=== uart_tx_sched_flat ===
**src/rtl/uart_tx_sched_if.sv**
```systemverilog
// Requester-side handshake bundle: per-requester byte, parity select and valid/ready.
interface uart_tx_sched_if #(
  parameter int unsigned NUM_REQ = 4
);
  logic [NUM_REQ-1:0]   req_valid;
  logic [8*NUM_REQ-1:0] req_data;
  logic [NUM_REQ-1:0]   req_parity;
  logic [NUM_REQ-1:0]   req_ready;

  modport master (output req_valid, output req_data, output req_parity, input req_ready);
  modport slave  (input req_valid, input req_data, input req_parity, output req_ready);
endinterface

```
**src/rtl/uart_tx_sched.sv**
```systemverilog
// Round-robin scheduler sharing one UART transmitter between NUM_REQ byte sources.
// Launches the transmitter, watches its busy flag and inserts an idle gap between frames.
module uart_tx_sched #(
  parameter int unsigned NUM_REQ      = 4,
  parameter int unsigned BUSY_TIMEOUT = 16,
  parameter int unsigned GAP_CYCLES   = 2,
  localparam int unsigned IDW = (NUM_REQ > 1) ? $clog2(NUM_REQ) : 1
) (
  input  logic              sys_clk,
  input  logic              rst,
  uart_tx_sched_if.slave    req,
  output logic              tx_enable,
  output logic              even_odd,
  output logic [7:0]        tx_data_in,
  input  logic              tx_busy,
  output logic [IDW-1:0]    grant_id,
  output logic              active,
  output logic              err_timeout
);
  localparam int unsigned TOW = $clog2(BUSY_TIMEOUT + 1);
  localparam int unsigned GPW = $clog2(GAP_CYCLES + 2);

  typedef enum logic [2:0] {IDLE, LAUNCH, WAIT_BUSY, WAIT_DONE, GAP} state_t;

  state_t           state;
  logic [IDW-1:0]   rr_ptr;
  logic [IDW-1:0]   win;
  logic [IDW-1:0]   idx;
  logic             any_valid;
  logic             accept;
  logic [TOW-1:0]   to_cnt;
  logic [GPW-1:0]   gap_cnt;

  // First valid requester at or above the rr pointer, wrapping modulo NUM_REQ.
  always_comb begin
    win       = '0;
    idx       = '0;
    any_valid = 1'b0;
    for (int unsigned k = 0; k < NUM_REQ; k++) begin
      idx = IDW'((32'(rr_ptr) + k) % NUM_REQ);
      if (!any_valid && req.req_valid[idx]) begin
        win       = idx;
        any_valid = 1'b1;
      end
    end
  end

  assign accept = (state == IDLE) && !tx_busy && any_valid;

  always_comb begin
    req.req_ready = '0;
    if (accept) req.req_ready[win] = 1'b1;
  end

  always_ff @(posedge sys_clk) begin
    if (rst) begin
      state       <= IDLE;
      rr_ptr      <= '0;
      tx_enable   <= 1'b0;
      even_odd    <= 1'b0;
      tx_data_in  <= '0;
      grant_id    <= '0;
      active      <= 1'b0;
      err_timeout <= 1'b0;
      to_cnt      <= '0;
      gap_cnt     <= '0;
    end else begin
      err_timeout <= 1'b0;
      unique case (state)
        IDLE: begin
          if (accept) begin
            tx_data_in <= req.req_data[{win, 3'b000} +: 8];
            even_odd   <= req.req_parity[win];
            grant_id   <= win;
            rr_ptr     <= (32'(win) + 1 == NUM_REQ) ? '0 : win + 1'b1;
            active     <= 1'b1;
            state      <= LAUNCH;
          end
        end
        LAUNCH: begin
          tx_enable <= 1'b1;
          to_cnt    <= '0;
          state     <= WAIT_BUSY;
        end
        WAIT_BUSY: begin
          // Busy is checked first so it wins on the expiry edge.
          if (tx_busy) begin
            tx_enable <= 1'b0;
            state     <= WAIT_DONE;
          end else if (32'(to_cnt) + 1 >= BUSY_TIMEOUT) begin
            tx_enable   <= 1'b0;
            err_timeout <= 1'b1;
            active      <= 1'b0;
            state       <= IDLE;
          end else begin
            to_cnt <= to_cnt + 1'b1;
          end
        end
        WAIT_DONE: begin
          if (!tx_busy) begin
            if (GAP_CYCLES == 0) begin
              active <= 1'b0;
              state  <= IDLE;
            end else begin
              gap_cnt <= '0;
              state   <= GAP;
            end
          end
        end
        GAP: begin
          if (32'(gap_cnt) + 1 >= GAP_CYCLES) begin
            active <= 1'b0;
            state  <= IDLE;
          end else begin
            gap_cnt <= gap_cnt + 1'b1;
          end
        end
        default: state <= IDLE;
      endcase
    end
  end
endmodule

```
**src/flat_wrapper.sv**
```systemverilog
// flat-port wrapper written by rule: the top's interface ports become plain ports
module uart_tx_sched_flat 
#(
  parameter int unsigned NUM_REQ      = 4,
  parameter int unsigned BUSY_TIMEOUT = 16,
  parameter int unsigned GAP_CYCLES   = 2,
  localparam int unsigned IDW = (NUM_REQ > 1) ? $clog2(NUM_REQ) : 1
)
  (sys_clk, rst, tx_enable, even_odd, tx_data_in, tx_busy, grant_id, active, err_timeout, req_req_valid, req_req_data, req_req_parity, req_req_ready);
  uart_tx_sched_if #(.NUM_REQ(NUM_REQ)) req_i ();
  input  logic sys_clk;
  input  logic rst;
  output logic tx_enable;
  output logic even_odd;
  output logic [7:0] tx_data_in;
  input  logic tx_busy;
  output logic [IDW-1:0] grant_id;
  output logic active;
  output logic err_timeout;
  input wire logic [$bits(req_i.req_valid)-1:0] req_req_valid;
  input wire logic [$bits(req_i.req_data)-1:0] req_req_data;
  input wire logic [$bits(req_i.req_parity)-1:0] req_req_parity;
  output wire logic [$bits(req_i.req_ready)-1:0] req_req_ready;
  assign req_i.req_valid = req_req_valid;
  assign req_i.req_data = req_req_data;
  assign req_i.req_parity = req_req_parity;
  assign req_req_ready = req_i.req_ready;
  uart_tx_sched #(.NUM_REQ(NUM_REQ), .BUSY_TIMEOUT(BUSY_TIMEOUT), .GAP_CYCLES(GAP_CYCLES)) u_core (.sys_clk(sys_clk), .rst(rst), .req(req_i), .tx_enable(tx_enable), .even_odd(even_odd), .tx_data_in(tx_data_in), .tx_busy(tx_busy), .grant_id(grant_id), .active(active), .err_timeout(err_timeout));
endmodule
```
**config.mk**
```make
export PLATFORM = sky130hd
export DESIGN_NAME = uart_tx_sched_flat
export DESIGN_NICKNAME = d
export VERILOG_FILES = /design/src/rtl/uart_tx_sched_if.sv /design/src/rtl/uart_tx_sched.sv /design/src/flat_wrapper.sv
export SDC_FILE = /design/constraint.sdc
export NUM_CORES = 1
export LEC_CHECK = 0
export ABC_CLOCK_PERIOD_IN_PS = 5100
export CAP_MARGIN = 30
export CORE_MARGIN = 2
export CORE_UTILIZATION = 24
export DETAILED_ROUTE_END_ITERATION = 6
export PLACE_DENSITY_LB_ADDON = 0.12
export SETUP_SLACK_MARGIN = 0.15
export SLEW_MARGIN = 20
export SYNTH_ARGS = -nofsm -noshare
export SYNTH_HDL_FRONTEND = slang
export SYNTH_SLANG_ARGS = --single-unit
export TNS_END_PERCENT = 30
```
**constraint.sdc**
```tcl
create_clock -name sys_clk -period 5.1 [get_ports sys_clk]
set_input_delay 0.51 -clock sys_clk [delete_from_list [all_inputs] [get_ports sys_clk]]
set_output_delay 0.51 -clock sys_clk [all_outputs]
set_load 0.01 [all_outputs]
```
=== fold_collect_flat ===
File: config.mk
export PLATFORM = sky130hd
export DESIGN_NAME = fold_collect_flat
export DESIGN_NICKNAME = d
export VERILOG_FILES = /design/src/rtl/fold_collect_if.sv /design/src/rtl/fold_collect.sv /design/src/flat_wrapper.sv
export SDC_FILE = /design/constraint.sdc
export NUM_CORES = 1
export LEC_CHECK = 0
export CAP_MARGIN = 25
export CORE_MARGIN = 4
export CORE_UTILIZATION = 48
export CTS_BUF_LIST = sky130_fd_sc_hd__clkbuf_4 sky130_fd_sc_hd__clkbuf_8
export DETAILED_ROUTE_END_ITERATION = 16
export PLACE_DENSITY = 0.82
export SYNTH_ARGS = -nofsm -noshare
export SYNTH_HDL_FRONTEND = slang
export SYNTH_SLANG_ARGS = --single-unit
File: constraint.sdc
create_clock -name clk -period 5.9 [get_ports clk]
set_input_delay 1.18 -clock clk [delete_from_list [all_inputs] [get_ports clk]]
set_output_delay 1.18 -clock clk [all_outputs]
set_load 0.02 [all_outputs]
File: src/rtl/fold_collect_if.sv
// Handshake and data bundle between the fold_collect sequencer and its
// neighbours: sample start from upstream, partial slices from the MAC array,
// and the assembled result to the next layer.
interface fold_collect_if #(
    parameter int DIM_OUT  = 8,
    parameter int FOLD     = 4,
    parameter int LOG_FOLD = 2,
    parameter int OUTWD    = 16
);
    localparam int SLICE = DIM_OUT / FOLD;

    logic                           in_valid;
    logic                           in_ready;
    logic [LOG_FOLD-1:0]            select;
    logic                           part_valid;
    logic [SLICE-1:0][OUTWD-1:0]    part;
    logic                           out_valid;
    logic                           out_ready;
    logic [DIM_OUT-1:0][OUTWD-1:0]  out;
    logic                           err;

    // Environment side: starts samples, supplies slices, consumes results.
    modport master (
        output in_valid, part_valid, part, out_ready,
        input  in_ready, select, out_valid, out, err
    );

    // Sequencer side.
    modport slave (
        input  in_valid, part_valid, part, out_ready,
        output in_ready, select, out_valid, out, err
    );
endinterface

File: src/rtl/fold_collect.sv
// Fold sequencer and output assembler for the folded FC layer.
// Steps the weight-mux select through FOLD passes, stores each pass's
// partial slice into its slot of the result register, then holds the
// assembled vector until downstream accepts it.
// Optional feature: define FOLD_RELU_EN to clamp negative part words to
// zero before they are stored.
module fold_collect #(
    parameter int DIM_OUT  = 8,
    parameter int FOLD     = 4,
    parameter int LOG_FOLD = 2,
    parameter int OUTWD    = 16
) (
    input  logic          clk,
    input  logic          rst,
    fold_collect_if.slave bus
);
    localparam int                  SLICE    = DIM_OUT / FOLD;
    localparam logic [LOG_FOLD-1:0] LAST_SEL = LOG_FOLD'(FOLD - 1);

    typedef enum logic [1:0] {
        IDLE = 2'd0,
        RUN  = 2'd1,
        DONE = 2'd2
    } state_t;

    state_t                         state;
    state_t                         state_nxt;
    logic [LOG_FOLD-1:0]            select_q;
    // One entry per fold pass; entry 0 occupies the low words of out.
    logic [FOLD-1:0][SLICE*OUTWD-1:0] out_q;
    logic                           err_q;
    logic [SLICE-1:0][OUTWD-1:0]    part_w;
    logic                           take;
    logic                           last_beat;
    logic                           stray;

    assign take      = (state == RUN) && bus.part_valid;
    assign last_beat = take && (select_q == LAST_SEL);
    assign stray     = bus.part_valid && (state != RUN);

`ifdef FOLD_RELU_EN
    // Clamp each incoming word at zero when its sign bit is set.
    always_comb begin
        // NOTE: every always_comb target gets a default first so no path
        // leaves it unassigned and no latch is inferred.
        part_w = bus.part;
        for (int j = 0; j < SLICE; j++) begin
            if (bus.part[j][OUTWD-1]) begin
                part_w[j] = '0;
            end
        end
    end
`else
    assign part_w = bus.part;
`endif

    // State register.
    always_ff @(posedge clk or posedge rst) begin
        // NOTE: sequential state uses non-blocking assignments so every
        // register samples pre-edge values regardless of block order.
        if (rst) begin
            state <= IDLE;
        end else begin
            state <= state_nxt;
        end
    end

    // Next-state decode; in_valid is ignored outside IDLE so samples never overlap.
    always_comb begin
        state_nxt = state;
        case (state)
            IDLE:    if (bus.in_valid) state_nxt = RUN;
            RUN:     if (last_beat)    state_nxt = DONE;
            DONE:    if (bus.out_ready) state_nxt = IDLE;
            default: state_nxt = IDLE;
        endcase
    end

    // Handshake outputs decoded from the state register only.
    always_comb begin
        bus.in_ready  = 1'b0;
        bus.out_valid = 1'b0;
        case (state)
            IDLE:    bus.in_ready  = 1'b1;
            DONE:    bus.out_valid = 1'b1;
            default: ;
        endcase
    end

    // Fold index: advances per accepted slice, wraps to 0 only on the final slice.
    always_ff @(posedge clk or posedge rst) begin
        if (rst) begin
            select_q <= '0;
        end else if (take) begin
            select_q <= last_beat ? '0 : select_q + 1'b1;
        end
    end

    // Result slots: overwritten slice by slice; not cleared between samples.
    always_ff @(posedge clk or posedge rst) begin
        // NOTE: the result register is reset because downstream sees all
        // zeros out of reset; each slot is still fully rewritten per sample.
        if (rst) begin
            out_q <= '0;
        end else if (take) begin
            out_q[select_q] <= part_w;
        end
    end

    // Sticky error for slices arriving while no sample is being assembled.
    always_ff @(posedge clk or posedge rst) begin
        if (rst) begin
            err_q <= 1'b0;
        end else if (stray) begin
            err_q <= 1'b1;
        end
    end

    assign bus.select = select_q;
    assign bus.out    = out_q;
    assign bus.err    = err_q;
endmodule

File: src/flat_wrapper.sv
// flat-port wrapper written by rule: the top's interface ports become plain ports
module fold_collect_flat 
#(
    parameter int DIM_OUT  = 8,
    parameter int FOLD     = 4,
    parameter int LOG_FOLD = 2,
    parameter int OUTWD    = 16
)
  (clk, rst, bus_in_valid, bus_part_valid, bus_part, bus_out_ready, bus_in_ready, bus_select, bus_out_valid, bus_out, bus_err);
  fold_collect_if #(.DIM_OUT(DIM_OUT), .FOLD(FOLD), .LOG_FOLD(LOG_FOLD), .OUTWD(OUTWD)) bus_i ();
  input  logic clk;
  input  logic rst;
  input wire logic [$bits(bus_i.in_valid)-1:0] bus_in_valid;
  input wire logic [$bits(bus_i.part_valid)-1:0] bus_part_valid;
  input wire logic [$bits(bus_i.part)-1:0] bus_part;
  input wire logic [$bits(bus_i.out_ready)-1:0] bus_out_ready;
  output wire logic [$bits(bus_i.in_ready)-1:0] bus_in_ready;
  output wire logic [$bits(bus_i.select)-1:0] bus_select;
  output wire logic [$bits(bus_i.out_valid)-1:0] bus_out_valid;
  output wire logic [$bits(bus_i.out)-1:0] bus_out;
  output wire logic [$bits(bus_i.err)-1:0] bus_err;
  assign bus_i.in_valid = bus_in_valid;
  assign bus_i.part_valid = bus_part_valid;
  assign bus_i.part = bus_part;
  assign bus_i.out_ready = bus_out_ready;
  assign bus_in_ready = bus_i.in_ready;
  assign bus_select = bus_i.select;
  assign bus_out_valid = bus_i.out_valid;
  assign bus_out = bus_i.out;
  assign bus_err = bus_i.err;
  fold_collect #(.DIM_OUT(DIM_OUT), .FOLD(FOLD), .LOG_FOLD(LOG_FOLD), .OUTWD(OUTWD)) u_core (.clk(clk), .rst(rst), .bus(bus_i));
endmodule
=== uint_to_fp32_flat ===
## config.mk

```make
export PLATFORM = sky130hd
export DESIGN_NAME = uint_to_fp32_flat
export DESIGN_NICKNAME = d
export VERILOG_FILES = /design/src/rtl/uint_to_fp32_pkg.sv /design/src/rtl/uint_to_fp32_if.sv /design/src/rtl/uint_to_fp32_pack.sv /design/src/rtl/uint_to_fp32.sv /design/src/flat_wrapper.sv
export SDC_FILE = /design/constraint.sdc
export NUM_CORES = 1
export LEC_CHECK = 0
export CAP_MARGIN = 20
export CORE_MARGIN = 2
export CORE_UTILIZATION = 45
export CTS_CLUSTER_DIAMETER = 200
export DETAILED_ROUTE_END_ITERATION = 8
export DONT_BUFFER_PORTS = 1
export GPL_TIMING_DRIVEN = 0
export PLACE_DENSITY = 0.67
export SYNTH_ARGS = -nofsm -noshare
export SYNTH_HDL_FRONTEND = slang
export SYNTH_SLANG_ARGS = --single-unit
```

## constraint.sdc

```tcl
create_clock -name clk -period 2.8 [get_ports clk]
set_input_delay 0.42 -clock clk [delete_from_list [all_inputs] [get_ports clk]]
set_output_delay 0.42 -clock clk [all_outputs]
set_load 0.05 [all_outputs]
```

## src/rtl/uint_to_fp32_pkg.sv

```systemverilog
// Shared types and IEEE-754 single-precision constants for uint_to_fp32.
// Optional macro UINT_TO_FP32_SIGNED_EN (consumed by rtl/uint_to_fp32.sv)
// switches the input to two's complement.
package uint_to_fp32_pkg;

    // Converter control states
    typedef enum logic [1:0] {
        IDLE = 2'd0,
        NORM = 2'd1,
        DONE = 2'd2
    } state_t;

    localparam int unsigned FP_BIAS   = 127;
    localparam int unsigned FP_EXP_W  = 8;
    localparam int unsigned FP_FRAC_W = 23;
    localparam logic [31:0] FP_ZERO   = 32'h0;

    // Biased exponent loaded at accept: value of the MSB position of an IN_W-bit magnitude
    function automatic logic [FP_EXP_W-1:0] exp_init(input int unsigned in_w);
        return FP_EXP_W'(FP_BIAS + in_w - 1);
    endfunction

endpackage

```

## src/rtl/uint_to_fp32_if.sv

```systemverilog
// Handshake bundle for uint_to_fp32: input valid/ready/data, output
// valid/ready/result and a busy flag.  Master = producer/consumer side,
// slave = converter side.
interface uint_to_fp32_if #(
    parameter int unsigned IN_W = 8
);

    logic            in_valid;
    logic            in_ready;
    logic [IN_W-1:0] in_data;
    logic            out_valid;
    logic            out_ready;
    logic [31:0]     out_fp;
    logic            busy;

    modport master (
        output in_valid,
        output in_data,
        output out_ready,
        input  in_ready,
        input  out_valid,
        input  out_fp,
        input  busy
    );

    modport slave (
        input  in_valid,
        input  in_data,
        input  out_ready,
        output in_ready,
        output out_valid,
        output out_fp,
        output busy
    );

endinterface

```

## src/rtl/uint_to_fp32_pack.sv

```systemverilog
// fp32_pack: assembles a single-precision word from sign, biased exponent and
// a left-normalized IN_W-bit magnitude (hidden bit in mag[IN_W-1]).
// A magnitude whose hidden bit is clear can only be zero and packs as +0.
module fp32_pack
    import uint_to_fp32_pkg::*;
#(
    parameter int unsigned IN_W = 8
) (
    input  logic                sign,
    input  logic [FP_EXP_W-1:0] exp,
    input  logic [IN_W-1:0]     mag,
    output logic [31:0]         fp
);

    logic [FP_FRAC_W:0] aligned;

    // Left-align the magnitude to 24 bits so the fraction is the 23 bits below the hidden bit
    always_comb begin
        aligned = (FP_FRAC_W + 1)'(mag) << (FP_FRAC_W + 1 - IN_W);
        if (aligned[FP_FRAC_W]) begin
            fp = {sign, exp, aligned[FP_FRAC_W-1:0]};
        end else begin
            fp = FP_ZERO;
        end
    end

endmodule

```

## src/rtl/uint_to_fp32.sv

```systemverilog
// uint_to_fp32: multi-cycle integer to IEEE-754 single-precision converter.
// One value is accepted in IDLE, normalized one bit per cycle in NORM and
// held in DONE until the consumer takes it.
// Macro UINT_TO_FP32_SIGNED_EN: treat in_data as two's complement.
module uint_to_fp32
    import uint_to_fp32_pkg::*;
#(
    parameter int unsigned IN_W = 8
) (
    input  logic         clk,
    input  logic         rst,
    uint_to_fp32_if.slave bus
);

    localparam logic [FP_EXP_W-1:0] EXP_INIT = exp_init(IN_W);

    state_t                state;
    state_t                state_next;
    logic                  accept;
    logic [IN_W-1:0]       mag;
    logic [FP_EXP_W-1:0]   exp;
    logic                  sign;
    logic [IN_W-1:0]       in_mag;
    logic                  in_sign;
    logic [31:0]           out_fp;
    logic [31:0]           packed_fp;

`ifdef UINT_TO_FP32_SIGNED_EN
    // Two's complement input: magnitude of the most negative value still fits IN_W bits unsigned
    always_comb begin
        in_sign = bus.in_data[IN_W-1];
        in_mag  = in_sign ? -bus.in_data : bus.in_data;
    end

    // Sign is latched together with the magnitude at accept
    always_ff @(posedge clk) begin
        if (rst) begin
            sign <= 1'b0;
        end else if (accept) begin
            sign <= in_sign;
        end
    end
`else
    // Unsigned input: positive results only
    always_comb begin
        in_sign = 1'b0;
        in_mag  = bus.in_data;
        sign    = in_sign;
    end
`endif

    // State register
    always_ff @(posedge clk) begin
        if (rst) begin
            state <= IDLE;
        end else begin
            state <= state_next;
        end
    end

    // Next-state and accept decision
    always_comb begin
        state_next = state;
        accept     = 1'b0;
        case (state)
            IDLE: begin
                if (bus.in_valid) begin
                    accept     = 1'b1;
                    state_next = (in_mag == '0) ? DONE : NORM;
                end
            end
            NORM: begin
                if (mag[IN_W-1]) begin
                    state_next = DONE;
                end
            end
            DONE: begin
                if (bus.out_ready) begin
                    state_next = IDLE;
                end
            end
            default: state_next = IDLE;
        endcase
    end

    // Magnitude shifter, exponent counter and result register
    always_ff @(posedge clk) begin
        if (rst) begin
            mag    <= '0;
            exp    <= '0;
            out_fp <= FP_ZERO;
        end else begin
            case (state)
                IDLE: begin
                    if (accept) begin
                        mag <= in_mag;
                        exp <= EXP_INIT;
                        if (in_mag == '0) begin
                            out_fp <= FP_ZERO;
                        end
                    end
                end
                NORM: begin
                    if (mag[IN_W-1]) begin
                        out_fp <= packed_fp;
                    end else begin
                        mag <= {mag[IN_W-2:0], 1'b0};
                        exp <= exp - 1'b1;
                    end
                end
                default: ;
            endcase
        end
    end

    fp32_pack #(
        .IN_W(IN_W)
    ) u_pack (
        .sign(sign),
        .exp (exp),
        .mag (mag),
        .fp  (packed_fp)
    );

    // Handshake outputs decoded straight from the state register
    always_comb begin
        bus.in_ready  = (state == IDLE);
        bus.out_valid = (state == DONE);
        bus.busy      = (state != IDLE);
        bus.out_fp    = out_fp;
    end

endmodule
```

## src/flat_wrapper.sv

```systemverilog
// flat-port wrapper written by rule: the top's interface ports become plain ports
module uint_to_fp32_flat import uint_to_fp32_pkg::*;
#(
    parameter int unsigned IN_W = 8
)
  (clk, rst, bus_in_valid, bus_in_data, bus_out_ready, bus_in_ready, bus_out_valid, bus_out_fp, bus_busy);
  uint_to_fp32_if #(.IN_W(IN_W)) bus_i ();
  input  logic clk;
  input  logic rst;
  input wire logic [$bits(bus_i.in_valid)-1:0] bus_in_valid;
  input wire logic [$bits(bus_i.in_data)-1:0] bus_in_data;
  input wire logic [$bits(bus_i.out_ready)-1:0] bus_out_ready;
  output wire logic [$bits(bus_i.in_ready)-1:0] bus_in_ready;
  output wire logic [$bits(bus_i.out_valid)-1:0] bus_out_valid;
  output wire logic [$bits(bus_i.out_fp)-1:0] bus_out_fp;
  output wire logic [$bits(bus_i.busy)-1:0] bus_busy;
  assign bus_i.in_valid = bus_in_valid;
  assign bus_i.in_data = bus_in_data;
  assign bus_i.out_ready = bus_out_ready;
  assign bus_in_ready = bus_i.in_ready;
  assign bus_out_valid = bus_i.out_valid;
  assign bus_out_fp = bus_i.out_fp;
  assign bus_busy = bus_i.busy;
  uint_to_fp32 #(.IN_W(IN_W)) u_core (.clk(clk), .rst(rst), .bus(bus_i));
endmodule
```

Fig. 1: fold_collect_flat, the clock network
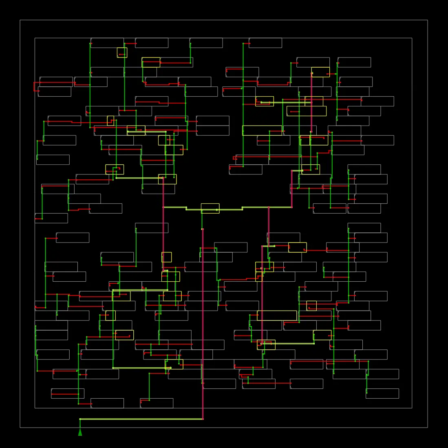
number of clock buffer instances in the layout: 23
TritonCTS sink count: 133
Power Clock: 0.802 mW
worst clock skew on the final layout: 0.00990 ns
Insertion Delay late pin: 0.42 ns

==> results.py, fold_collect_flat <==
# Metrics from the implementation run
metrics = {
    "placed_design": {
        "placed_cell_area_um2": 7100,
        "dp_hpwl_mm": 8.21,
    },
    "final_layout": {
        "post_layout_nonfiller_instances": 626,
        "final_nets": 515,
        "design_area_um2": 7550,
    },
    "min_path": {
        "timing.hold.worst_path_depth": 1,
        "min_to": "u_core.bus.err",
        "min_from": "u_core.bus.err",
    },
    "setup_path": {
        "highest_delay_cell_along_the_critical_path": "sky130_fd_sc_hd__clkdlybuf4s50_1",
        "r2r-start": "u_core.state[0]",
        "cp-startpoint": "u_core.state[0]",
    },
    "floorplan": {
        "initial_core_utilization_pct": 49.4,
    },
    "timing": {
        "post-route-worst-setup-slack_ns": 2.82,
    },
    "grt": {
        "globalRouteTotalUtil_pct": 19.7,
    },
    "drt": {
        "viasPerCell": 5.13,
    },
    "logic_synthesis": {
        "post_synth_main_area_contributors": "sky130_fd_sc_hd__dfrtp_1 62%, sky130_fd_sc_hd__mux2_4 16%, sky130_fd_sc_hd__mux2_2 15%",
    },
    "run_status": {
        "outcome": "finished clean",
    },
}
-- fold_collect_flat: registers in the layout (all words and copies together), names as in the netlist --
register	count
u_core.bus.err	1
u_core.bus.select	2
u_core.state	2
u_core.bus.out	128
-- fold_collect_flat: final cells by class --
type                       count  area, um2  area share (%)
clock inverter                 8        124            1.64
inverter                       4       17.5           0.232
sequential                   133       3330            44.1
timing repair buffer         171       1730            22.9
clock buffer                  23        298            3.94
multi-input combinational    147       1880            24.9
tap                          140        175            2.32
-- fold_collect_flat: where the power goes --
group | total (mW) | leakage (nW) | switching, mW | internal, mW
Sequential | 1.65 | 1.58 | 0.278 | 1.38
Clock | 0.802 | 0.212 | 0.339 | 0.463
Combinational | 2.51 | 1.70 | 1.11 | 1.40
-- fold_collect_flat: layer usage --
metal	part of all wire, %	vias to the layer above	wire length, um	track usage, %
met5	0	-	0	0
met4	2.2	0	272	8.39
met3	7.0	21	852	6.53
met2	52	104	6370	33.9
met1	39	1682	4710	22.5
li1	-	1406	-	-
-- fold_collect_flat: cell families after synthesis --
group                    synth area share, %
AND-OR/OR-AND                          0.396
adder cells (fa/ha/maj)                0.931
buffers and inverters                   3.07
flip-flops                              61.9
multiplexers                            31.3
AND/OR/NAND/NOR                         2.35
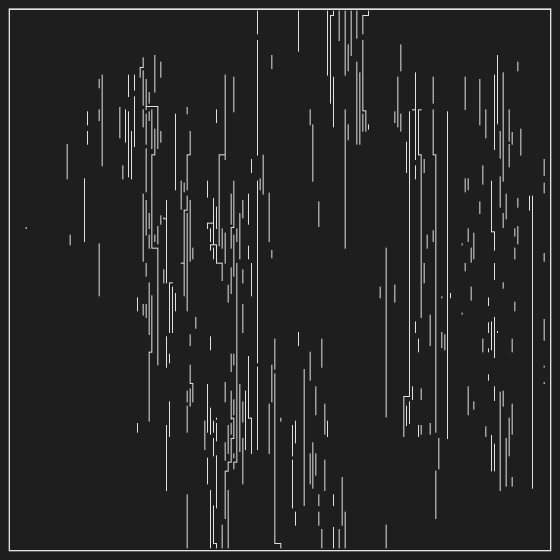
Fig. 2. Metal 2 (uart_tx_sched_flat).
The layer holds 43% of the routed length. The layer carries 1690 um of wire. The wires run mostly vertical.
via count: 1390
Total Routed Length: 3.91 mm
global-route met2 utilization: 18.3%

Fig. 3: uart_tx_sched_flat, routed metal per tile
The bar under the picture is 20 um long. 17 x 17 tiles, from dark purple (low) to yellow (high), scaled to the fullest tile. Values are wire area over tile area, all layers added.
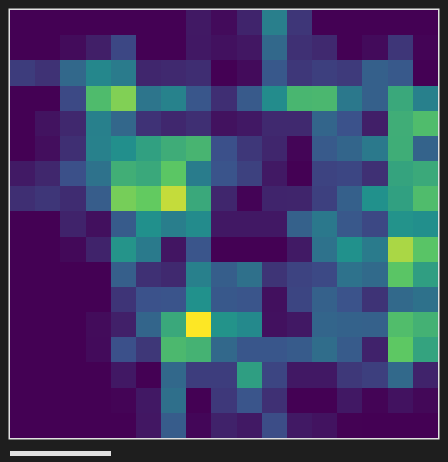
The fullest tile reaches 0.40. The densest ninth of the die: right middle. The mean over all tiles is 0.088.
Avg WL per Cell: 13.0 um
GRT Resource Usage Total: 11.3%

==> results.py, uart_tx_sched_flat <==
# Metrics from the implementation run
metrics = {
    "final_layout": {
        "largest_register_ffs": 8,
        "num-nonclk-buffers": 61,
        "seq_cells": 26,
    },
    "cts": {
        "htreeDepth": 1,
    },
    "setup_path": {
        "timing.critical_path.to_type": "output pin",
        "worstPathRequired_ns": 4.59,
        "criticalPathCategory": "in -> out",
    },
    "logic_synthesis": {
        "synth_largest_type_area_fraction_pct": 33.2,
    },
    "timing": {
        "worst-slew-pin-transition_ns": 0.847,
        "fmaxAchievable_ghz": 0.316,
    },
    "placed_design": {
        "dp_hpwl_mm": 2.93,
    },
    "pwr": {
        "power.clock.total_mw": 0.172,
        "comb_power_share_pct": 31.0,
    },
    "drt": {
        "wl_met3_um": 354,
    },
    "run_status": {
        "outcome": "finished clean",
    },
}
## uart_tx_sched_flat: cell usage in the layout, fill, tap and decap left out, drive strengths merged, types with 2 or more instances in the layout
cell and instances:
clkdlybuf4s50 60, dfxtp 26, mux2i 21, nor2 14, a21oi 13, nand2 10, nand3b 10, o221ai 9
ha 7, inv 6, and2 4, a211oi 3, and3 3, nand3 3, xor2 3, clkbuf 3
or3 2, a31oi 2, nand2b 2, o21a 2, o31ai 2, nor4 2, o22ai 2
## uart_tx_sched_flat: worst max-delay path, delay by kind of cell
family / cells / cell delay [ns]
and+or+nand+nor: 2 / 0.25
AOI/OAI and AO/OA: 1 / 0.13
adders and majority gates: 1 / 0.19
muxes: 1 / 0.17
buffers and inverters: 4 / 1.41
## uart_tx_sched_flat: path summary, 6_finish.rpt
kind / from / end / slack, ns / depth (start not counted)
max reg2reg: u_core.state[2] / u_core.even_odd / 2.77 / 4
min: u_core.grant_id[1] / u_core.grant_id[1] / 0.46 / 2
min reg2reg: u_core.grant_id[1] / u_core.grant_id[1] / 0.46 / 2
max: req_req_valid[0] / req_req_ready[2] / 1.93 / 9
Fig. 4: uint_to_fp32_flat, metal 2
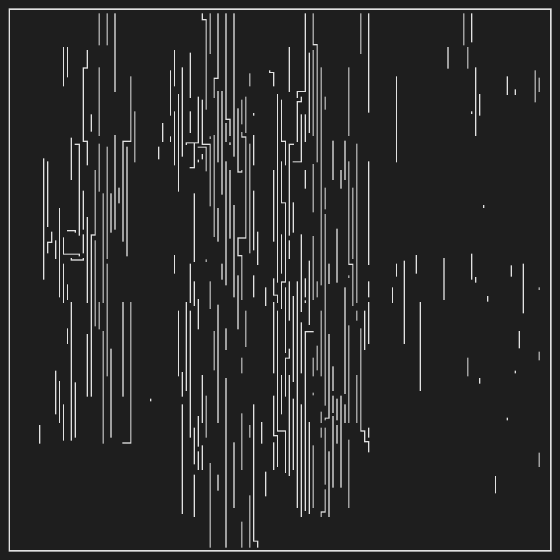
The layer carries 1580 um of wire. The longest straight run is 26.2 um. The layer holds 50% of the routed length. 161 nets have wire on it. The wires run mostly vertical.
via count: 1197
global-route met2 utilization: 30.5%

==> results.py, uint_to_fp32_flat <==
# Metrics from the implementation run
metrics = {
    "run_status": {
        "outcome": "finished clean",
    },
    "final_layout": {
        "clock_buffers": 7,
    },
    "grt": {
        "vias_in_the_first_global_route": 1154,
        "number_of_antenna_violations_at_the_first_check_in_global_routing": 0,
        "grt_max_degree": 11,
        "grtUsageMet1_pct": 18.7,
    },
    "setup_path": {
        "data_arrival_time_at_the_worst_slack_endpoint_ns": 2.08,
        "highest_delay_cell_along_the_critical_path": "sky130_fd_sc_hd__nor2_1",
        "setup.worst_path.start_class": "register",
    },
    "timing": {
        "holdWs_ns": 0.262,
        "finalClockSkew_ns": 0.0131,
    },
    "logic_synthesis": {
        "ys_sh_adder_pct": 0.808,
        "synth_async_reset_ratio_pct": 0,
        "ys_sh_xor_pct": 2.83,
    },
    "placed_design": {
        "port_buffers": 0,
    },
    "floorplan": {
        "core_region_area_um2": 3310,
    },
    "cts": {
        "cts_hold_repair.buffers": 0,
    },
}
[uint_to_fp32_flat: report_power, final]
part           switching [mW]  internal [mW]
combinational           0.158         0.0828
clock                   0.156          0.145
sequential             0.0444          0.499
[uint_to_fp32_flat: routing by layer]
layer | share of wire, % | wire length [um]
met1 | 40 | 1260
met2 | 50 | 1580
met3 | 8.4 | 266
met4 | 2.0 | 63
met5 | 0 | 0
[uint_to_fp32_flat: worst register-to-register path, delay by kind of cell, from the launching register on]
kind | cells | cell delay (ns)
buf+inv | 2 | 0.37
compound gates | 2 | 0.36
flops | 1 | 0.33
simple gates | 2 | 0.54
[uint_to_fp32_flat: placed cells by master (no fill, tap or decap), types with 5 or more instances in the layout]
cell type                  synthesis  routed
sky130_fd_sc_hd__a22oi_2           9       9
sky130_fd_sc_hd__a21oi_1          14      14
sky130_fd_sc_hd__dfxtp_1          33      33
sky130_fd_sc_hd__xor2_1            5       5
sky130_fd_sc_hd__clkbuf_4          0       5
sky130_fd_sc_hd__conb_1            1      17
sky130_fd_sc_hd__a22oi_1          13      13
sky130_fd_sc_hd__buf_4            18      18
sky130_fd_sc_hd__nor2_1           26      26
sky130_fd_sc_hd__nand2_1          11      11

==> gallery <==
Metal 3.
panel A
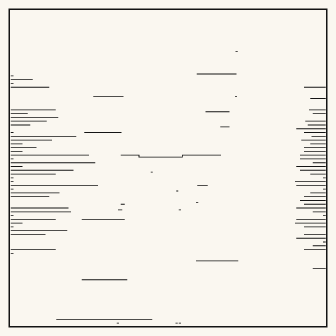
panel B
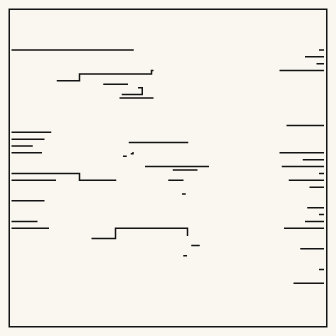
panel C
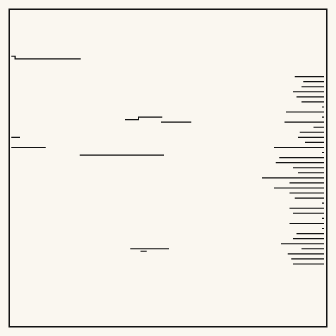
panel C -> uart_tx_sched_flat
panel B -> uint_to_fp32_flat
panel A -> fold_collect_flat

Key to panel C:
44 nets have wire on it. The wires run mostly horizontal. The longest straight run is 22.3 um.


=== tim6_cnt_core_flat ===
Fig. 5: tim6_cnt_core_flat, signal wires on met1
Supply wires on this layer in grey.
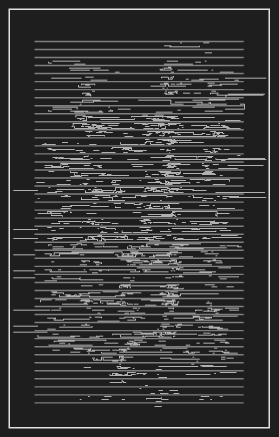

===== config.mk =====
export PLATFORM = sky130hd
export DESIGN_NAME = tim6_cnt_core_flat
export DESIGN_NICKNAME = d
export VERILOG_FILES = /design/src/rtl/tim6_cnt_core_if.sv /design/src/rtl/tim6_cnt_core.sv /design/src/flat_wrapper.sv
export SDC_FILE = /design/constraint.sdc
export NUM_CORES = 1
export LEC_CHECK = 0
export CORE_ASPECT_RATIO = 1.75
export CORE_MARGIN = 8
export CORE_UTILIZATION = 40
export CTS_BUF_LIST = sky130_fd_sc_hd__clkbuf_16
export CTS_CLUSTER_SIZE = 28
export DETAILED_ROUTE_END_ITERATION = 10
export SYNTH_ARGS = -nofsm -noshare
export SYNTH_HDL_FRONTEND = slang
export SYNTH_SLANG_ARGS = --single-unit

===== constraint.sdc =====
create_clock -name clk -period 4.2 [get_ports clk]
set_input_delay 1.05 -clock clk [delete_from_list [all_inputs] [get_ports clk]]
set_output_delay 1.05 -clock clk [all_outputs]
set_load 0.05 [all_outputs]

===== src/rtl/tim6_cnt_core_if.sv =====
// Control/status bundle between the TIM6 register block and its counting core.
// master = register side (drives controls), slave = counting core.
interface tim6_cnt_core_if #(
  parameter int CNT_W = 16
) ();
  logic             cen;
  logic             udis;
  logic             urs;
  logic             opm;
  logic             arpe;
  logic [CNT_W-1:0] psc_in;
  logic [CNT_W-1:0] arr_in;
  logic             ug;
  logic [CNT_W-1:0] cnt;
  logic             uif_set;
  logic             cen_clr;
  logic             trgo;

  modport master (
    output cen, udis, urs, opm, arpe, psc_in, arr_in, ug,
    input  cnt, uif_set, cen_clr, trgo
  );

  modport slave (
    input  cen, udis, urs, opm, arpe, psc_in, arr_in, ug,
    output cnt, uif_set, cen_clr, trgo
  );
endinterface


===== src/rtl/tim6_cnt_core.sv =====
// TIM6 counting core: prescaler, up-counter, ARR/PSC shadows and update-event pulses.
// Optional TIM6_DBG_FREEZE_EN adds a dbg_halt input that freezes counting.
module tim6_cnt_core #(
  parameter int CNT_W = 16
) (
  input  logic             clk,
  input  logic             rst_n,
`ifdef TIM6_DBG_FREEZE_EN
  input  logic             dbg_halt,
`endif
  tim6_cnt_core_if.slave   bus
);

  logic [CNT_W-1:0] cnt_q, cnt_d;
  logic [CNT_W-1:0] psc_cnt_q, psc_cnt_d;
  logic [CNT_W-1:0] psc_act_q, psc_act_d;
  logic [CNT_W-1:0] arr_act_q, arr_act_d;
  logic             ug_q;
  logic             opm_halt_q, opm_halt_d;
  logic             uif_set_q, uif_set_d;
  logic             cen_clr_q, cen_clr_d;
  logic             trgo_q, trgo_d;

  logic freeze;
  logic ug_pulse;
  logic run;
  logic tick;
  logic ovf;
  logic uev;

`ifdef TIM6_DBG_FREEZE_EN
  assign freeze = dbg_halt;
`else
  assign freeze = 1'b0;
`endif

  assign ug_pulse = bus.ug & ~ug_q;
  assign run      = bus.cen & ~opm_halt_q & ~freeze;
  assign tick     = run & (psc_cnt_q == psc_act_q);
  // A zero auto-reload parks the counter at 0 and never produces an overflow.
  assign ovf      = tick & (arr_act_q != '0) & (cnt_q == arr_act_q);
  assign uev      = (ug_pulse | ovf) & ~bus.udis;

  always_comb begin
    // NOTE: every next-state signal gets a default first so no latch is inferred.
    cnt_d      = cnt_q;
    psc_cnt_d  = psc_cnt_q;
    psc_act_d  = psc_act_q;
    arr_act_d  = bus.arpe ? arr_act_q : bus.arr_in;
    opm_halt_d = opm_halt_q & bus.cen;
    uif_set_d  = 1'b0;
    cen_clr_d  = 1'b0;
    trgo_d     = 1'b0;

    if (run) begin
      psc_cnt_d = tick ? '0 : psc_cnt_q + 1'b1;
    end

    if (tick) begin
      if ((arr_act_q == '0) || ovf) begin
        cnt_d = '0;
      end else begin
        cnt_d = cnt_q + 1'b1;
      end
    end

    if (uev) begin
      psc_act_d = bus.psc_in;
      arr_act_d = bus.arr_in;
      trgo_d    = 1'b1;
    end

    // UG takes priority over a coincident overflow so only one UEV is seen.
    if (ug_pulse) begin
      cnt_d     = '0;
      psc_cnt_d = '0;
      uif_set_d = ~bus.udis & ~bus.urs;
    end else if (ovf && !bus.udis) begin
      uif_set_d = 1'b1;
      if (bus.opm) begin
        cen_clr_d  = 1'b1;
        opm_halt_d = 1'b1;
      end
    end
  end

  // NOTE: clocked state uses non-blocking assignments so all registers update together.
  always_ff @(posedge clk or negedge rst_n) begin
    if (!rst_n) begin
      cnt_q      <= '0;
      psc_cnt_q  <= '0;
      psc_act_q  <= '0;
      arr_act_q  <= '0;
      ug_q       <= 1'b0;
      opm_halt_q <= 1'b0;
      uif_set_q  <= 1'b0;
      cen_clr_q  <= 1'b0;
      trgo_q     <= 1'b0;
    end else begin
      cnt_q      <= cnt_d;
      psc_cnt_q  <= psc_cnt_d;
      psc_act_q  <= psc_act_d;
      arr_act_q  <= arr_act_d;
      ug_q       <= bus.ug;
      opm_halt_q <= opm_halt_d;
      uif_set_q  <= uif_set_d;
      cen_clr_q  <= cen_clr_d;
      trgo_q     <= trgo_d;
    end
  end

  assign bus.cnt     = cnt_q;
  assign bus.uif_set = uif_set_q;
  assign bus.cen_clr = cen_clr_q;
  assign bus.trgo    = trgo_q;

endmodule


===== src/flat_wrapper.sv =====
// flat-port wrapper written by rule: the top's interface ports become plain ports
module tim6_cnt_core_flat 
#(
  parameter int CNT_W = 16
)
  (clk, rst_n, bus_cen, bus_udis, bus_urs, bus_opm, bus_arpe, bus_psc_in, bus_arr_in, bus_ug, bus_cnt, bus_uif_set, bus_cen_clr, bus_trgo);
  tim6_cnt_core_if #(.CNT_W(CNT_W)) bus_i ();
  input  logic clk;
  input  logic rst_n;
  input wire logic [$bits(bus_i.cen)-1:0] bus_cen;
  input wire logic [$bits(bus_i.udis)-1:0] bus_udis;
  input wire logic [$bits(bus_i.urs)-1:0] bus_urs;
  input wire logic [$bits(bus_i.opm)-1:0] bus_opm;
  input wire logic [$bits(bus_i.arpe)-1:0] bus_arpe;
  input wire logic [$bits(bus_i.psc_in)-1:0] bus_psc_in;
  input wire logic [$bits(bus_i.arr_in)-1:0] bus_arr_in;
  input wire logic [$bits(bus_i.ug)-1:0] bus_ug;
  output wire logic [$bits(bus_i.cnt)-1:0] bus_cnt;
  output wire logic [$bits(bus_i.uif_set)-1:0] bus_uif_set;
  output wire logic [$bits(bus_i.cen_clr)-1:0] bus_cen_clr;
  output wire logic [$bits(bus_i.trgo)-1:0] bus_trgo;
  assign bus_i.cen = bus_cen;
  assign bus_i.udis = bus_udis;
  assign bus_i.urs = bus_urs;
  assign bus_i.opm = bus_opm;
  assign bus_i.arpe = bus_arpe;
  assign bus_i.psc_in = bus_psc_in;
  assign bus_i.arr_in = bus_arr_in;
  assign bus_i.ug = bus_ug;
  assign bus_cnt = bus_i.cnt;
  assign bus_uif_set = bus_i.uif_set;
  assign bus_cen_clr = bus_i.cen_clr;
  assign bus_trgo = bus_i.trgo;
  tim6_cnt_core #(.CNT_W(CNT_W)) u_core (.clk(clk), .rst_n(rst_n), .bus(bus_i));
endmodule

=== udp_pkt_scheduler ===
==> src/rtl/udp_pkt_scheduler.sv <==
// udp_pkt_scheduler: paces fixed-length UDP payloads out of the camera line FIFO
// and tracks frame/packet sequence numbers across camera vsync.
module udp_pkt_scheduler #(
   parameter int PKT_LEN    = 1024,
   parameter int LEVEL_W    = 11,
   parameter int IFG_CYCLES = 64
) (
   input  logic               gmii_rx_clk,
   input  logic               rst,
   input  logic               cmos_vsync,
   input  logic [LEVEL_W-1:0] fifo_data_count,
   output logic               fifo_rd_en,
   output logic               udp_tx_req,
   input  logic               udp_tx_ack,
   input  logic               udp_tx_data_req,
   input  logic               udp_tx_done,
   output logic [15:0]        udp_send_data_length,
   output logic [15:0]        frame_id,
   output logic [15:0]        pkt_id,
   output logic               frame_start,
   output logic [15:0]        drop_cnt,
   output logic               busy
);
   localparam logic [15:0] LEN = 16'(PKT_LEN);
   localparam logic [15:0] IFG = 16'(IFG_CYCLES);

   typedef enum logic [2:0] {IDLE, REQ, SEND, WAIT_DONE, GAP} state_t;
   state_t state, state_nxt;

   logic        vs_s1, vs_s2, vs_s3, vs_rise, corrupt, done_lat;
   logic [15:0] byte_cnt, gap_cnt;
   logic        level_ok, done_evt, complete, dropped;

   assign udp_send_data_length = LEN;
   assign frame_start          = vs_rise;
   assign level_ok             = 32'(fifo_data_count) >= 32'(PKT_LEN);
   assign done_evt             = udp_tx_done || done_lat;
   assign complete             = state == WAIT_DONE && done_evt;
   // a vsync coinciding with completion still marks the packet as dropped
   assign dropped              = complete && (corrupt || vs_rise);

   always_ff @(posedge gmii_rx_clk or posedge rst)
      if (rst) state <= IDLE;
      else     state <= state_nxt;

   always_comb begin
      state_nxt = state;
      case (state)
         IDLE:      if (level_ok && !vs_rise) state_nxt = REQ;
         REQ:       if (udp_tx_ack) state_nxt = SEND; else if (vs_rise) state_nxt = IDLE;
         SEND:      if (byte_cnt == LEN) state_nxt = WAIT_DONE;
         WAIT_DONE: if (done_evt) state_nxt = GAP;
         GAP:       if (gap_cnt <= 16'd1) state_nxt = IDLE;
         default:   state_nxt = IDLE;
      endcase
   end

   always_comb begin
      udp_tx_req = state == REQ;
      fifo_rd_en = state == SEND && udp_tx_data_req && byte_cnt < LEN;
      busy       = state != IDLE;
   end

   always_ff @(posedge gmii_rx_clk or posedge rst)
      if (rst) begin
         vs_s1    <= 1'b0;
         vs_s2    <= 1'b0;
         vs_s3    <= 1'b0;
         vs_rise  <= 1'b0;
         byte_cnt <= '0;
         gap_cnt  <= '0;
         done_lat <= 1'b0;
         corrupt  <= 1'b0;
         frame_id <= '0;
         pkt_id   <= '0;
         drop_cnt <= '0;
      end else begin
         vs_s1    <= cmos_vsync;
         vs_s2    <= vs_s1;
         vs_s3    <= vs_s2;
         vs_rise  <= vs_s2 & ~vs_s3;
         byte_cnt <= (state == REQ && udp_tx_ack) ? '0 : fifo_rd_en ? byte_cnt + 16'd1 : byte_cnt;
         gap_cnt  <= complete ? IFG : state == GAP ? gap_cnt - 16'd1 : gap_cnt;
         // an early done during SEND is held until WAIT_DONE consumes it
         done_lat <= state == SEND && (done_lat || udp_tx_done);
         if (complete)
            corrupt <= 1'b0;
         else if (vs_rise && (state == SEND || state == WAIT_DONE || (state == REQ && udp_tx_ack)))
            corrupt <= 1'b1;
         frame_id <= frame_id + 16'(vs_rise);
         if (vs_rise)
            pkt_id <= '0;
         else if (complete && !corrupt)
            pkt_id <= pkt_id + 16'd1;
         if (dropped && drop_cnt != 16'hFFFF)
            drop_cnt <= drop_cnt + 16'd1;
      end
endmodule

==> config.mk <==
export PLATFORM = sky130hd
export DESIGN_NAME = udp_pkt_scheduler
export DESIGN_NICKNAME = d
export VERILOG_FILES = /design/src/rtl/udp_pkt_scheduler.sv
export SDC_FILE = /design/constraint.sdc
export NUM_CORES = 1
export LEC_CHECK = 0
export ABC_AREA = 1
export CAP_MARGIN = 20
export CELL_PAD_IN_SITES_DETAIL_PLACEMENT = 0
export CELL_PAD_IN_SITES_GLOBAL_PLACEMENT = 1
export CORE_ASPECT_RATIO = 0.5
export CORE_MARGIN = 4
export CORE_UTILIZATION = 42
export DETAILED_ROUTE_END_ITERATION = 7
export GPL_ROUTABILITY_DRIVEN = 0
export HOLD_SLACK_MARGIN = 0.03
export MAX_ROUTING_LAYER = met4
export PLACE_DENSITY_LB_ADDON = 0.1
export SYNTH_ARGS = -nofsm -noshare
export SYNTH_HDL_FRONTEND = slang
export SYNTH_SLANG_ARGS = --single-unit
==> constraint.sdc <==
create_clock -name gmii_rx_clk -period 4.3 [get_ports gmii_rx_clk]
set_input_delay 0.43 -clock gmii_rx_clk [delete_from_list [all_inputs] [get_ports gmii_rx_clk]]
set_output_delay 0.43 -clock gmii_rx_clk [all_outputs]
set_load 0.02 [all_outputs]
=== vga_rect_fill ===
--- src/rtl/vga_rect_fill.sv ---
// vga_rect_fill: rectangle-fill command engine for the VGA framebuffer write port.
// Accepts one fill command per valid/ready handshake, clips it to the visible area and
// emits one framebuffer write per cycle in raster order. The address is updated
// incrementally and no multiplier is used per pixel.
//
// Ports
//   clk, reset          clock (rising edge), asynchronous active-high reset
//   cmd_valid/ready     command handshake; ready is high only while idle
//   cmd_x/y/w/h         rectangle origin and size in pixels
//   cmd_color           fill colour
//   write_enable        framebuffer write strobe
//   write_addr          row*H_VISIBLE_AREA + col of the current write
//   pixel_in            colour of the current write (held when write_enable is low)
//   busy                high while a command is being processed
//   done                one-cycle pulse when a command completes
module vga_rect_fill #(
  parameter int unsigned H_VISIBLE_AREA = 50,
  parameter int unsigned V_VISIBLE_AREA = 50,
  parameter int unsigned PIXEL_WIDTH    = 12,
  parameter int unsigned ADDR_WIDTH     = 32,
  parameter int unsigned COORD_WIDTH    = 16
) (
  input  logic                   clk,
  input  logic                   reset,
  input  logic                   cmd_valid,
  output logic                   cmd_ready,
  input  logic [COORD_WIDTH-1:0] cmd_x,
  input  logic [COORD_WIDTH-1:0] cmd_y,
  input  logic [COORD_WIDTH-1:0] cmd_w,
  input  logic [COORD_WIDTH-1:0] cmd_h,
  input  logic [PIXEL_WIDTH-1:0] cmd_color,
  output logic                   write_enable,
  output logic [ADDR_WIDTH-1:0]  write_addr,
  output logic [PIXEL_WIDTH-1:0] pixel_in,
  output logic                   busy,
  output logic                   done
);

  localparam int unsigned CW1 = COORD_WIDTH + 1;
  localparam logic [COORD_WIDTH:0]   HLim     = CW1'(H_VISIBLE_AREA);
  localparam logic [COORD_WIDTH:0]   VLim     = CW1'(V_VISIBLE_AREA);
  localparam logic [COORD_WIDTH:0]   ExtOne   = CW1'(1);
  localparam logic [COORD_WIDTH-1:0] CoordOne = COORD_WIDTH'(1);
  localparam logic [ADDR_WIDTH-1:0]  HStep    = ADDR_WIDTH'(H_VISIBLE_AREA);
  localparam logic [ADDR_WIDTH-1:0]  AddrOne  = ADDR_WIDTH'(1);

  typedef enum logic [1:0] {StIdle, StFill, StDone} state_e;

  state_e                 state_q;
  logic [COORD_WIDTH-1:0] x_start_q, x_last_q, y_last_q, col_q, row_q;
  logic [ADDR_WIDTH-1:0]  row_base_q, addr_q;
  logic [PIXEL_WIDTH-1:0] pix_q;
  logic                   we_q, done_q, ready_q, busy_q;

  logic [COORD_WIDTH:0]   x_sum, y_sum, x_end, y_end;
  logic [ADDR_WIDTH-1:0]  y_base, next_base;
  logic                   cmd_empty, accept, col_wrap, fill_last;

  always_comb begin
    // Extra bit keeps x+w / y+h from wrapping before the clip.
    x_sum     = {1'b0, cmd_x} + {1'b0, cmd_w};
    y_sum     = {1'b0, cmd_y} + {1'b0, cmd_h};
    x_end     = (x_sum > HLim) ? HLim : x_sum;
    y_end     = (y_sum > VLim) ? VLim : y_sum;
    cmd_empty = (cmd_w == '0) || (cmd_h == '0) ||
                ({1'b0, cmd_x} >= HLim) || ({1'b0, cmd_y} >= VLim);
    // Constant-coefficient product, evaluated once per accepted command.
    y_base    = ADDR_WIDTH'(cmd_y) * HStep;
    next_base = row_base_q + HStep;
    accept    = cmd_valid && ready_q;
    col_wrap  = (col_q == x_last_q);
    fill_last = col_wrap && (row_q == y_last_q);
  end

  always_ff @(posedge clk or posedge reset) begin
    if (reset) begin
      state_q    <= StIdle;
      x_start_q  <= '0;
      x_last_q   <= '0;
      y_last_q   <= '0;
      col_q      <= '0;
      row_q      <= '0;
      row_base_q <= '0;
      addr_q     <= '0;
      pix_q      <= '0;
      we_q       <= 1'b0;
      done_q     <= 1'b0;
      ready_q    <= 1'b1;
      busy_q     <= 1'b0;
    end else begin
      unique case (state_q)
        StIdle: begin
          if (accept) begin
            ready_q <= 1'b0;
            busy_q  <= 1'b1;
            if (cmd_empty) begin
              state_q <= StDone;
              done_q  <= 1'b1;
            end else begin
              // First write goes out on the accepting edge itself.
              state_q    <= StFill;
              we_q       <= 1'b1;
              addr_q     <= y_base + ADDR_WIDTH'(cmd_x);
              pix_q      <= cmd_color;
              row_base_q <= y_base;
              x_start_q  <= cmd_x;
              col_q      <= cmd_x;
              row_q      <= cmd_y;
              x_last_q   <= COORD_WIDTH'(x_end - ExtOne);
              y_last_q   <= COORD_WIDTH'(y_end - ExtOne);
            end
          end
        end
        StFill: begin
          if (fill_last) begin
            state_q <= StDone;
            we_q    <= 1'b0;
            done_q  <= 1'b1;
          end else if (col_wrap) begin
            col_q      <= x_start_q;
            row_q      <= row_q + CoordOne;
            row_base_q <= next_base;
            addr_q     <= next_base + ADDR_WIDTH'(x_start_q);
          end else begin
            col_q  <= col_q + CoordOne;
            addr_q <= addr_q + AddrOne;
          end
        end
        StDone: begin
          state_q <= StIdle;
          done_q  <= 1'b0;
          busy_q  <= 1'b0;
          ready_q <= 1'b1;
        end
        default: begin
          state_q <= StIdle;
          we_q    <= 1'b0;
          done_q  <= 1'b0;
          busy_q  <= 1'b0;
          ready_q <= 1'b1;
        end
      endcase
    end
  end

  assign cmd_ready    = ready_q;
  assign write_enable = we_q;
  assign write_addr   = addr_q;
  assign pixel_in     = pix_q;
  assign busy         = busy_q;
  assign done         = done_q;

endmodule

--- config.mk ---
export PLATFORM = sky130hd
export DESIGN_NAME = vga_rect_fill
export DESIGN_NICKNAME = d
export VERILOG_FILES = /design/src/rtl/vga_rect_fill.sv
export SDC_FILE = /design/constraint.sdc
export NUM_CORES = 1
export LEC_CHECK = 0
export CAP_MARGIN = 20
export CORE_ASPECT_RATIO = 1.75
export CORE_MARGIN = 10
export CORE_UTILIZATION = 40
export DETAILED_ROUTE_END_ITERATION = 6
export GPL_TIMING_DRIVEN = 0
export SYNTH_ARGS = -nofsm -noshare
export SYNTH_HDL_FRONTEND = slang
export SYNTH_SLANG_ARGS = --single-unit
--- constraint.sdc ---
create_clock -name clk -period 7 [get_ports clk]
set_clock_uncertainty 0.2 [all_clocks]
set_input_delay 0.7 -clock clk [delete_from_list [all_inputs] [get_ports clk]]
set_output_delay 0.7 -clock clk [all_outputs]
set_load 0.01 [all_outputs]
=== snd_rom_fetch ===
<file path="src/rtl/snd_rom_fetch.sv">
`timescale 1ns/1ps
// Sound ROM read bridge: a CPU byte read maps either onto a one-cycle synchronous ROM or onto a fixed unmapped byte.
// Define SND_ROM_PREFETCH_EN to compile in a one-entry next-address prefetch buffer.
module snd_rom_fetch #(
    parameter logic [3:0] ROM_BASE      = 4'hF,
    parameter logic [7:0] UNMAPPED_DATA = 8'hFF
) (
    input  logic        clock_i,
    input  logic        reset_n_i,
    input  logic        cpu_req_i,
    input  logic [15:0] cpu_addr_i,
    output logic        cpu_ready_o,
    output logic        cpu_ack_o,
    output logic [7:0]  cpu_data_o,
    output logic [11:0] rom_address_o,
    input  logic [7:0]  rom_data_i,
    output logic [2:0]  state_o
);

    typedef enum logic [2:0] {
        S_IDLE  = 3'd0,
        S_ADDR  = 3'd1,
        S_DATA  = 3'd2,
        S_ACK   = 3'd3,
        S_PFCAP = 3'd4
    } state_t;

    state_t state;

    // Handshake: a read is accepted on any cycle with cpu_req_i && cpu_ready_o; cpu_addr_i is
    // sampled only then. The result is signalled by a single-cycle cpu_ack_o pulse with cpu_data_o
    // valid in that cycle. Requests outside IDLE are ignored, so the requester holds req/addr.
    assign cpu_ready_o = (state == S_IDLE);
    assign state_o     = state;

`ifdef SND_ROM_PREFETCH_EN
    logic [11:0] pf_addr;
    logic [7:0]  pf_data;
    logic        pf_valid;
    logic        pf_fill;
`endif

    always_ff @(posedge clock_i or negedge reset_n_i) begin
        if (!reset_n_i) begin
            state         <= S_IDLE;
            cpu_ack_o     <= 1'b0;
            cpu_data_o    <= 8'h00;
            rom_address_o <= 12'h000;
`ifdef SND_ROM_PREFETCH_EN
            pf_addr       <= 12'h000;
            pf_data       <= 8'h00;
            pf_valid      <= 1'b0;
            pf_fill       <= 1'b0;
`endif
        end else begin
            cpu_ack_o <= 1'b0;
            case (state)
                S_IDLE: begin
                    if (cpu_req_i) begin
                        if (cpu_addr_i[15:12] != ROM_BASE) begin
                            cpu_data_o <= UNMAPPED_DATA;
                            cpu_ack_o  <= 1'b1;
                            state      <= S_ACK;
`ifdef SND_ROM_PREFETCH_EN
                            pf_fill    <= 1'b0;
                        end else if (pf_valid && (cpu_addr_i[11:0] == pf_addr)) begin
                            // Hit: answer from the buffer and start fetching the following byte.
                            cpu_data_o    <= pf_data;
                            cpu_ack_o     <= 1'b1;
                            rom_address_o <= pf_addr + 12'd1;
                            pf_addr       <= pf_addr + 12'd1;
                            pf_valid      <= 1'b0;
                            pf_fill       <= 1'b1;
                            state         <= S_ACK;
`endif
                        end else begin
                            rom_address_o <= cpu_addr_i[11:0];
                            state         <= S_ADDR;
                        end
                    end
                end
                S_ADDR: state <= S_DATA;
                S_DATA: begin
                    cpu_data_o <= rom_data_i;
                    cpu_ack_o  <= 1'b1;
                    state      <= S_ACK;
`ifdef SND_ROM_PREFETCH_EN
                    // rom_address_o still holds the address just read, so +1 is the next byte.
                    rom_address_o <= rom_address_o + 12'd1;
                    pf_addr       <= rom_address_o + 12'd1;
                    pf_valid      <= 1'b0;
                    pf_fill       <= 1'b1;
`endif
                end
                S_ACK: begin
`ifdef SND_ROM_PREFETCH_EN
                    state <= pf_fill ? S_PFCAP : S_IDLE;
`else
                    state <= S_IDLE;
`endif
                end
                S_PFCAP: begin
`ifdef SND_ROM_PREFETCH_EN
                    pf_data  <= rom_data_i;
                    pf_valid <= 1'b1;
                    pf_fill  <= 1'b0;
`endif
                    state <= S_IDLE;
                end
                default: state <= S_IDLE;
            endcase
        end
    end

endmodule

</file>
<file path="config.mk">
export PLATFORM = sky130hd
export DESIGN_NAME = snd_rom_fetch
export DESIGN_NICKNAME = d
export VERILOG_FILES = /design/src/rtl/snd_rom_fetch.sv
export SDC_FILE = /design/constraint.sdc
export NUM_CORES = 1
export LEC_CHECK = 0
export CAP_MARGIN = 10
export CORE_MARGIN = 2
export CORE_UTILIZATION = 32
export DETAILED_ROUTE_END_ITERATION = 8
export GPL_TIMING_DRIVEN = 0
export PLACE_DENSITY = 0.66
export RECOVER_POWER = 100
export SLEW_MARGIN = 20
export SYNTH_ARGS = -nofsm -noshare
export SYNTH_HDL_FRONTEND = slang
export SYNTH_SLANG_ARGS = --single-unit
</file>
<file path="constraint.sdc">
create_clock -name clock_i -period 2.3 [get_ports clock_i]
set_input_delay 0.46 -clock clock_i [delete_from_list [all_inputs] [get_ports clock_i]]
set_output_delay 0.46 -clock clock_i [all_outputs]
set_load 0.01 [all_outputs]
</file>
Fig. 6: snd_rom_fetch, routed metal per tile
The bar under the picture is 20 um long. 12 x 12 tiles, from dark purple (low) to yellow (high), scaled to the fullest tile. Values are wire area over tile area, all layers added.
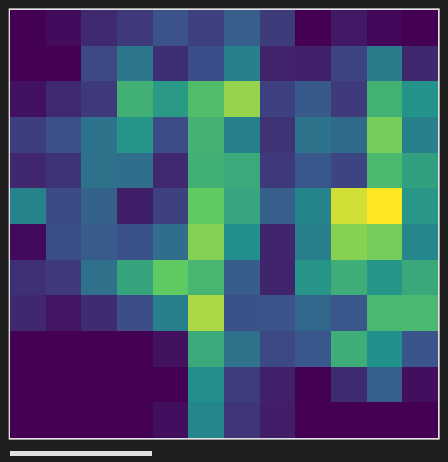
17% of the tiles are nearly empty. The fullest tile reaches 0.30. The mean over all tiles is 0.090. The emptiest ninth of the die: bottom left.
Avg WL per Cell: 11.7 um
via count: 744
GRT Resource Usage Total: 11.6%

==> results.py, snd_rom_fetch <==
# Metrics from the implementation run
metrics = {
    "floorplan": {
        "initial_core_utilization_pct": 33.3,
    },
    "final_layout": {
        "logic_gate_count": 43,
        "count_of_fill_cells_added_during_filler_insertion": 271,
        "final_layout_top_logic_cells": "26 x sky130_fd_sc_hd__clkdlybuf4s50_1, 23 x sky130_fd_sc_hd__dfrtp_1, 23 x sky130_fd_sc_hd__dlygate4sd3_1",
        "flow.area_growth_from_synthesis_pct": 56.8,
        "post_layout_nonfiller_instances": 170,
        "clock_buffers": 4,
    },
    "drt": {
        "first_pass_iters": 3,
        "detail_route.wirelength_mm": 1.99,
    },
    "logic_synthesis": {
        "ys_chip_area_um2": 1010,
        "synth_area_leader_cell": "sky130_fd_sc_hd__dfrtp_1",
    },
    "cts": {
        "cts_clock_pin_slew_for_the_worst_setup_and_hold_paths_ns": 0.12,
    },
    "timing": {
        "max_slew_margin_pct": 20.9,
        "finalClockSkew_ns": 0.00113,
    },
    "setup_path": {
        "worstPathRequired_ns": 1.84,
    },
    "flow_run": {
        "stage_log_warnings": 28,
        "max_cap_violations": 0,
    },
    "pwr": {
        "irDropWorstVdd_uv": 423,
    },
    "grt": {
        "grtUsageMet3_pct": 3.25,
    },
    "run_status": {
        "outcome": "finished clean",
    },
}
snd_rom_fetch: report_power, final:
part           internal, mW  switching [mW]  leakage [nW]
Combinational         0.541           0.362         0.379
Clock                0.0676           0.115        0.0150
Sequential            0.590          0.0915         0.271
snd_rom_fetch: through the flow:
step	total power, mW	hold slack [ns]	worst slack [ns]
floorplan	1.17	0.164	0.582
global placement	1.67	0.489	0.228
detailed placement	1.69	0.495	0.203
CTS	1.88	0.524	0.142
global route	1.91	0.481	0.0611
finish	1.77	0.366	0.150
snd_rom_fetch: worst paths after layout:
check | endpoint | slack (ns) | cells past startpoint
max in group asynchronous | state_o[1] | 1.24 | 1
min in group clock_i | rom_address_o[1] | 0.51 | 1
hold / removal | rom_address_o[9] | 0.37 | 1
setup / recovery | cpu_ready_o | 0.15 | 3
setup reg to reg | rom_address_o[6] | 0.28 | 5
hold reg to reg | rom_address_o[1] | 0.51 | 1
snd_rom_fetch: kinds of logic after synthesis:
family | share of synthesized area, %
adder cells (fa/ha/maj) | 3.73
AND-OR/OR-AND | 3.60
multiplexers | 23.4
other | 0.372
flip-flops | 57.1
buffers and inverters | 2.98
AND/OR/NAND/NOR | 8.82
Fig. 7: udp_pkt_scheduler, metal 3
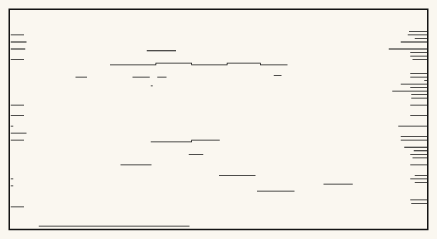
52 nets have wire on it. The layer carries 503 um of wire.
Total Routed Length: 10.8 mm
M3 GR Usage: 3.98%

==> results.py, udp_pkt_scheduler <==
# Metrics from the implementation run
metrics = {
    "final_layout": {
        "final_layout_top_logic_cells": "193 x sky130_fd_sc_hd__nand2_1, 105 x sky130_fd_sc_hd__nor2_1, 89 x sky130_fd_sc_hd__dfrtp_1",
        "flow.area_growth_from_synthesis_pct": 20.3,
        "design_area_um2": 5970,
        "postLayoutCoreUtil_pct": 53.0,
    },
    "pwr": {
        "power.switching_mw": 1.01,
        "powerSeq_mw": 1.13,
        "reported_combinational_group_power_mw": 0.814,
    },
    "logic_synthesis": {
        "most_common_cell": "sky130_fd_sc_hd__nand2_1",
        "post_synth_main_area_contributors": "sky130_fd_sc_hd__dfrtp_1 45%, sky130_fd_sc_hd__nand2_1 15%, sky130_fd_sc_hd__nor2_1 8.0%",
        "ys_cells": 660,
        "ys_sh_adder_pct": 2.02,
        "ff_type": "sky130_fd_sc_hd__dfrtp_1",
    },
    "cts": {
        "cts_buffers": 9,
        "cts_hold_repair.buffers": 0,
        "clock_path_buffers": 2,
        "cts_clock_pin_slew_for_the_worst_setup_and_hold_paths_ns": 0.06,
        "tritoncts": "yes",
    },
    "grt": {
        "globalRouteTotalUtil_pct": 17.0,
    },
    "drt": {
        "drc_violation_count_after_routing": 0,
        "antenna_left": 0,
        "routedWlPerCell_um": 12.3,
        "viasPerCell": 4.75,
    },
    "run_status": {
        "outcome": "finished clean",
    },
    "timing": {
        "period_minus_slack_ns": 2.65,
        "finalSetupTns_ns": 0,
        "finalSetupViolCount": 0,
    },
    "min_path": {
        "min-delay-path-class": "in -> async",
    },
    "setup_path": {
        "timing.critical_path.to_type": "output pin",
        "ff2ff_path_depth": 9,
        "timing.critical_path.to": "fifo_rd_en",
    },
    "floorplan": {
        "row_count": 27,
    },
    "placed_design": {
        "placed_cell_area_um2": 5630,
        "placedCellCount": 868,
    },
}
[udp_pkt_scheduler: logic make-up after synthesis]
kind of cell             Yosys count
other                              2
AND-OR/OR-AND                     49
XOR/XNOR                          29
flip-flops                        89
buffers and inverters             91
AND/OR/NAND/NOR                  392
adder cells (fa/ha/maj)            8
[udp_pkt_scheduler: sequential cells by signal, summed over array words and instances (netlist names)]
name         flops
done_lat         1
state            3
frame_id        16
vs_s2            1
pkt_id          16
drop_cnt        16
vs_s3            1
vs_s1            1
corrupt          1
byte_cnt        16
frame_start      1
gap_cnt         16
[udp_pkt_scheduler: metal layers]
metal / global-route usage, % / wire (um) / vias to the layer above / share of wire [%]
met5: - / 0 / - / 0
met1: 23.4 / 5510 / 1949 / 51
met3: 3.98 / 503 / 6 / 4.6
li1: - / - / 2179 / -
met2: 25.5 / 4760 / 66 / 44
met4: 4.60 / 66 / 0 / 0.61
[udp_pkt_scheduler: final cells by class]
class | count | area, um2
clock buffers | 9 | 225
clock inverters | 7 | 95.1
fillers | 1125 | 5280
inverters | 67 | 255
multi-input cells | 494 | 2360
flip-flops and latches | 89 | 2230
well taps | 159 | 199
repair buffers | 60 | 608
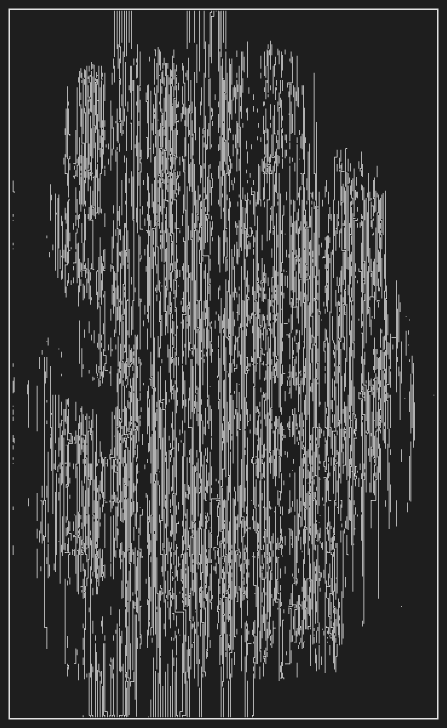
Fig. 8. Metal 2 (vga_rect_fill).
The wires run mostly vertical. The layer carries 27.7 mm of wire.
global-route met2 utilization: 43.4%
via count: 14000
Total Routed Length: 52.5 mm

==> results.py, vga_rect_fill <==
# Metrics from the implementation run
metrics = {
    "run_status": {
        "outcome": "finished clean",
    },
    "grt": {
        "global_route.overflow_total": 0,
        "grtUsageMet3_pct": 3.39,
        "grt_pass1_wl_mm": 81.0,
    },
    "setup_path": {
        "cp_slowest_stage_delay_ns": 0.73,
        "timing.critical_path.to_type": "register",
        "crit_chain": "clkdlybuf4s50_1, inv_1, ha_1, ha_1, fa_1, ha_1, a21oi_1, o22ai_1, o41ai_1, xnor2_1, ha_1, nand4_1, o21ai_0, a41o_1, nand4_1, nand2b_1, xor2_1, o21ai_0",
    },
    "min_path": {
        "timing.hold.worst_path_depth": 2,
    },
    "cts": {
        "worstSkewPairLatency_ns": 0.47,
        "postCtsResizedCells": 0,
        "clock_path_buffers": 2,
        "cts_buffers": 17,
    },
    "placed_design": {
        "pre_cts_ws_ns": 0.439,
    },
    "final_layout": {
        "ant_diodes": 0,
        "final_nets": 2121,
        "count_of_fill_cells_added_during_filler_insertion": 3494,
    },
    "pwr": {
        "p_per_area_nw_per_um2": 203,
    },
    "flow_run": {
        "stage_log_warnings": 37,
    },
    "timing": {
        "fmaxAchievable_ghz": 0.163,
        "post-route-worst-setup-slack_ns": 0.858,
    },
    "drt": {
        "detail_route.iter0.violations": 942,
        "viasPerCell": 5.88,
    },
    "logic_synthesis": {
        "ys_sh_xor_pct": 9.68,
        "ys_seq_share_pct": 28.4,
        "synth_nets": 1974,
    },
}
## vga_rect_fill: per-layer routing
layer	vias up	share of wire, %
met5	-	0
met2	451	53
met1	6756	36
li1	6594	-
met3	161	4.4
met4	0	6.5
## vga_rect_fill: cell families after synthesis
logic type	after synthesis
simple gates	623
buf+inv	163
fa+ha+maj	144
compound gates	487
xor+xnor	157
flops	161
mux	16
## vga_rect_fill: tightest hold or removal path, cell delays in order (launching register included)
cell and delay [ns]:
sky130_fd_sc_hd__dfrtp_1 0.34, sky130_fd_sc_hd__nand2_1 0.05, sky130_fd_sc_hd__nand2_1 0.05
## vga_rect_fill: area by class of cell
class                   count  area share [%]
repair buffers            128            7.76
flip-flops and latches    161            24.2
inverters                  92            2.12
clock inverters            14           0.931
multi-input cells        1427            57.3
clock buffers              17            2.55
well taps                 465            3.49
plain buffers              71            1.64
## vga_rect_fill: power breakdown
group	leakage [nW]	internal, mW	switching (mW)
clock	0.274	0.529	0.445
combinational	5.17	0.557	0.786
sequential	1.97	0.979	0.0806
total	7.41	2.06	1.31
Fig. 9: tim6_cnt_core_flat, met4 routing
The bar under the picture is 20 um long. Supply wires on this layer in grey.
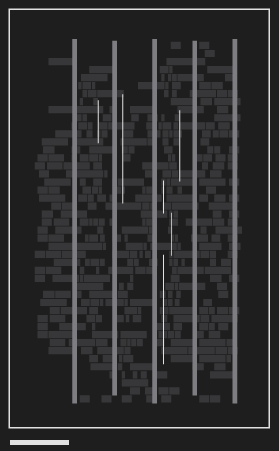
The wires run mostly vertical. 2 nets have wire on it. The layer carries 137 um of wire. The longest straight run is 36.7 um. The layer holds 1.6% of the routed length.
via count: 2611
Total Routed Length: 8.54 mm

About Fig. 5:
The layer holds 38% of the routed length. The wires run mostly horizontal. The layer carries 3260 um of wire. The longest straight run is 20.2 um.
GR met1 Demand/Resource: 15.4%

==> results.py, tim6_cnt_core_flat <==
# Metrics from the implementation run
metrics = {
    "pwr": {
        "p_per_area_nw_per_um2": 362,
        "swShare_pct": 24.4,
        "power.switching_mw": 0.395,
        "irDropWorstVdd_uv": 224,
        "total_power_mw": 1.62,
        "total_leakage_power_nw": 1.97,
    },
    "setup_path": {
        "critical-path-top-delay-family": "simple AND/OR/NAND/NOR gates",
        "timing.critical_path.to_type": "register",
        "timing.critical_path.to": "u_core.psc_act_q[0]",
        "cp_num_cells": 6,
        "worstPathMaxFanout": 17,
    },
    "floorplan": {
        "pin_count": 59,
        "fp.dieW_um": 87.6,
        "initial_core_utilization_pct": 41.3,
        "chipArea_um2": 12400,
    },
    "drt": {
        "highest_signal_layer": "met4",
        "detail_route.iter0.violations": 118,
        "route.met2.wl_mm": 4.73,
        "drc_violation_count_after_routing": 0,
    },
    "grt": {
        "vias_in_the_first_global_route": 2786,
        "grt-busiest-layer": "met2",
        "grt_pass1_wl_mm": 14.2,
        "global_route.overflow_total": 0,
    },
    "logic_synthesis": {
        "synth_async_reset_ratio_pct": 100,
        "synth.avg_cell_area_um2": 11.3,
        "most_common_cell": "sky130_fd_sc_hd__dfrtp_1",
    },
    "run_status": {
        "outcome": "finished clean",
    },
    "final_layout": {
        "drive_gt1_share_pct": 14.2,
        "count_of_fill_cells_added_during_filler_insertion": 843,
        "logic_area_um2": 1740,
    },
    "placed_design": {
        "gp_congestion": 0.837,
        "placedCellCount": 483,
    },
    "timing": {
        "fmaxAchievable_ghz": 0.327,
        "period_minus_slack_ns": 3.06,
        "post-route-worst-setup-slack_ns": 1.14,
        "finalSetupViolCount": 0,
        "grt_setup_unrepaired": "no",
    },
    "cts": {
        "tritoncts": "yes",
        "clock_path_buffers": 2,
        "clock-sinks": 69,
    },
}
tim6_cnt_core_flat: through the flow:
stage / hold slack (ns) / util [%]
after CTS: 0.520 / 51.7
after detailed placement: 0.507 / 48.8
after global placement: 0.499 / 48.8
after floorplan: 0.464 / -
after global routing: 0.550 / 51.7
final: 0.515 / 51.7
tim6_cnt_core_flat: power groups by stage:
stage,clock [mW],sequential (mW),combinational (mW)
after floorplan,0,0.772,0.131
after global placement,0,0.778,0.207
after detailed placement,0,0.779,0.211
after CTS,0.664,0.768,0.213
after global routing,0.698,0.775,0.228
final,0.646,0.768,0.208
tim6_cnt_core_flat: cell families after synthesis:
kind of cell             after synthesis  share of synthesized area, %
XOR/XNOR                              46                          11.5
multiplexers                          33                          11.3
adder cells (fa/ha/maj)                2                         0.698
buffers and inverters                 16                          3.25
AND-OR/OR-AND                         41                          8.94
flip-flops                            69                          48.2
AND/OR/NAND/NOR                      109                          16.2
tim6_cnt_core_flat: layout make-up:
class / instances / area share [%]
Tap cell: 117 / 3.27
Multi-Input combinational cell: 231 / 38.8
Inverter: 4 / 0.335
Sequential cell: 69 / 38.5
Clock buffer: 9 / 5.02
Timing Repair Buffer: 62 / 13.5
Clock inverter: 6 / 0.530

=== wb_arbiter ===
Fig. 10: wb_arbiter, metal 3
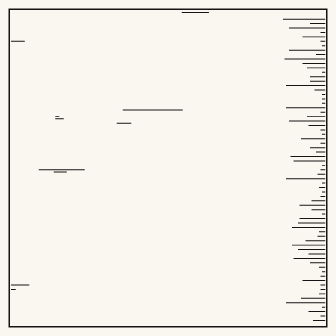

--- src/rtl/wb_pkg.sv ---
`default_nettype none
// ============================================================================
//  Module   : wb_pkg
//  Purpose  : Shared Wishbone width defaults and the round-robin winner
//             function used by bus arbiters.
//  Contents : WB_ADDR_WIDTH, WB_DATA_WIDTH  - default bus widths
//             WB_MAX_MASTERS                - widest request vector handled
//             rr_next(req, last, n)         - one-hot round-robin winner
//  Revision : 1.0 - initial release
// ============================================================================
package wb_pkg;

  localparam int WB_ADDR_WIDTH  = 20;
  localparam int WB_DATA_WIDTH  = 8;
  localparam int WB_MAX_MASTERS = 8;
  localparam int WB_IDX_WIDTH   = 3;

  // Returns the first requester strictly after the one-hot 'last' position,
  // wrapping around within the low 'n' bits. All zeros when nobody requests.
  // 'n' must be in 1..WB_MAX_MASTERS.
  function automatic logic [WB_MAX_MASTERS-1:0] rr_next(
    input logic [WB_MAX_MASTERS-1:0] req,
    input logic [WB_MAX_MASTERS-1:0] last,
    input int                        n
  );
    logic [WB_IDX_WIDTH-1:0] last_i;
    logic [WB_IDX_WIDTH-1:0] idx;
    logic                    found;
    rr_next = '0;
    last_i  = '0;
    idx     = '0;
    found   = 1'b0;
    for (int i = 0; i < WB_MAX_MASTERS; i++) begin
      if (last[i]) last_i = WB_IDX_WIDTH'(i);
    end
    // Offsets 1..n visit every master once, ending on 'last' itself.
    for (int k = 1; k <= WB_MAX_MASTERS; k++) begin
      if (k <= n && !found) begin
        idx = WB_IDX_WIDTH'((int'(last_i) + k) % n);
        if (req[idx]) begin
          rr_next[idx] = 1'b1;
          found        = 1'b1;
        end
      end
    end
  endfunction

endpackage
`default_nettype wire

--- src/rtl/wb_arbiter_rr_select.sv ---
`default_nettype none
// ============================================================================
//  Module   : rr_select
//  Purpose  : Combinational round-robin priority picker.
//  Ports    : i_req   [N-1:0] - request vector
//             i_last  [N-1:0] - one-hot position of the previous winner
//             o_grant [N-1:0] - one-hot winner (zero when no request)
//             o_any           - at least one request present
//  Revision : 1.0 - initial release
// ============================================================================
module rr_select
  import wb_pkg::*;
#(
  parameter int N = 2
) (
  input  logic [N-1:0] i_req,
  input  logic [N-1:0] i_last,
  output logic [N-1:0] o_grant,
  output logic         o_any
);

  logic [WB_MAX_MASTERS-1:0] w_grant_full;

  assign w_grant_full = rr_next(WB_MAX_MASTERS'(i_req), WB_MAX_MASTERS'(i_last), N);
  assign o_grant      = w_grant_full[N-1:0];
  assign o_any        = |w_grant_full;

endmodule
`default_nettype wire

--- src/rtl/wb_arbiter.sv ---
`default_nettype none
// ============================================================================
//  Module   : wb_arbiter
//  Purpose  : Round-robin Wishbone B4 pipelined arbiter sharing one target bus
//             among NUM_MASTERS initiators, with a no-ack watchdog.
//  Ports    : wb_clock_i, wb_reset_n_i      - clock, async active-low reset
//             m_addr_i/m_data_i             - packed per-master addr/wdata
//             m_we_i/m_cycle_i/m_strobe_i   - per-master controls
//             m_data_o                      - read data, all masters
//             m_stall_o/m_ack_o/m_err_o     - per-master responses
//             s_addr_o/s_data_o/s_we_o/
//             s_cycle_o/s_strobe_o          - target request lanes
//             s_data_i/s_stall_i/s_ack_i    - target responses
//  Revision : 1.0 - initial release
// ============================================================================
module wb_arbiter
  import wb_pkg::*;
#(
  parameter int NUM_MASTERS    = 2,
  parameter int ADDR_WIDTH     = WB_ADDR_WIDTH,
  parameter int DATA_WIDTH     = WB_DATA_WIDTH,
  parameter int TIMEOUT_CYCLES = 64
) (
  input  logic                              wb_clock_i,
  input  logic                              wb_reset_n_i,
  input  logic [NUM_MASTERS*ADDR_WIDTH-1:0] m_addr_i,
  input  logic [NUM_MASTERS*DATA_WIDTH-1:0] m_data_i,
  input  logic [NUM_MASTERS-1:0]            m_we_i,
  input  logic [NUM_MASTERS-1:0]            m_cycle_i,
  input  logic [NUM_MASTERS-1:0]            m_strobe_i,
  output logic [DATA_WIDTH-1:0]             m_data_o,
  output logic [NUM_MASTERS-1:0]            m_stall_o,
  output logic [NUM_MASTERS-1:0]            m_ack_o,
  output logic [NUM_MASTERS-1:0]            m_err_o,
  output logic [ADDR_WIDTH-1:0]             s_addr_o,
  output logic [DATA_WIDTH-1:0]             s_data_o,
  output logic                              s_we_o,
  output logic                              s_cycle_o,
  output logic                              s_strobe_o,
  input  logic [DATA_WIDTH-1:0]             s_data_i,
  input  logic                              s_stall_i,
  input  logic                              s_ack_i
);

  localparam int CNT_W = $clog2(TIMEOUT_CYCLES) + 1;
  localparam logic [CNT_W-1:0]       c_TIMEOUT  = CNT_W'(TIMEOUT_CYCLES);
  localparam logic [CNT_W-1:0]       c_ONE      = CNT_W'(1);
  localparam logic [CNT_W-1:0]       c_CNT_MAX  = {CNT_W{1'b1}};
  // Pointer starts on the highest master so master 0 wins first.
  localparam logic [NUM_MASTERS-1:0] c_LAST_RST = {1'b1, {(NUM_MASTERS-1){1'b0}}};

  logic                   r_grant_valid;
  logic [NUM_MASTERS-1:0] r_grant;
  logic [NUM_MASTERS-1:0] r_last;
  logic [CNT_W-1:0]       r_outstanding;
  logic [CNT_W-1:0]       r_wd_count;
  logic                   r_aborted;

  logic [NUM_MASTERS-1:0] w_winner;
  logic                   w_any;
  logic                   w_owner_cyc;
  logic                   w_arb;
  logic                   w_issue;
  logic                   w_ack_ok;
  logic                   w_retire;
  logic                   w_timeout;
  logic [ADDR_WIDTH-1:0]  w_addr;
  logic [DATA_WIDTH-1:0]  w_data;

  rr_select #(
    .N (NUM_MASTERS)
  ) u_rr_select (
    .i_req   (m_cycle_i),
    .i_last  (r_last),
    .o_grant (w_winner),
    .o_any   (w_any)
  );

  // Ownership lasts exactly as long as the owner holds cycle; a new winner is
  // picked on the same edge the owner is seen low, so handoff needs no idle.
  assign w_owner_cyc = r_grant_valid & (|(r_grant & m_cycle_i));
  assign w_arb       = ~w_owner_cyc;

  // One-hot AND-OR mux of the owner's lanes; all zeros with no owner.
  always_comb begin
    w_addr = '0;
    w_data = '0;
    for (int i = 0; i < NUM_MASTERS; i++) begin
      if (r_grant[i]) begin
        w_addr = w_addr | m_addr_i[i*ADDR_WIDTH +: ADDR_WIDTH];
        w_data = w_data | m_data_i[i*DATA_WIDTH +: DATA_WIDTH];
      end
    end
  end

  assign s_addr_o   = w_addr;
  assign s_data_o   = w_data;
  assign s_cycle_o  = w_owner_cyc & ~r_aborted;
  assign s_strobe_o = s_cycle_o & (|(r_grant & m_strobe_i));
  assign s_we_o     = r_grant_valid & (|(r_grant & m_we_i));
  assign m_data_o   = s_data_i;

  assign w_issue  = s_strobe_o & ~s_stall_i;
  // Acks with no owner or after an abort belong to nobody.
  assign w_ack_ok = s_ack_i & r_grant_valid & ~r_aborted;
  assign w_retire = w_ack_ok & (r_outstanding != '0);
  // An ack landing on the expiry cycle wins over the error.
  assign w_timeout = r_grant_valid & ~r_aborted & ~s_ack_i & (r_wd_count == c_TIMEOUT);

  generate
    for (genvar gi = 0; gi < NUM_MASTERS; gi++) begin : g_resp
      logic w_own;
      assign w_own         = r_grant_valid & r_grant[gi];
      assign m_stall_o[gi] = w_own ? (s_stall_i | r_aborted) : 1'b1;
      assign m_ack_o[gi]   = w_own & w_ack_ok;
      assign m_err_o[gi]   = w_own & w_timeout;
    end
  endgenerate

  always_ff @(posedge wb_clock_i or negedge wb_reset_n_i) begin
    if (!wb_reset_n_i) begin
      r_grant_valid <= 1'b0;
      r_grant       <= '0;
      r_last        <= c_LAST_RST;
      r_outstanding <= '0;
      r_wd_count    <= '0;
      r_aborted     <= 1'b0;
    end else if (w_arb) begin
      r_grant_valid <= w_any;
      r_grant       <= w_winner;
      if (w_any) r_last <= w_winner;
      r_outstanding <= '0;
      r_wd_count    <= '0;
      r_aborted     <= 1'b0;
    end else if (r_aborted) begin
      r_outstanding <= '0;
      r_wd_count    <= '0;
    end else if (w_timeout) begin
      r_aborted     <= 1'b1;
      r_outstanding <= '0;
      r_wd_count    <= '0;
    end else begin
      if (w_issue && !w_retire && r_outstanding != c_CNT_MAX) begin
        r_outstanding <= r_outstanding + c_ONE;
      end else if (w_retire && !w_issue) begin
        r_outstanding <= r_outstanding - c_ONE;
      end
      if (w_ack_ok) begin
        r_wd_count <= '0;
      end else if (r_outstanding != '0) begin
        r_wd_count <= r_wd_count + c_ONE;
      end
    end
  end

endmodule
`default_nettype wire

--- config.mk ---
export PLATFORM = sky130hd
export DESIGN_NAME = wb_arbiter
export DESIGN_NICKNAME = d
export VERILOG_FILES = /design/src/rtl/wb_pkg.sv /design/src/rtl/wb_arbiter_rr_select.sv /design/src/rtl/wb_arbiter.sv
export SDC_FILE = /design/constraint.sdc
export NUM_CORES = 1
export LEC_CHECK = 0
export CELL_PAD_IN_SITES_DETAIL_PLACEMENT = 0
export CELL_PAD_IN_SITES_GLOBAL_PLACEMENT = 2
export CORE_UTILIZATION = 19
export DETAILED_ROUTE_END_ITERATION = 12
export GPL_ROUTABILITY_DRIVEN = 0
export GPL_TIMING_DRIVEN = 0
export PLACE_DENSITY_LB_ADDON = 0.1
export SLEW_MARGIN = 25
export SYNTH_ARGS = -nofsm -noshare
export SYNTH_HDL_FRONTEND = slang
export SYNTH_HIERARCHICAL = 1
export SYNTH_SLANG_ARGS = --single-unit
--- constraint.sdc ---
create_clock -name wb_clock_i -period 3.2 [get_ports wb_clock_i]
set_clock_uncertainty 0.1 [all_clocks]
set_input_delay 0.64 -clock wb_clock_i [delete_from_list [all_inputs] [get_ports wb_clock_i]]
set_output_delay 0.64 -clock wb_clock_i [all_outputs]
set_load 0.01 [all_outputs]
=== fc_argmax_unit ===
$ cat config.mk
export PLATFORM = sky130hd
export DESIGN_NAME = fc_argmax_unit
export DESIGN_NICKNAME = d
export VERILOG_FILES = /design/src/rtl/fc_argmax_unit.sv
export SDC_FILE = /design/constraint.sdc
export NUM_CORES = 1
export LEC_CHECK = 0
export CAP_MARGIN = 20
export CORE_MARGIN = 2
export CORE_UTILIZATION = 42
export DETAILED_ROUTE_END_ITERATION = 8
export PLACE_DENSITY = 0.71
export SYNTH_ARGS = -nofsm -noshare
export SYNTH_HDL_FRONTEND = slang
export SYNTH_SLANG_ARGS = --single-unit
$ cat constraint.sdc
create_clock -name clk -period 13.3 [get_ports clk]
set_input_delay 2.66 -clock clk [delete_from_list [all_inputs] [get_ports clk]]
set_output_delay 2.66 -clock clk [all_outputs]
set_load 0.01 [all_outputs]
$ cat src/rtl/fc_argmax_unit.sv
// ============================================================================
// Module   : fc_argmax_unit
// Purpose  : Classifier output stage; captures the FC results and scans them
//            serially for the index and value of the signed maximum.
// Revision : 1.0 - initial release
// ============================================================================
`default_nettype none

module fc_argmax_unit #(
    parameter int SIG_DATA_WIDTH = 32,
    parameter int NUM_OUT        = 10,
    parameter int INDEX_WIDTH    = $clog2(NUM_OUT)
) (
    input  logic                              clk,
    input  logic                              reset,
    input  logic                              start_from_previous,
    input  logic [NUM_OUT*SIG_DATA_WIDTH-1:0] data_in,
    output logic                              end_to_previous,
    output logic                              busy,
    output logic [INDEX_WIDTH-1:0]            class_index,
    output logic [SIG_DATA_WIDTH-1:0]         max_value,
    output logic                              result_valid
);

    localparam logic [INDEX_WIDTH-1:0] c_LAST_IDX = INDEX_WIDTH'(NUM_OUT - 1);

    typedef enum logic [0:0] {
        S_IDLE = 1'b0,
        S_SCAN = 1'b1
    } state_t;

    state_t                            r_state;
    state_t                            w_state_next;
    logic                              w_capture;
    logic                              w_last;
    logic                              w_greater;
    logic        [INDEX_WIDTH-1:0]     r_cnt;
    logic signed [SIG_DATA_WIDTH-1:0]  r_buf [NUM_OUT];
    logic signed [SIG_DATA_WIDTH-1:0]  w_neuron [NUM_OUT];
    logic signed [SIG_DATA_WIDTH-1:0]  r_best_val;
    logic        [INDEX_WIDTH-1:0]     r_best_idx;
    logic signed [SIG_DATA_WIDTH-1:0]  w_best_val_nx;
    logic        [INDEX_WIDTH-1:0]     w_best_idx_nx;

    for (genvar k = 0; k < NUM_OUT; k++) begin : g_unpack
        assign w_neuron[k] = data_in[k*SIG_DATA_WIDTH +: SIG_DATA_WIDTH];
    end

    // Strict compare: on ties the earlier (lower) index is kept.
    assign w_greater     = r_buf[r_cnt] > r_best_val;
    assign w_best_val_nx = w_greater ? r_buf[r_cnt] : r_best_val;
    assign w_best_idx_nx = w_greater ? r_cnt : r_best_idx;
    assign w_last        = (r_cnt == c_LAST_IDX);

    always_ff @(posedge clk) begin
        if (reset) begin
            r_state <= S_IDLE;
        end else begin
            r_state <= w_state_next;
        end
    end

    always_comb begin
        w_state_next    = r_state;
        end_to_previous = 1'b0;
        busy            = 1'b0;
        w_capture       = 1'b0;
        case (r_state)
            S_IDLE: begin
                end_to_previous = 1'b1;
                if (start_from_previous) begin
                    w_capture    = 1'b1;
                    w_state_next = S_SCAN;
                end
            end
            S_SCAN: begin
                busy = 1'b1;
                if (w_last) begin
                    w_state_next = S_IDLE;
                end
            end
            default: w_state_next = S_IDLE;
        endcase
    end

    always_ff @(posedge clk) begin
        if (reset) begin
            r_cnt        <= '0;
            r_best_val   <= '0;
            r_best_idx   <= '0;
            class_index  <= '0;
            max_value    <= '0;
            result_valid <= 1'b0;
            for (int k = 0; k < NUM_OUT; k++) begin
                r_buf[k] <= '0;
            end
        end else begin
            result_valid <= 1'b0;
            if (w_capture) begin
                for (int k = 0; k < NUM_OUT; k++) begin
                    r_buf[k] <= w_neuron[k];
                end
                // Neuron 0 seeds the running best, so the scan starts at 1.
                r_best_val <= w_neuron[0];
                r_best_idx <= '0;
                r_cnt      <= INDEX_WIDTH'(1);
            end else if (r_state == S_SCAN) begin
                r_best_val <= w_best_val_nx;
                r_best_idx <= w_best_idx_nx;
                if (w_last) begin
                    class_index  <= w_best_idx_nx;
                    max_value    <= w_best_val_nx;
                    result_valid <= 1'b1;
                    r_cnt        <= '0;
                end else begin
                    r_cnt <= r_cnt + 1'b1;
                end
            end
        end
    end

endmodule

`default_nettype wire

=== btn_debounce ===
### config.mk
export PLATFORM = sky130hd
export DESIGN_NAME = btn_debounce
export DESIGN_NICKNAME = d
export VERILOG_FILES = /design/src/rtl/btn_debounce.sv
export SDC_FILE = /design/constraint.sdc
export NUM_CORES = 1
export LEC_CHECK = 0
export ABC_AREA = 1
export CAP_MARGIN = 10
export CORE_MARGIN = 10
export CORE_UTILIZATION = 55
export CTS_BUF_LIST = sky130_fd_sc_hd__clkbuf_4 sky130_fd_sc_hd__clkbuf_8 sky130_fd_sc_hd__clkbuf_16
export DETAILED_ROUTE_END_ITERATION = 10
export GPL_TIMING_DRIVEN = 0
export PLACE_DENSITY = 0.81
export SETUP_SLACK_MARGIN = 0.02
export SLEW_MARGIN = 25
export SYNTH_ARGS = -nofsm -noshare
export SYNTH_HDL_FRONTEND = slang
export SYNTH_SLANG_ARGS = --single-unit
### constraint.sdc
create_clock -name i_clk -period 15.37 [get_ports i_clk]
set_input_delay 3.074 -clock i_clk [delete_from_list [all_inputs] [get_ports i_clk]]
set_output_delay 3.074 -clock i_clk [all_outputs]
set_load 0.02 [all_outputs]
### src/rtl/btn_debounce.sv
// -----------------------------------------------------------------------------
// btn_debounce
//
// Multi-channel push-button conditioner. Each raw pin is synchronised by two
// flops and polarity-corrected so that s = 1 means "active". Each channel then
// runs its own four-state debounce FSM. A level change is accepted only after
// DEBOUNCE_CYCLES consecutive stable samples. A separate hold counter produces
// a long-press pulse once the button has been held for LONG_PRESS_CYCLES after
// an accepted press.
//
// Ports
//   i_clk      : single clock; all logic runs on the rising edge
//   i_rst      : asynchronous, active-high reset
//   i_btn      : raw asynchronous button pins (NUM_BTN bits)
//   o_btn      : debounced, polarity-corrected level (1 = pressed)
//   o_press    : one-cycle pulse per accepted press
//   o_release  : one-cycle pulse per accepted release
//   o_long     : one-cycle pulse per long press
// -----------------------------------------------------------------------------
module btn_debounce #(
    parameter int unsigned         NUM_BTN           = 7,
    parameter int unsigned         DEBOUNCE_CYCLES   = 250000,
    parameter int unsigned         LONG_PRESS_CYCLES = 25000000,
    parameter logic [NUM_BTN-1:0]  ACTIVE_LOW_MASK   = 7'b0000001
) (
    input  logic               i_clk,
    input  logic               i_rst,
    input  logic [NUM_BTN-1:0] i_btn,
    output logic [NUM_BTN-1:0] o_btn,
    output logic [NUM_BTN-1:0] o_press,
    output logic [NUM_BTN-1:0] o_release,
    output logic [NUM_BTN-1:0] o_long
);

    // Zero-length windows would make the FSM accept changes with no filtering
    // and would break the "counter = N-1" compares below.
    if (DEBOUNCE_CYCLES < 1) begin : g_bad_debounce
        $error("btn_debounce: DEBOUNCE_CYCLES must be >= 1");
    end
    if (LONG_PRESS_CYCLES < 1) begin : g_bad_long
        $error("btn_debounce: LONG_PRESS_CYCLES must be >= 1");
    end

    localparam int unsigned MaxCycles =
        (DEBOUNCE_CYCLES > LONG_PRESS_CYCLES) ? DEBOUNCE_CYCLES : LONG_PRESS_CYCLES;
    localparam int unsigned CntW = $clog2(MaxCycles + 1);

    localparam logic [CntW-1:0] DebLast = CntW'(DEBOUNCE_CYCLES - 1);
    localparam logic [CntW-1:0] LongMax = CntW'(LONG_PRESS_CYCLES);

    typedef enum logic [1:0] {
        StReleased,
        StWaitPress,
        StPressed,
        StWaitRelease
    } state_e;

    // -------------------------------------------------------------------------
    // Two-flop synchroniser. Flops reset to the idle raw level so that an idle
    // button reads inactive straight out of reset and no spurious pulse follows.
    // -------------------------------------------------------------------------
    logic [NUM_BTN-1:0] sync1_q;
    logic [NUM_BTN-1:0] sync2_q;
    logic [NUM_BTN-1:0] s;

    always_ff @(posedge i_clk or posedge i_rst) begin
        if (i_rst) begin
            sync1_q <= ACTIVE_LOW_MASK;
            sync2_q <= ACTIVE_LOW_MASK;
        end else begin
            sync1_q <= i_btn;
            sync2_q <= sync1_q;
        end
    end

    // Polarity correction after synchronisation: s = 1 when the button is active.
    assign s = sync2_q ^ ACTIVE_LOW_MASK;

    // -------------------------------------------------------------------------
    // Per-channel debounce FSM, debounce counter and hold counter.
    // -------------------------------------------------------------------------
    for (genvar g = 0; g < NUM_BTN; g++) begin : g_chan
        state_e          state_q, state_d;
        logic [CntW-1:0] deb_q, deb_d;
        logic [CntW-1:0] hold_q, hold_d;
        logic            btn_q, btn_d;
        logic            press_q, press_d;
        logic            release_q, release_d;
        logic            long_q, long_d;
        logic            held_now;
        logic            held_next;

        always_comb begin
            state_d   = state_q;
            deb_d     = deb_q;
            hold_d    = hold_q;
            press_d   = 1'b0;
            release_d = 1'b0;
            long_d    = 1'b0;
            btn_d     = 1'b0;
            held_now  = 1'b0;
            held_next = 1'b0;

            unique case (state_q)
                StReleased: begin
                    if (s[g]) begin
                        state_d = StWaitPress;
                        deb_d   = '0;
                    end
                end
                StWaitPress: begin
                    if (!s[g]) begin
                        state_d = StReleased;
                    end else if (deb_q == DebLast) begin
                        state_d = StPressed;
                        press_d = 1'b1;
                    end else begin
                        deb_d = deb_q + 1'b1;
                    end
                end
                StPressed: begin
                    if (!s[g]) begin
                        state_d = StWaitRelease;
                        deb_d   = '0;
                    end
                end
                StWaitRelease: begin
                    // A return to active here is a bounce: go back without a pulse.
                    if (s[g]) begin
                        state_d = StPressed;
                    end else if (deb_q == DebLast) begin
                        state_d   = StReleased;
                        release_d = 1'b1;
                    end else begin
                        deb_d = deb_q + 1'b1;
                    end
                end
                default: begin
                    state_d = StReleased;
                    deb_d   = '0;
                end
            endcase

            held_now  = (state_q == StPressed) || (state_q == StWaitRelease);
            held_next = (state_d == StPressed) || (state_d == StWaitRelease);

            // Hold counter restarts on each accepted press and saturates, so the
            // long pulse can fire at most once per press.
            if (press_d) begin
                hold_d = '0;
            end else if (held_now && (hold_q != LongMax)) begin
                hold_d = hold_q + 1'b1;
            end

            // Suppress the long pulse if the channel is leaving the held states
            // on the same edge the counter reaches its limit.
            long_d = (hold_d == LongMax) && (hold_q != LongMax) && held_next;
            btn_d  = held_next;
        end

        always_ff @(posedge i_clk or posedge i_rst) begin
            if (i_rst) begin
                state_q   <= StReleased;
                deb_q     <= '0;
                hold_q    <= '0;
                btn_q     <= 1'b0;
                press_q   <= 1'b0;
                release_q <= 1'b0;
                long_q    <= 1'b0;
            end else begin
                state_q   <= state_d;
                deb_q     <= deb_d;
                hold_q    <= hold_d;
                btn_q     <= btn_d;
                press_q   <= press_d;
                release_q <= release_d;
                long_q    <= long_d;
            end
        end

        assign o_btn[g]     = btn_q;
        assign o_press[g]   = press_q;
        assign o_release[g] = release_q;
        assign o_long[g]    = long_q;
    end

endmodule

=== fetch_stage ===
**config.mk**
```make
export PLATFORM = sky130hd
export DESIGN_NAME = fetch_stage
export DESIGN_NICKNAME = d
export VERILOG_FILES = /design/src/rtl/cpu_pkg.sv /design/src/rtl/fetch_fifo.sv /design/src/rtl/fetch_stage.sv
export SDC_FILE = /design/constraint.sdc
export NUM_CORES = 1
export LEC_CHECK = 0
export CELL_PAD_IN_SITES_DETAIL_PLACEMENT = 1
export CELL_PAD_IN_SITES_GLOBAL_PLACEMENT = 1
export CORE_AREA = 2 2 219 221
export CTS_CLUSTER_SIZE = 20
export DETAILED_ROUTE_END_ITERATION = 8
export DIE_AREA = 0 0 221 223
export PLACE_DENSITY_LB_ADDON = 0.1
export SLEW_MARGIN = 20
export SYNTH_ARGS = -nofsm -noshare
export SYNTH_HDL_FRONTEND = slang
export SYNTH_SLANG_ARGS = --single-unit
export TNS_END_PERCENT = 50
```
**constraint.sdc**
```tcl
create_clock -name clk -period 2.7 [get_ports clk]
set_clock_uncertainty 0.2 [all_clocks]
set_input_delay 0.54 -clock clk [delete_from_list [all_inputs] [get_ports clk]]
set_output_delay 0.54 -clock clk [all_outputs]
set_load 0.02 [all_outputs]
```
**src/rtl/cpu_pkg.sv**
```systemverilog
// Shared RV32 pipeline types and constants used by the fetch stage.
package cpu_pkg;
  localparam int XLEN = 32;
  localparam logic [XLEN-1:0] NOP_INSN = 32'h00000013;

  typedef enum logic [1:0] {
    FS_IDLE,
    FS_REQ,
    FS_DRAIN
  } fetch_state_t;

  // Prefetch buffer entry; pc sits in the upper half of the 64-bit word.
  typedef struct packed {
    logic [XLEN-1:0] pc;
    logic [XLEN-1:0] insn;
  } fetch_entry_t;
endpackage

```
**src/rtl/fetch_fifo.sv**
```systemverilog
// Prefetch FIFO between instruction memory and decode; head holds its last
// value while empty so decode sees stable (if invalid) fields.
module fetch_fifo
  import cpu_pkg::*;
#(
  parameter int           DEPTH       = 2,
  parameter fetch_entry_t RESET_ENTRY = '0
) (
  input  logic                     clk,
  input  logic                     reset_n,
  input  logic                     push,
  input  fetch_entry_t             push_data,
  input  logic                     pop,
  input  logic                     flush,
  output logic [$clog2(DEPTH):0]   count,
  output logic                     head_valid,
  output fetch_entry_t             head
);
  localparam int PW = $clog2(DEPTH);
  localparam logic [PW:0] FULL_CNT = (PW+1)'(DEPTH);

  fetch_entry_t  mem [DEPTH];
  fetch_entry_t  last_q;
  logic [PW-1:0] wr_ptr, rd_ptr;
  logic          do_push, do_pop;

  assign head_valid = (count != '0);
  assign do_pop     = pop && head_valid;
  // A pop frees its slot in the same cycle, so push is legal even when full.
  assign do_push    = push && ((count < FULL_CNT) || do_pop);
  assign head       = head_valid ? mem[rd_ptr] : last_q;

  always_ff @(posedge clk or negedge reset_n) begin
    if (!reset_n) begin
      wr_ptr <= '0;
      rd_ptr <= '0;
      count  <= '0;
      last_q <= RESET_ENTRY;
      for (int i = 0; i < DEPTH; i++) mem[i] <= RESET_ENTRY;
    end else begin
      if (head_valid) last_q <= mem[rd_ptr];
      if (flush) begin
        wr_ptr <= '0;
        rd_ptr <= '0;
        count  <= '0;
      end else begin
        if (do_push) begin
          mem[wr_ptr] <= push_data;
          wr_ptr      <= wr_ptr + PW'(1);
        end
        if (do_pop) rd_ptr <= rd_ptr + PW'(1);
        count <= count + (PW+1)'(do_push) - (PW+1)'(do_pop);
      end
    end
  end
endmodule

```
**src/rtl/fetch_stage.sv**
```systemverilog
// RV32 instruction fetch: single-outstanding imem requests feeding a prefetch
// FIFO toward decode, with execute redirects flushing and retargeting fetch.
module fetch_stage
  import cpu_pkg::*;
#(
  parameter logic [XLEN-1:0] RESET_PC = 32'h00000000,
  parameter int              DEPTH    = 2
) (
  input  logic            clk,
  input  logic            reset_n,
  output logic            imem_req,
  output logic [XLEN-1:0] imem_addr,
  input  logic            imem_ack,
  input  logic [XLEN-1:0] imem_rdata,
  output logic            de_valid,
  input  logic            de_ready,
  output logic [XLEN-1:0] de_insn,
  output logic [XLEN-1:0] de_pc,
  input  logic            redirect_valid,
  input  logic [XLEN-1:0] redirect_pc
);
  localparam int PW = $clog2(DEPTH);
  localparam logic [PW:0] FULL_CNT = (PW+1)'(DEPTH);

  fetch_state_t    state_q, state_d;
  logic [XLEN-1:0] fetch_pc_q, fetch_pc_d;
  logic [XLEN-1:0] pending_q, pending_d;
  logic [XLEN-1:0] addr_d, redir_tgt;
  logic            req_d, ack, push, pop, flush, advance;
  logic [PW:0]     fifo_count, count_nxt;
  fetch_entry_t    push_entry, head;

  assign redir_tgt  = redirect_pc & ~32'h3;
  assign ack        = imem_req && imem_ack;
  assign flush      = redirect_valid;
  // A redirect drops any same-cycle ack; in DRAIN the ack is always dropped.
  assign push       = ack && (state_q == FS_REQ) && !redirect_valid;
  assign pop        = de_valid && de_ready;
  assign push_entry = {imem_addr, imem_rdata};
  // Occupancy after this cycle; a new request only issues if that leaves room.
  assign count_nxt  = flush ? '0 : fifo_count + (PW+1)'(push) - (PW+1)'(pop);

  always_comb begin
    state_d    = state_q;
    fetch_pc_d = fetch_pc_q;
    pending_d  = pending_q;
    req_d      = imem_req;
    addr_d     = imem_addr;
    advance    = 1'b0;
    unique case (state_q)
      FS_IDLE: begin
        if (redirect_valid) fetch_pc_d = redir_tgt;
        advance = 1'b1;
      end
      FS_REQ: begin
        if (redirect_valid && !ack) begin
          state_d   = FS_DRAIN;
          pending_d = redir_tgt;
        end else if (ack) begin
          fetch_pc_d = redirect_valid ? redir_tgt : fetch_pc_q + 32'd4;
          advance    = 1'b1;
        end
      end
      FS_DRAIN: begin
        if (redirect_valid) pending_d = redir_tgt;
        if (ack) begin
          fetch_pc_d = pending_d;
          advance    = 1'b1;
        end
      end
      default: state_d = FS_IDLE;
    endcase
    // Request bus is free this cycle: issue at fetch_pc_d if the FIFO has room.
    if (advance) begin
      if (count_nxt < FULL_CNT) begin
        state_d = FS_REQ;
        req_d   = 1'b1;
        addr_d  = fetch_pc_d;
      end else begin
        state_d = FS_IDLE;
        req_d   = 1'b0;
      end
    end
  end

  always_ff @(posedge clk or negedge reset_n) begin
    if (!reset_n) begin
      state_q    <= FS_IDLE;
      fetch_pc_q <= RESET_PC;
      pending_q  <= RESET_PC;
      imem_req   <= 1'b0;
      imem_addr  <= RESET_PC;
    end else begin
      state_q    <= state_d;
      fetch_pc_q <= fetch_pc_d;
      pending_q  <= pending_d;
      imem_req   <= req_d;
      imem_addr  <= addr_d;
    end
  end

  fetch_fifo #(
    .DEPTH      (DEPTH),
    .RESET_ENTRY({RESET_PC, NOP_INSN})
  ) u_fifo (
    .clk       (clk),
    .reset_n   (reset_n),
    .push      (push),
    .push_data (push_entry),
    .pop       (pop),
    .flush     (flush),
    .count     (fifo_count),
    .head_valid(de_valid),
    .head      (head)
  );

  assign de_insn = head.insn;
  assign de_pc   = head.pc;
endmodule

```
Fig. 11: fetch_stage, metal 3
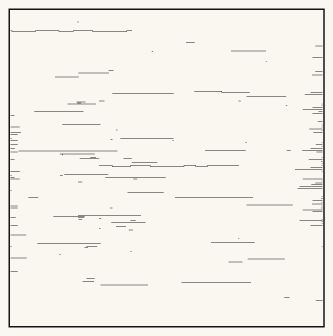
110 nets have wire on it. The layer holds 3.7% of the routed length.
Total Routed Length: 42.9 mm
M3 GR Usage: 2.98%

==> results.py, fetch_stage <==
# Metrics from the implementation run
metrics = {
    "run_status": {
        "outcome": "finished clean",
    },
    "pwr": {
        "comb_power_share_pct": 51.2,
        "p_int_mw": 15.6,
        "swShare_pct": 40.2,
        "powerSeq_mw": 7.98,
        "p_per_area_nw_per_um2": 1410,
    },
    "placed_design": {
        "pre_cts_ws_ns": -0.239,
        "dp_hpwl_mm": 30.7,
    },
    "drt": {
        "highest_signal_layer": "met4",
        "first_pass_iters": 5,
        "routedWlPerCell_um": 20.8,
    },
    "timing": {
        "timing.final.crit_share_pct": 97.6,
        "finalSetupTns_ns": 0,
        "period_minus_slack_ns": 2.64,
        "worst-slew-pin-transition_ns": 0.620,
        "max_slew_margin_pct": 58.0,
    },
    "final_layout": {
        "mostFrequentLayoutCell": "sky130_fd_sc_hd__dfrtp_1",
        "drive_gt1_share_pct": 35.7,
        "logic_area_um2": 6210,
        "flow.area_growth_from_synthesis_pct": 32.8,
    },
    "logic_synthesis": {
        "netlist_logic_family_top": "multiplexers",
        "post_synth_edffs": 0,
        "ys_sh_adder_pct": 0.271,
        "ys_seq_elements": 295,
    },
    "floorplan": {
        "core_region_area_um2": 47100,
        "row_count": 80,
        "initial_core_utilization_pct": 29.4,
        "die-height_um": 223,
    },
    "setup_path": {
        "r2r_end": "imem_addr[9]",
        "critPathBufInv": 3,
        "ff2ff_path_depth": 9,
        "r2r-start": "u_fifo.count[0]",
        "data_arrival_time_at_the_worst_slack_endpoint_ns": 1.90,
        "criticalPathCategory": "reg -> out",
        "r2r_setup_slack_ns": 0.07,
    },
    "cts": {
        "clock_path_buffers": 3,
    },
    "grt": {
        "global_route.overflow_total": 0,
        "grt_pass1_wl_mm": 67.7,
        "globalRouteTotalUtil_pct": 17.5,
    },
}
-- fetch_stage: layer usage --
layer,track usage [%],up-vias
met5,0,-
met2,28.0,185
li1,-,4773
met4,4.98,0
met1,24.4,5214
met3,2.98,49
-- fetch_stage: Yosys cell counts (all sizes together), types with 6 or more instances --
library cell,instances,area (um2)
and4,8,70.1
mux2,174,2160
dfstp,9,236
a211oi,7,52.6
nand2,56,215
inv,13,48.8
a21oi,89,457
mux2i,69,691
nor3,15,75.1
nor2,109,412
dfrtp,286,7160
nand3b,6,45.0
a41oi,8,70.1
nand3,22,115
clkbuf,20,75.1
and2,9,56.3
o21ai,37,189
o31ai,8,60.1
and3,7,43.8
a31oi,16,100
buf,57,393
xnor2,7,61.3
a22oi,15,113
nand4,10,75.1
-- fetch_stage: area by class of cell --
| cell class | instances | area share (%) |
|---|---|---|
| Clock inverter | 14 | 0.611 |
| Timing Repair Buffer | 305 | 15.4 |
| Multi-Input combinational cell | 776 | 33.7 |
| Sequential cell | 295 | 40.2 |
| Clock buffer | 49 | 5.60 |
| Tap cell | 615 | 4.18 |
| Inverter | 14 | 0.285 |
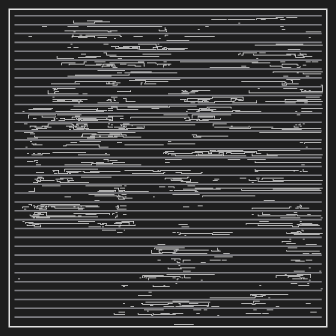
Fig. 12. Signal wires on met1 (wb_arbiter).
Supply wires on this layer in grey.
The layer carries 2860 um of wire. 336 nets have wire on it. The wires run mostly horizontal.
GR met1 Demand/Resource: 17.2%
Total Routed Length: 6.04 mm
via count: 1966

About Fig. 10:
The layer carries 383 um of wire. The wires run mostly horizontal. The layer holds 6.3% of the routed length. The longest straight run is 18.2 um.
M3 GR Usage: 2.24%

==> results.py, wb_arbiter <==
# Metrics from the implementation run
metrics = {
    "run_status": {
        "outcome": "finished clean",
    },
    "timing": {
        "period_minus_slack_ns": 3.04,
        "finalSetupViolCount": 0,
        "max_slew_margin_pct": 45.2,
    },
    "pwr": {
        "total_leakage_power_nw": 1.26,
        "powerSeq_mw": 0.371,
        "p_per_area_nw_per_um2": 652,
        "seqPwrFrac_pct": 18.4,
    },
    "setup_path": {
        "crit_chain": "clkdlybuf4s50_1, a22oi_2, nor4_4, o211ai_4, buf_4, ha_1, nor2b_2, o31ai_4, a2111oi_2, mux2i_1, nand3_1",
        "cp_slowest_stage_delay_ns": 0.48,
        "worstPathRequired_ns": 3.23,
        "critical-path-top-delay-family": "AND-OR/OR-AND gates",
    },
    "floorplan": {
        "initial_core_utilization_pct": 19.7,
        "die-height_um": 97.0,
        "chipArea_um2": 9410,
    },
    "cts": {
        "tritoncts": "yes",
        "cts_buffers": 3,
        "cts_clock_pin_slew_for_the_worst_setup_and_hold_paths_ns": 0.07,
    },
    "placed_design": {
        "port_buffers": 110,
    },
    "final_layout": {
        "ant_diodes": 0,
    },
    "logic_synthesis": {
        "synth_nets": 280,
    },
    "grt": {
        "grt_max_degree": 20,
    },
    "drt": {
        "detail_route.iter0.violations": 81,
        "routedWlPerCell_um": 14.2,
    },
}
wb_arbiter: layer usage:
metal	track usage, %	share of wire, %
met1	17.2	47
met2	22.2	46
met4	2.41	0.48
met3	2.24	6.3
met5	0	0
wb_arbiter: final timing paths:
kind	cells past startpoint	to
max	11	r_outstanding[6]
min	1	r_wd_count[6]
max reg2reg	10	r_outstanding[6]
min reg2reg	2	r_wd_count[6]
max in group asynchronous	1	r_last[1]
min in group wb_clock_i	2	r_wd_count[6]
wb_arbiter: cell type report:
| cell class | instances | share of cell area [%] |
|---|---|---|
| Timing Repair Buffer | 117 | 37.2 |
| Multi-Input combinational cell | 151 | 36.9 |
| Sequential cell | 19 | 15.4 |
| Tap cell | 108 | 4.36 |
| Buffer | 17 | 3.43 |
| Clock buffer | 4 | 1.45 |
| Inverter | 10 | 1.29 |
wb_arbiter: state kept, by name, indices dropped and copies added (netlist names):
name           flops
r_outstanding      7
r_wd_count         7
r_grant            2
r_aborted          1
r_grant_valid      1
r_last             1
wb_arbiter: what timing repair did:
action | CTS | global route
hold endpoints to repair | 0 | 0
pin swaps | 2 | 3
resized | 7 | 8
buffers inserted | 2 | 5
setup endpoints to repair | 6 | 2
Fig. 13: fc_argmax_unit, met4 routing
The bar under the picture is 50 um long. Supply wires on this layer in grey.
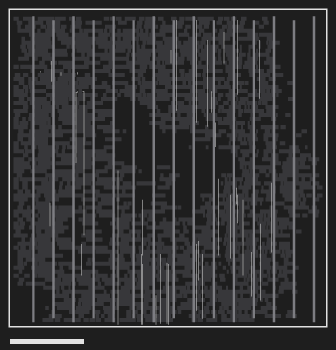
26 nets have wire on it. The layer holds 2.7% of the routed length. The layer carries 1340 um of wire.
via count: 12300
Total Routed Length: 49.3 mm

==> results.py, fc_argmax_unit <==
# Metrics from the implementation run
metrics = {
    "setup_path": {
        "timing.critical_path.to_type": "register",
        "cp_slowest_stage_delay_ns": 0.90,
        "ff2ff_path_depth": 16,
        "worstPathRequired_ns": 13.75,
    },
    "final_layout": {
        "ant_diodes": 3,
        "layout.area.top_class": "registers",
        "post_layout_nonfiller_instances": 2330,
    },
    "pwr": {
        "power.switching_mw": 0.744,
        "p_per_area_nw_per_um2": 127,
        "swShare_pct": 24.7,
        "total_leakage_power_nw": 8.78,
    },
    "logic_synthesis": {
        "synth_async_reset_ratio_pct": 0,
        "ys_seq_elements": 398,
        "post_synth_main_area_contributors": "sky130_fd_sc_hd__edfxtp_1 52%, sky130_fd_sc_hd__and2_1 11%, sky130_fd_sc_hd__dfxtp_1 8.4%",
        "synth.avg_cell_area_um2": 13.2,
        "ff_type": "sky130_fd_sc_hd__edfxtp_1",
        "synth_nets": 1761,
        "ys_seq_share_pct": 60.3,
    },
    "cts": {
        "htreeDepth": 2,
        "clock-root-buffer": "sky130_fd_sc_hd__clkbuf_16",
    },
    "floorplan": {
        "number_of_well_tap_cells_placed": 585,
    },
    "placed_design": {
        "pre_cts_ws_ns": 7.18,
        "gp_congestion": 0.831,
    },
    "grt": {
        "grt-busiest-layer": "met2",
        "number_of_antenna_violations_at_the_first_check_in_global_routing": 4,
        "grtUsageMet3_pct": 3.35,
    },
    "flow_run": {
        "max_cap_violations": 0,
    },
    "drt": {
        "route.met2.wl_mm": 22.4,
        "wl_met1_mm": 22.4,
        "antenna_left": 0,
    },
    "timing": {
        "grt_setup_unrepaired": "no",
        "finalClockSkew_ns": 0.0194,
    },
    "run_status": {
        "outcome": "finished clean",
    },
}
-- fc_argmax_unit: worst max-delay path: cells and delay by family (launching register included) --
kind                       cells  cell delay [ns]
buffers and inverters          3             1.26
AOI/OAI and AO/OA              5             1.44
DFF                            1             0.90
and+or+nand+nor                6             1.44
muxes                          1             0.53
adders and majority gates      1             0.35
-- fc_argmax_unit: state kept, by name, indices dropped and copies added, names as in the netlist --
| name | cells |
|---|---|
| r_buf | 320 |
| class_index | 4 |
| r_best_idx | 4 |
| max_value | 32 |
| r_cnt | 4 |
| result_valid | 1 |
| r_best_val | 32 |
| r_state | 1 |
-- fc_argmax_unit: cells by family (layout without fill, tap and decap cells) --
family / Yosys count / count (layout) / share of synthesized area [%]
xor gates and xnor gates: 1 / 1 / 0.0473
buffers and inverters: 142 / 478 / 3.31
and+or+nand+nor: 536 / 536 / 16.3
other: 0 / 3 / 0
DFF: 398 / 398 / 60.3
adders and majority gates: 32 / 32 / 2.16
AOI/OAI and AO/OA: 200 / 200 / 8.24
muxes: 97 / 97 / 9.58
Fig. 14: btn_debounce, the clock network
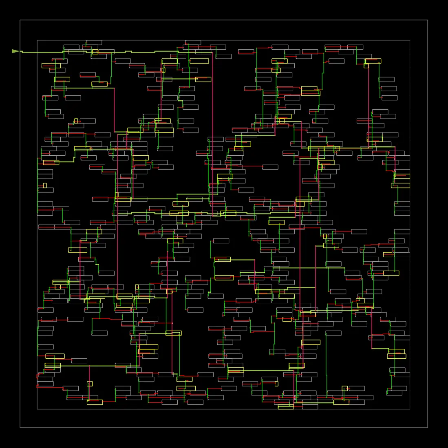
Insertion Delay late pin: 0.59 ns
number of clock buffers inserted by TritonCTS: 47
TritonCTS sink count: 406
worst clock skew on the final layout: 0.0239 ns

==> results.py, btn_debounce <==
# Metrics from the implementation run
metrics = {
    "logic_synthesis": {
        "postSynthCellCount": 4008,
        "post_synth_edffs": 0,
        "netlist-cell-type-count": 52,
        "ff_type": "sky130_fd_sc_hd__dfrtp_1",
    },
    "final_layout": {
        "layout.area.top_class": "combinational gates",
        "flow.area_growth_from_synthesis_pct": 11.5,
        "clock_buffers": 58,
        "count_of_fill_cells_added_during_filler_insertion": 4361,
    },
    "timing": {
        "hold_viol_final": 0,
        "post-route-worst-setup-slack_ns": 10.66,
        "worst-slew-pin-transition_ns": 0.720,
    },
    "setup_path": {
        "cp-startpoint": "g_chan[2].release_q",
        "cp_slowest_stage_delay_ns": 0.59,
        "r2r-start": "g_chan[4].deb_q[0]",
        "timing.critical_path.to": "o_release[2]",
    },
    "placed_design": {
        "gp_congestion": 0.957,
    },
    "grt": {
        "grt_max_degree": 96,
        "global_route.overflow_total": 0,
    },
    "pwr": {
        "total_leakage_power_nw": 14.3,
        "p_int_mw": 1.95,
        "seqPwrFrac_pct": 44.1,
        "power.switching_mw": 0.524,
    },
    "floorplan": {
        "core_region_area_um2": 47800,
    },
    "run_status": {
        "outcome": "finished clean",
    },
    "flow_run": {
        "max_cap_violations": 0,
    },
}
btn_debounce: routing by layer:
| layer | GRT usage, % | wire length [um] | vias up |
|---|---|---|---|
| li1 | - | - | 12900 |
| met1 | 30.2 | 29500 | 11500 |
| met2 | 36.8 | 29800 | 693 |
| met3 | 2.81 | 3470 | 124 |
| met4 | 7.36 | 1570 | 0 |
| met5 | 0 | 0 | - |
btn_debounce: registers in the layout, indices dropped and copies added, names as in the netlist:
register / count
g_chan.long_q: 7
g_chan.hold_q: 175
g_chan.release_q: 7
g_chan.state_q: 14
g_chan.btn_q: 7
g_chan.press_q: 7
g_chan.deb_q: 175
sync1_q: 7
sync2_q: 7
btn_debounce: power by group through the flow:
stage | Clock [mW] | Sequential [mW] | Combinational [mW]
finish | 1.32 | 1.09 | 0.0635
global route | 1.39 | 1.09 | 0.0747
CTS | 1.35 | 1.09 | 0.0658
detailed placement | 0 | 1.11 | 0.0657
global placement | 0 | 1.11 | 0.0600
floorplan | 0 | 1.11 | 0.0444
btn_debounce: cells by family (layout without fill, tap and decap cells):
group,Yosys count,count (layout)
compound gates,295,295
xor+xnor,100,100
fa+ha+maj,21,21
buf+inv,669,794
flops,406,406
simple gates,2517,2517

==> screenshots <==
Metal 2.
image #1
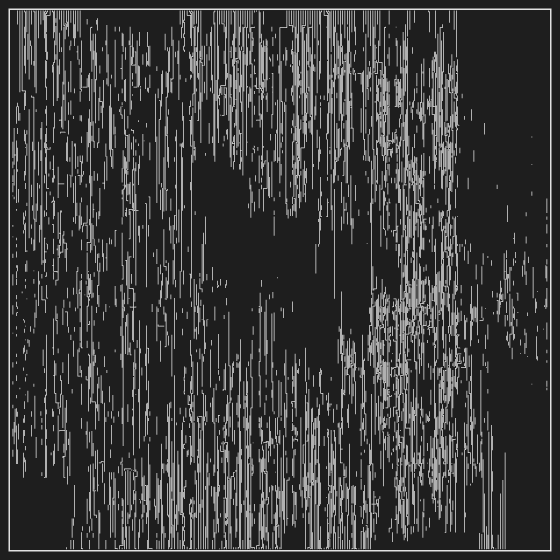
image #2
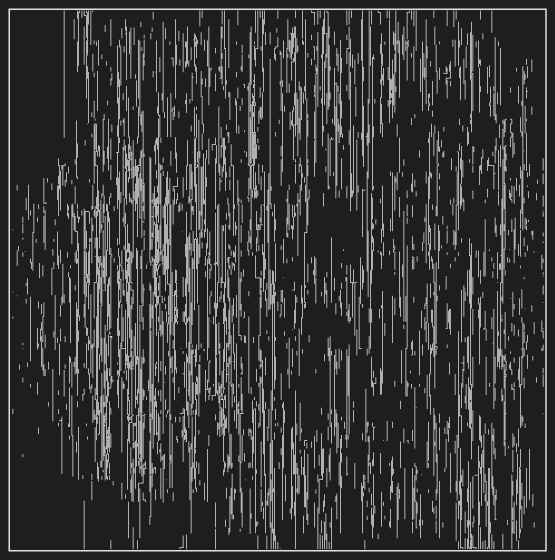
image #3
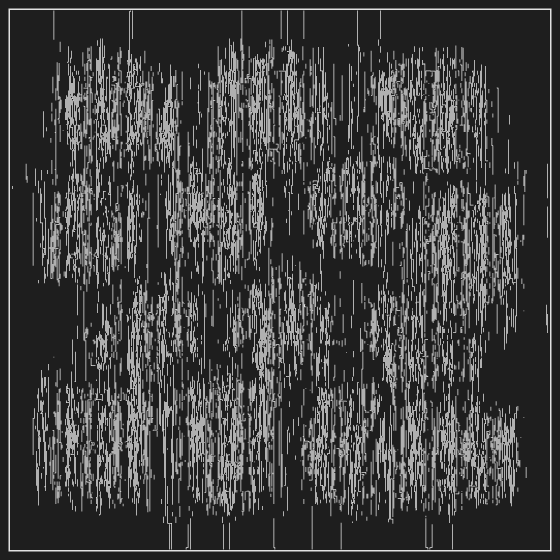
image #4
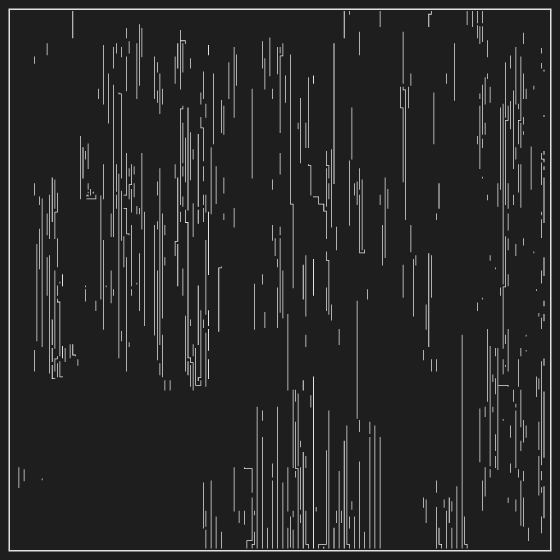
wb_arbiter is image #4.
fc_argmax_unit is image #1.
fetch_stage is image #2.
btn_debounce is image #3.



==> layout pictures side by side <==
Metal 3.
shot_01.png
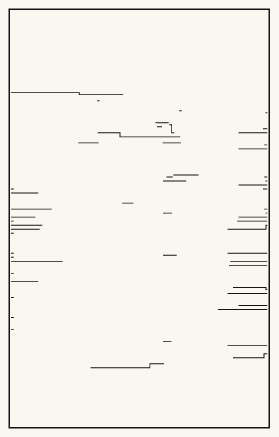
shot_02.png
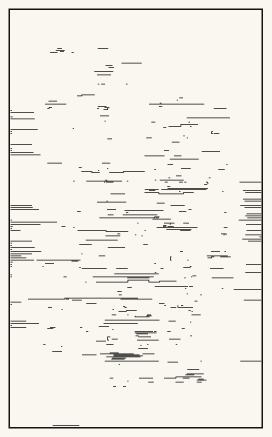
shot_03.png
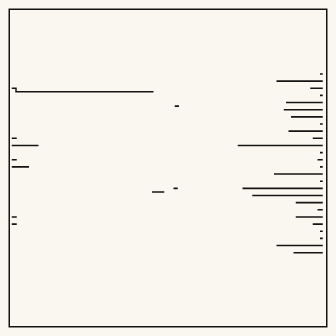
shot_04.png
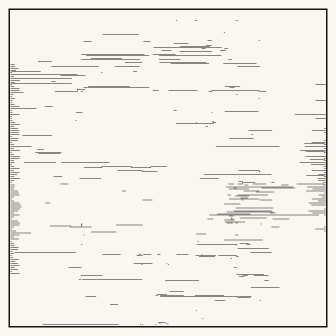
shot_05.png
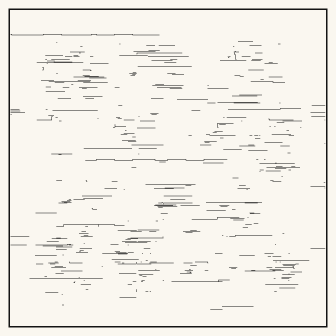
fc_argmax_unit is shot_04.png.
snd_rom_fetch is shot_03.png.
tim6_cnt_core_flat is shot_01.png.
btn_debounce is shot_05.png.
vga_rect_fill is shot_02.png.


==> layout pictures side by side <==
Metal 2.
Plate I
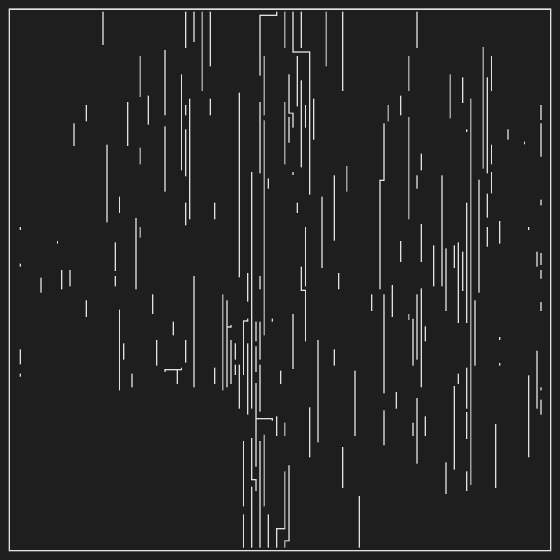
Plate II
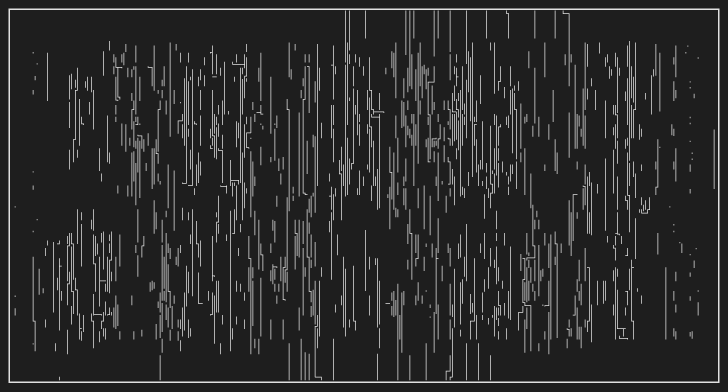
Plate III
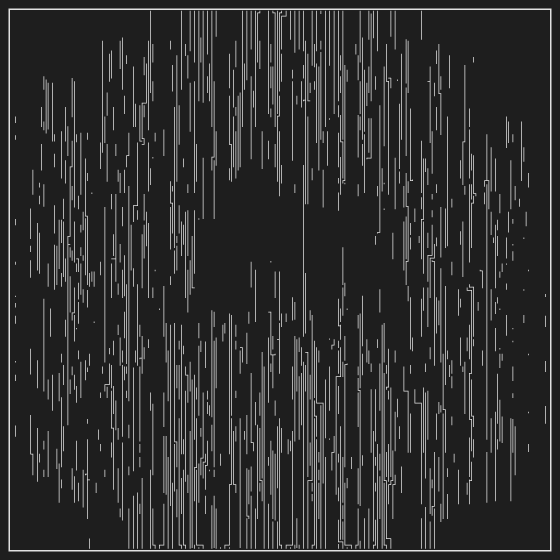
Plate IV
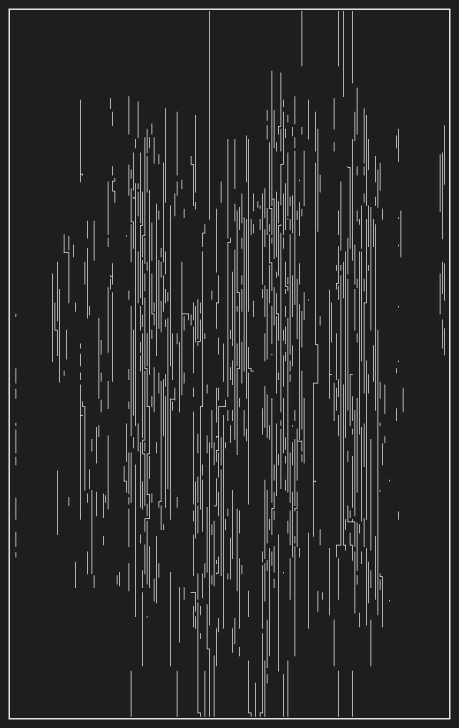
- tim6_cnt_core_flat = Plate IV
- fold_collect_flat = Plate III
- udp_pkt_scheduler = Plate II
- snd_rom_fetch = Plate I

Power figures rest on the tool's default switching activity, not on a simulated workload.
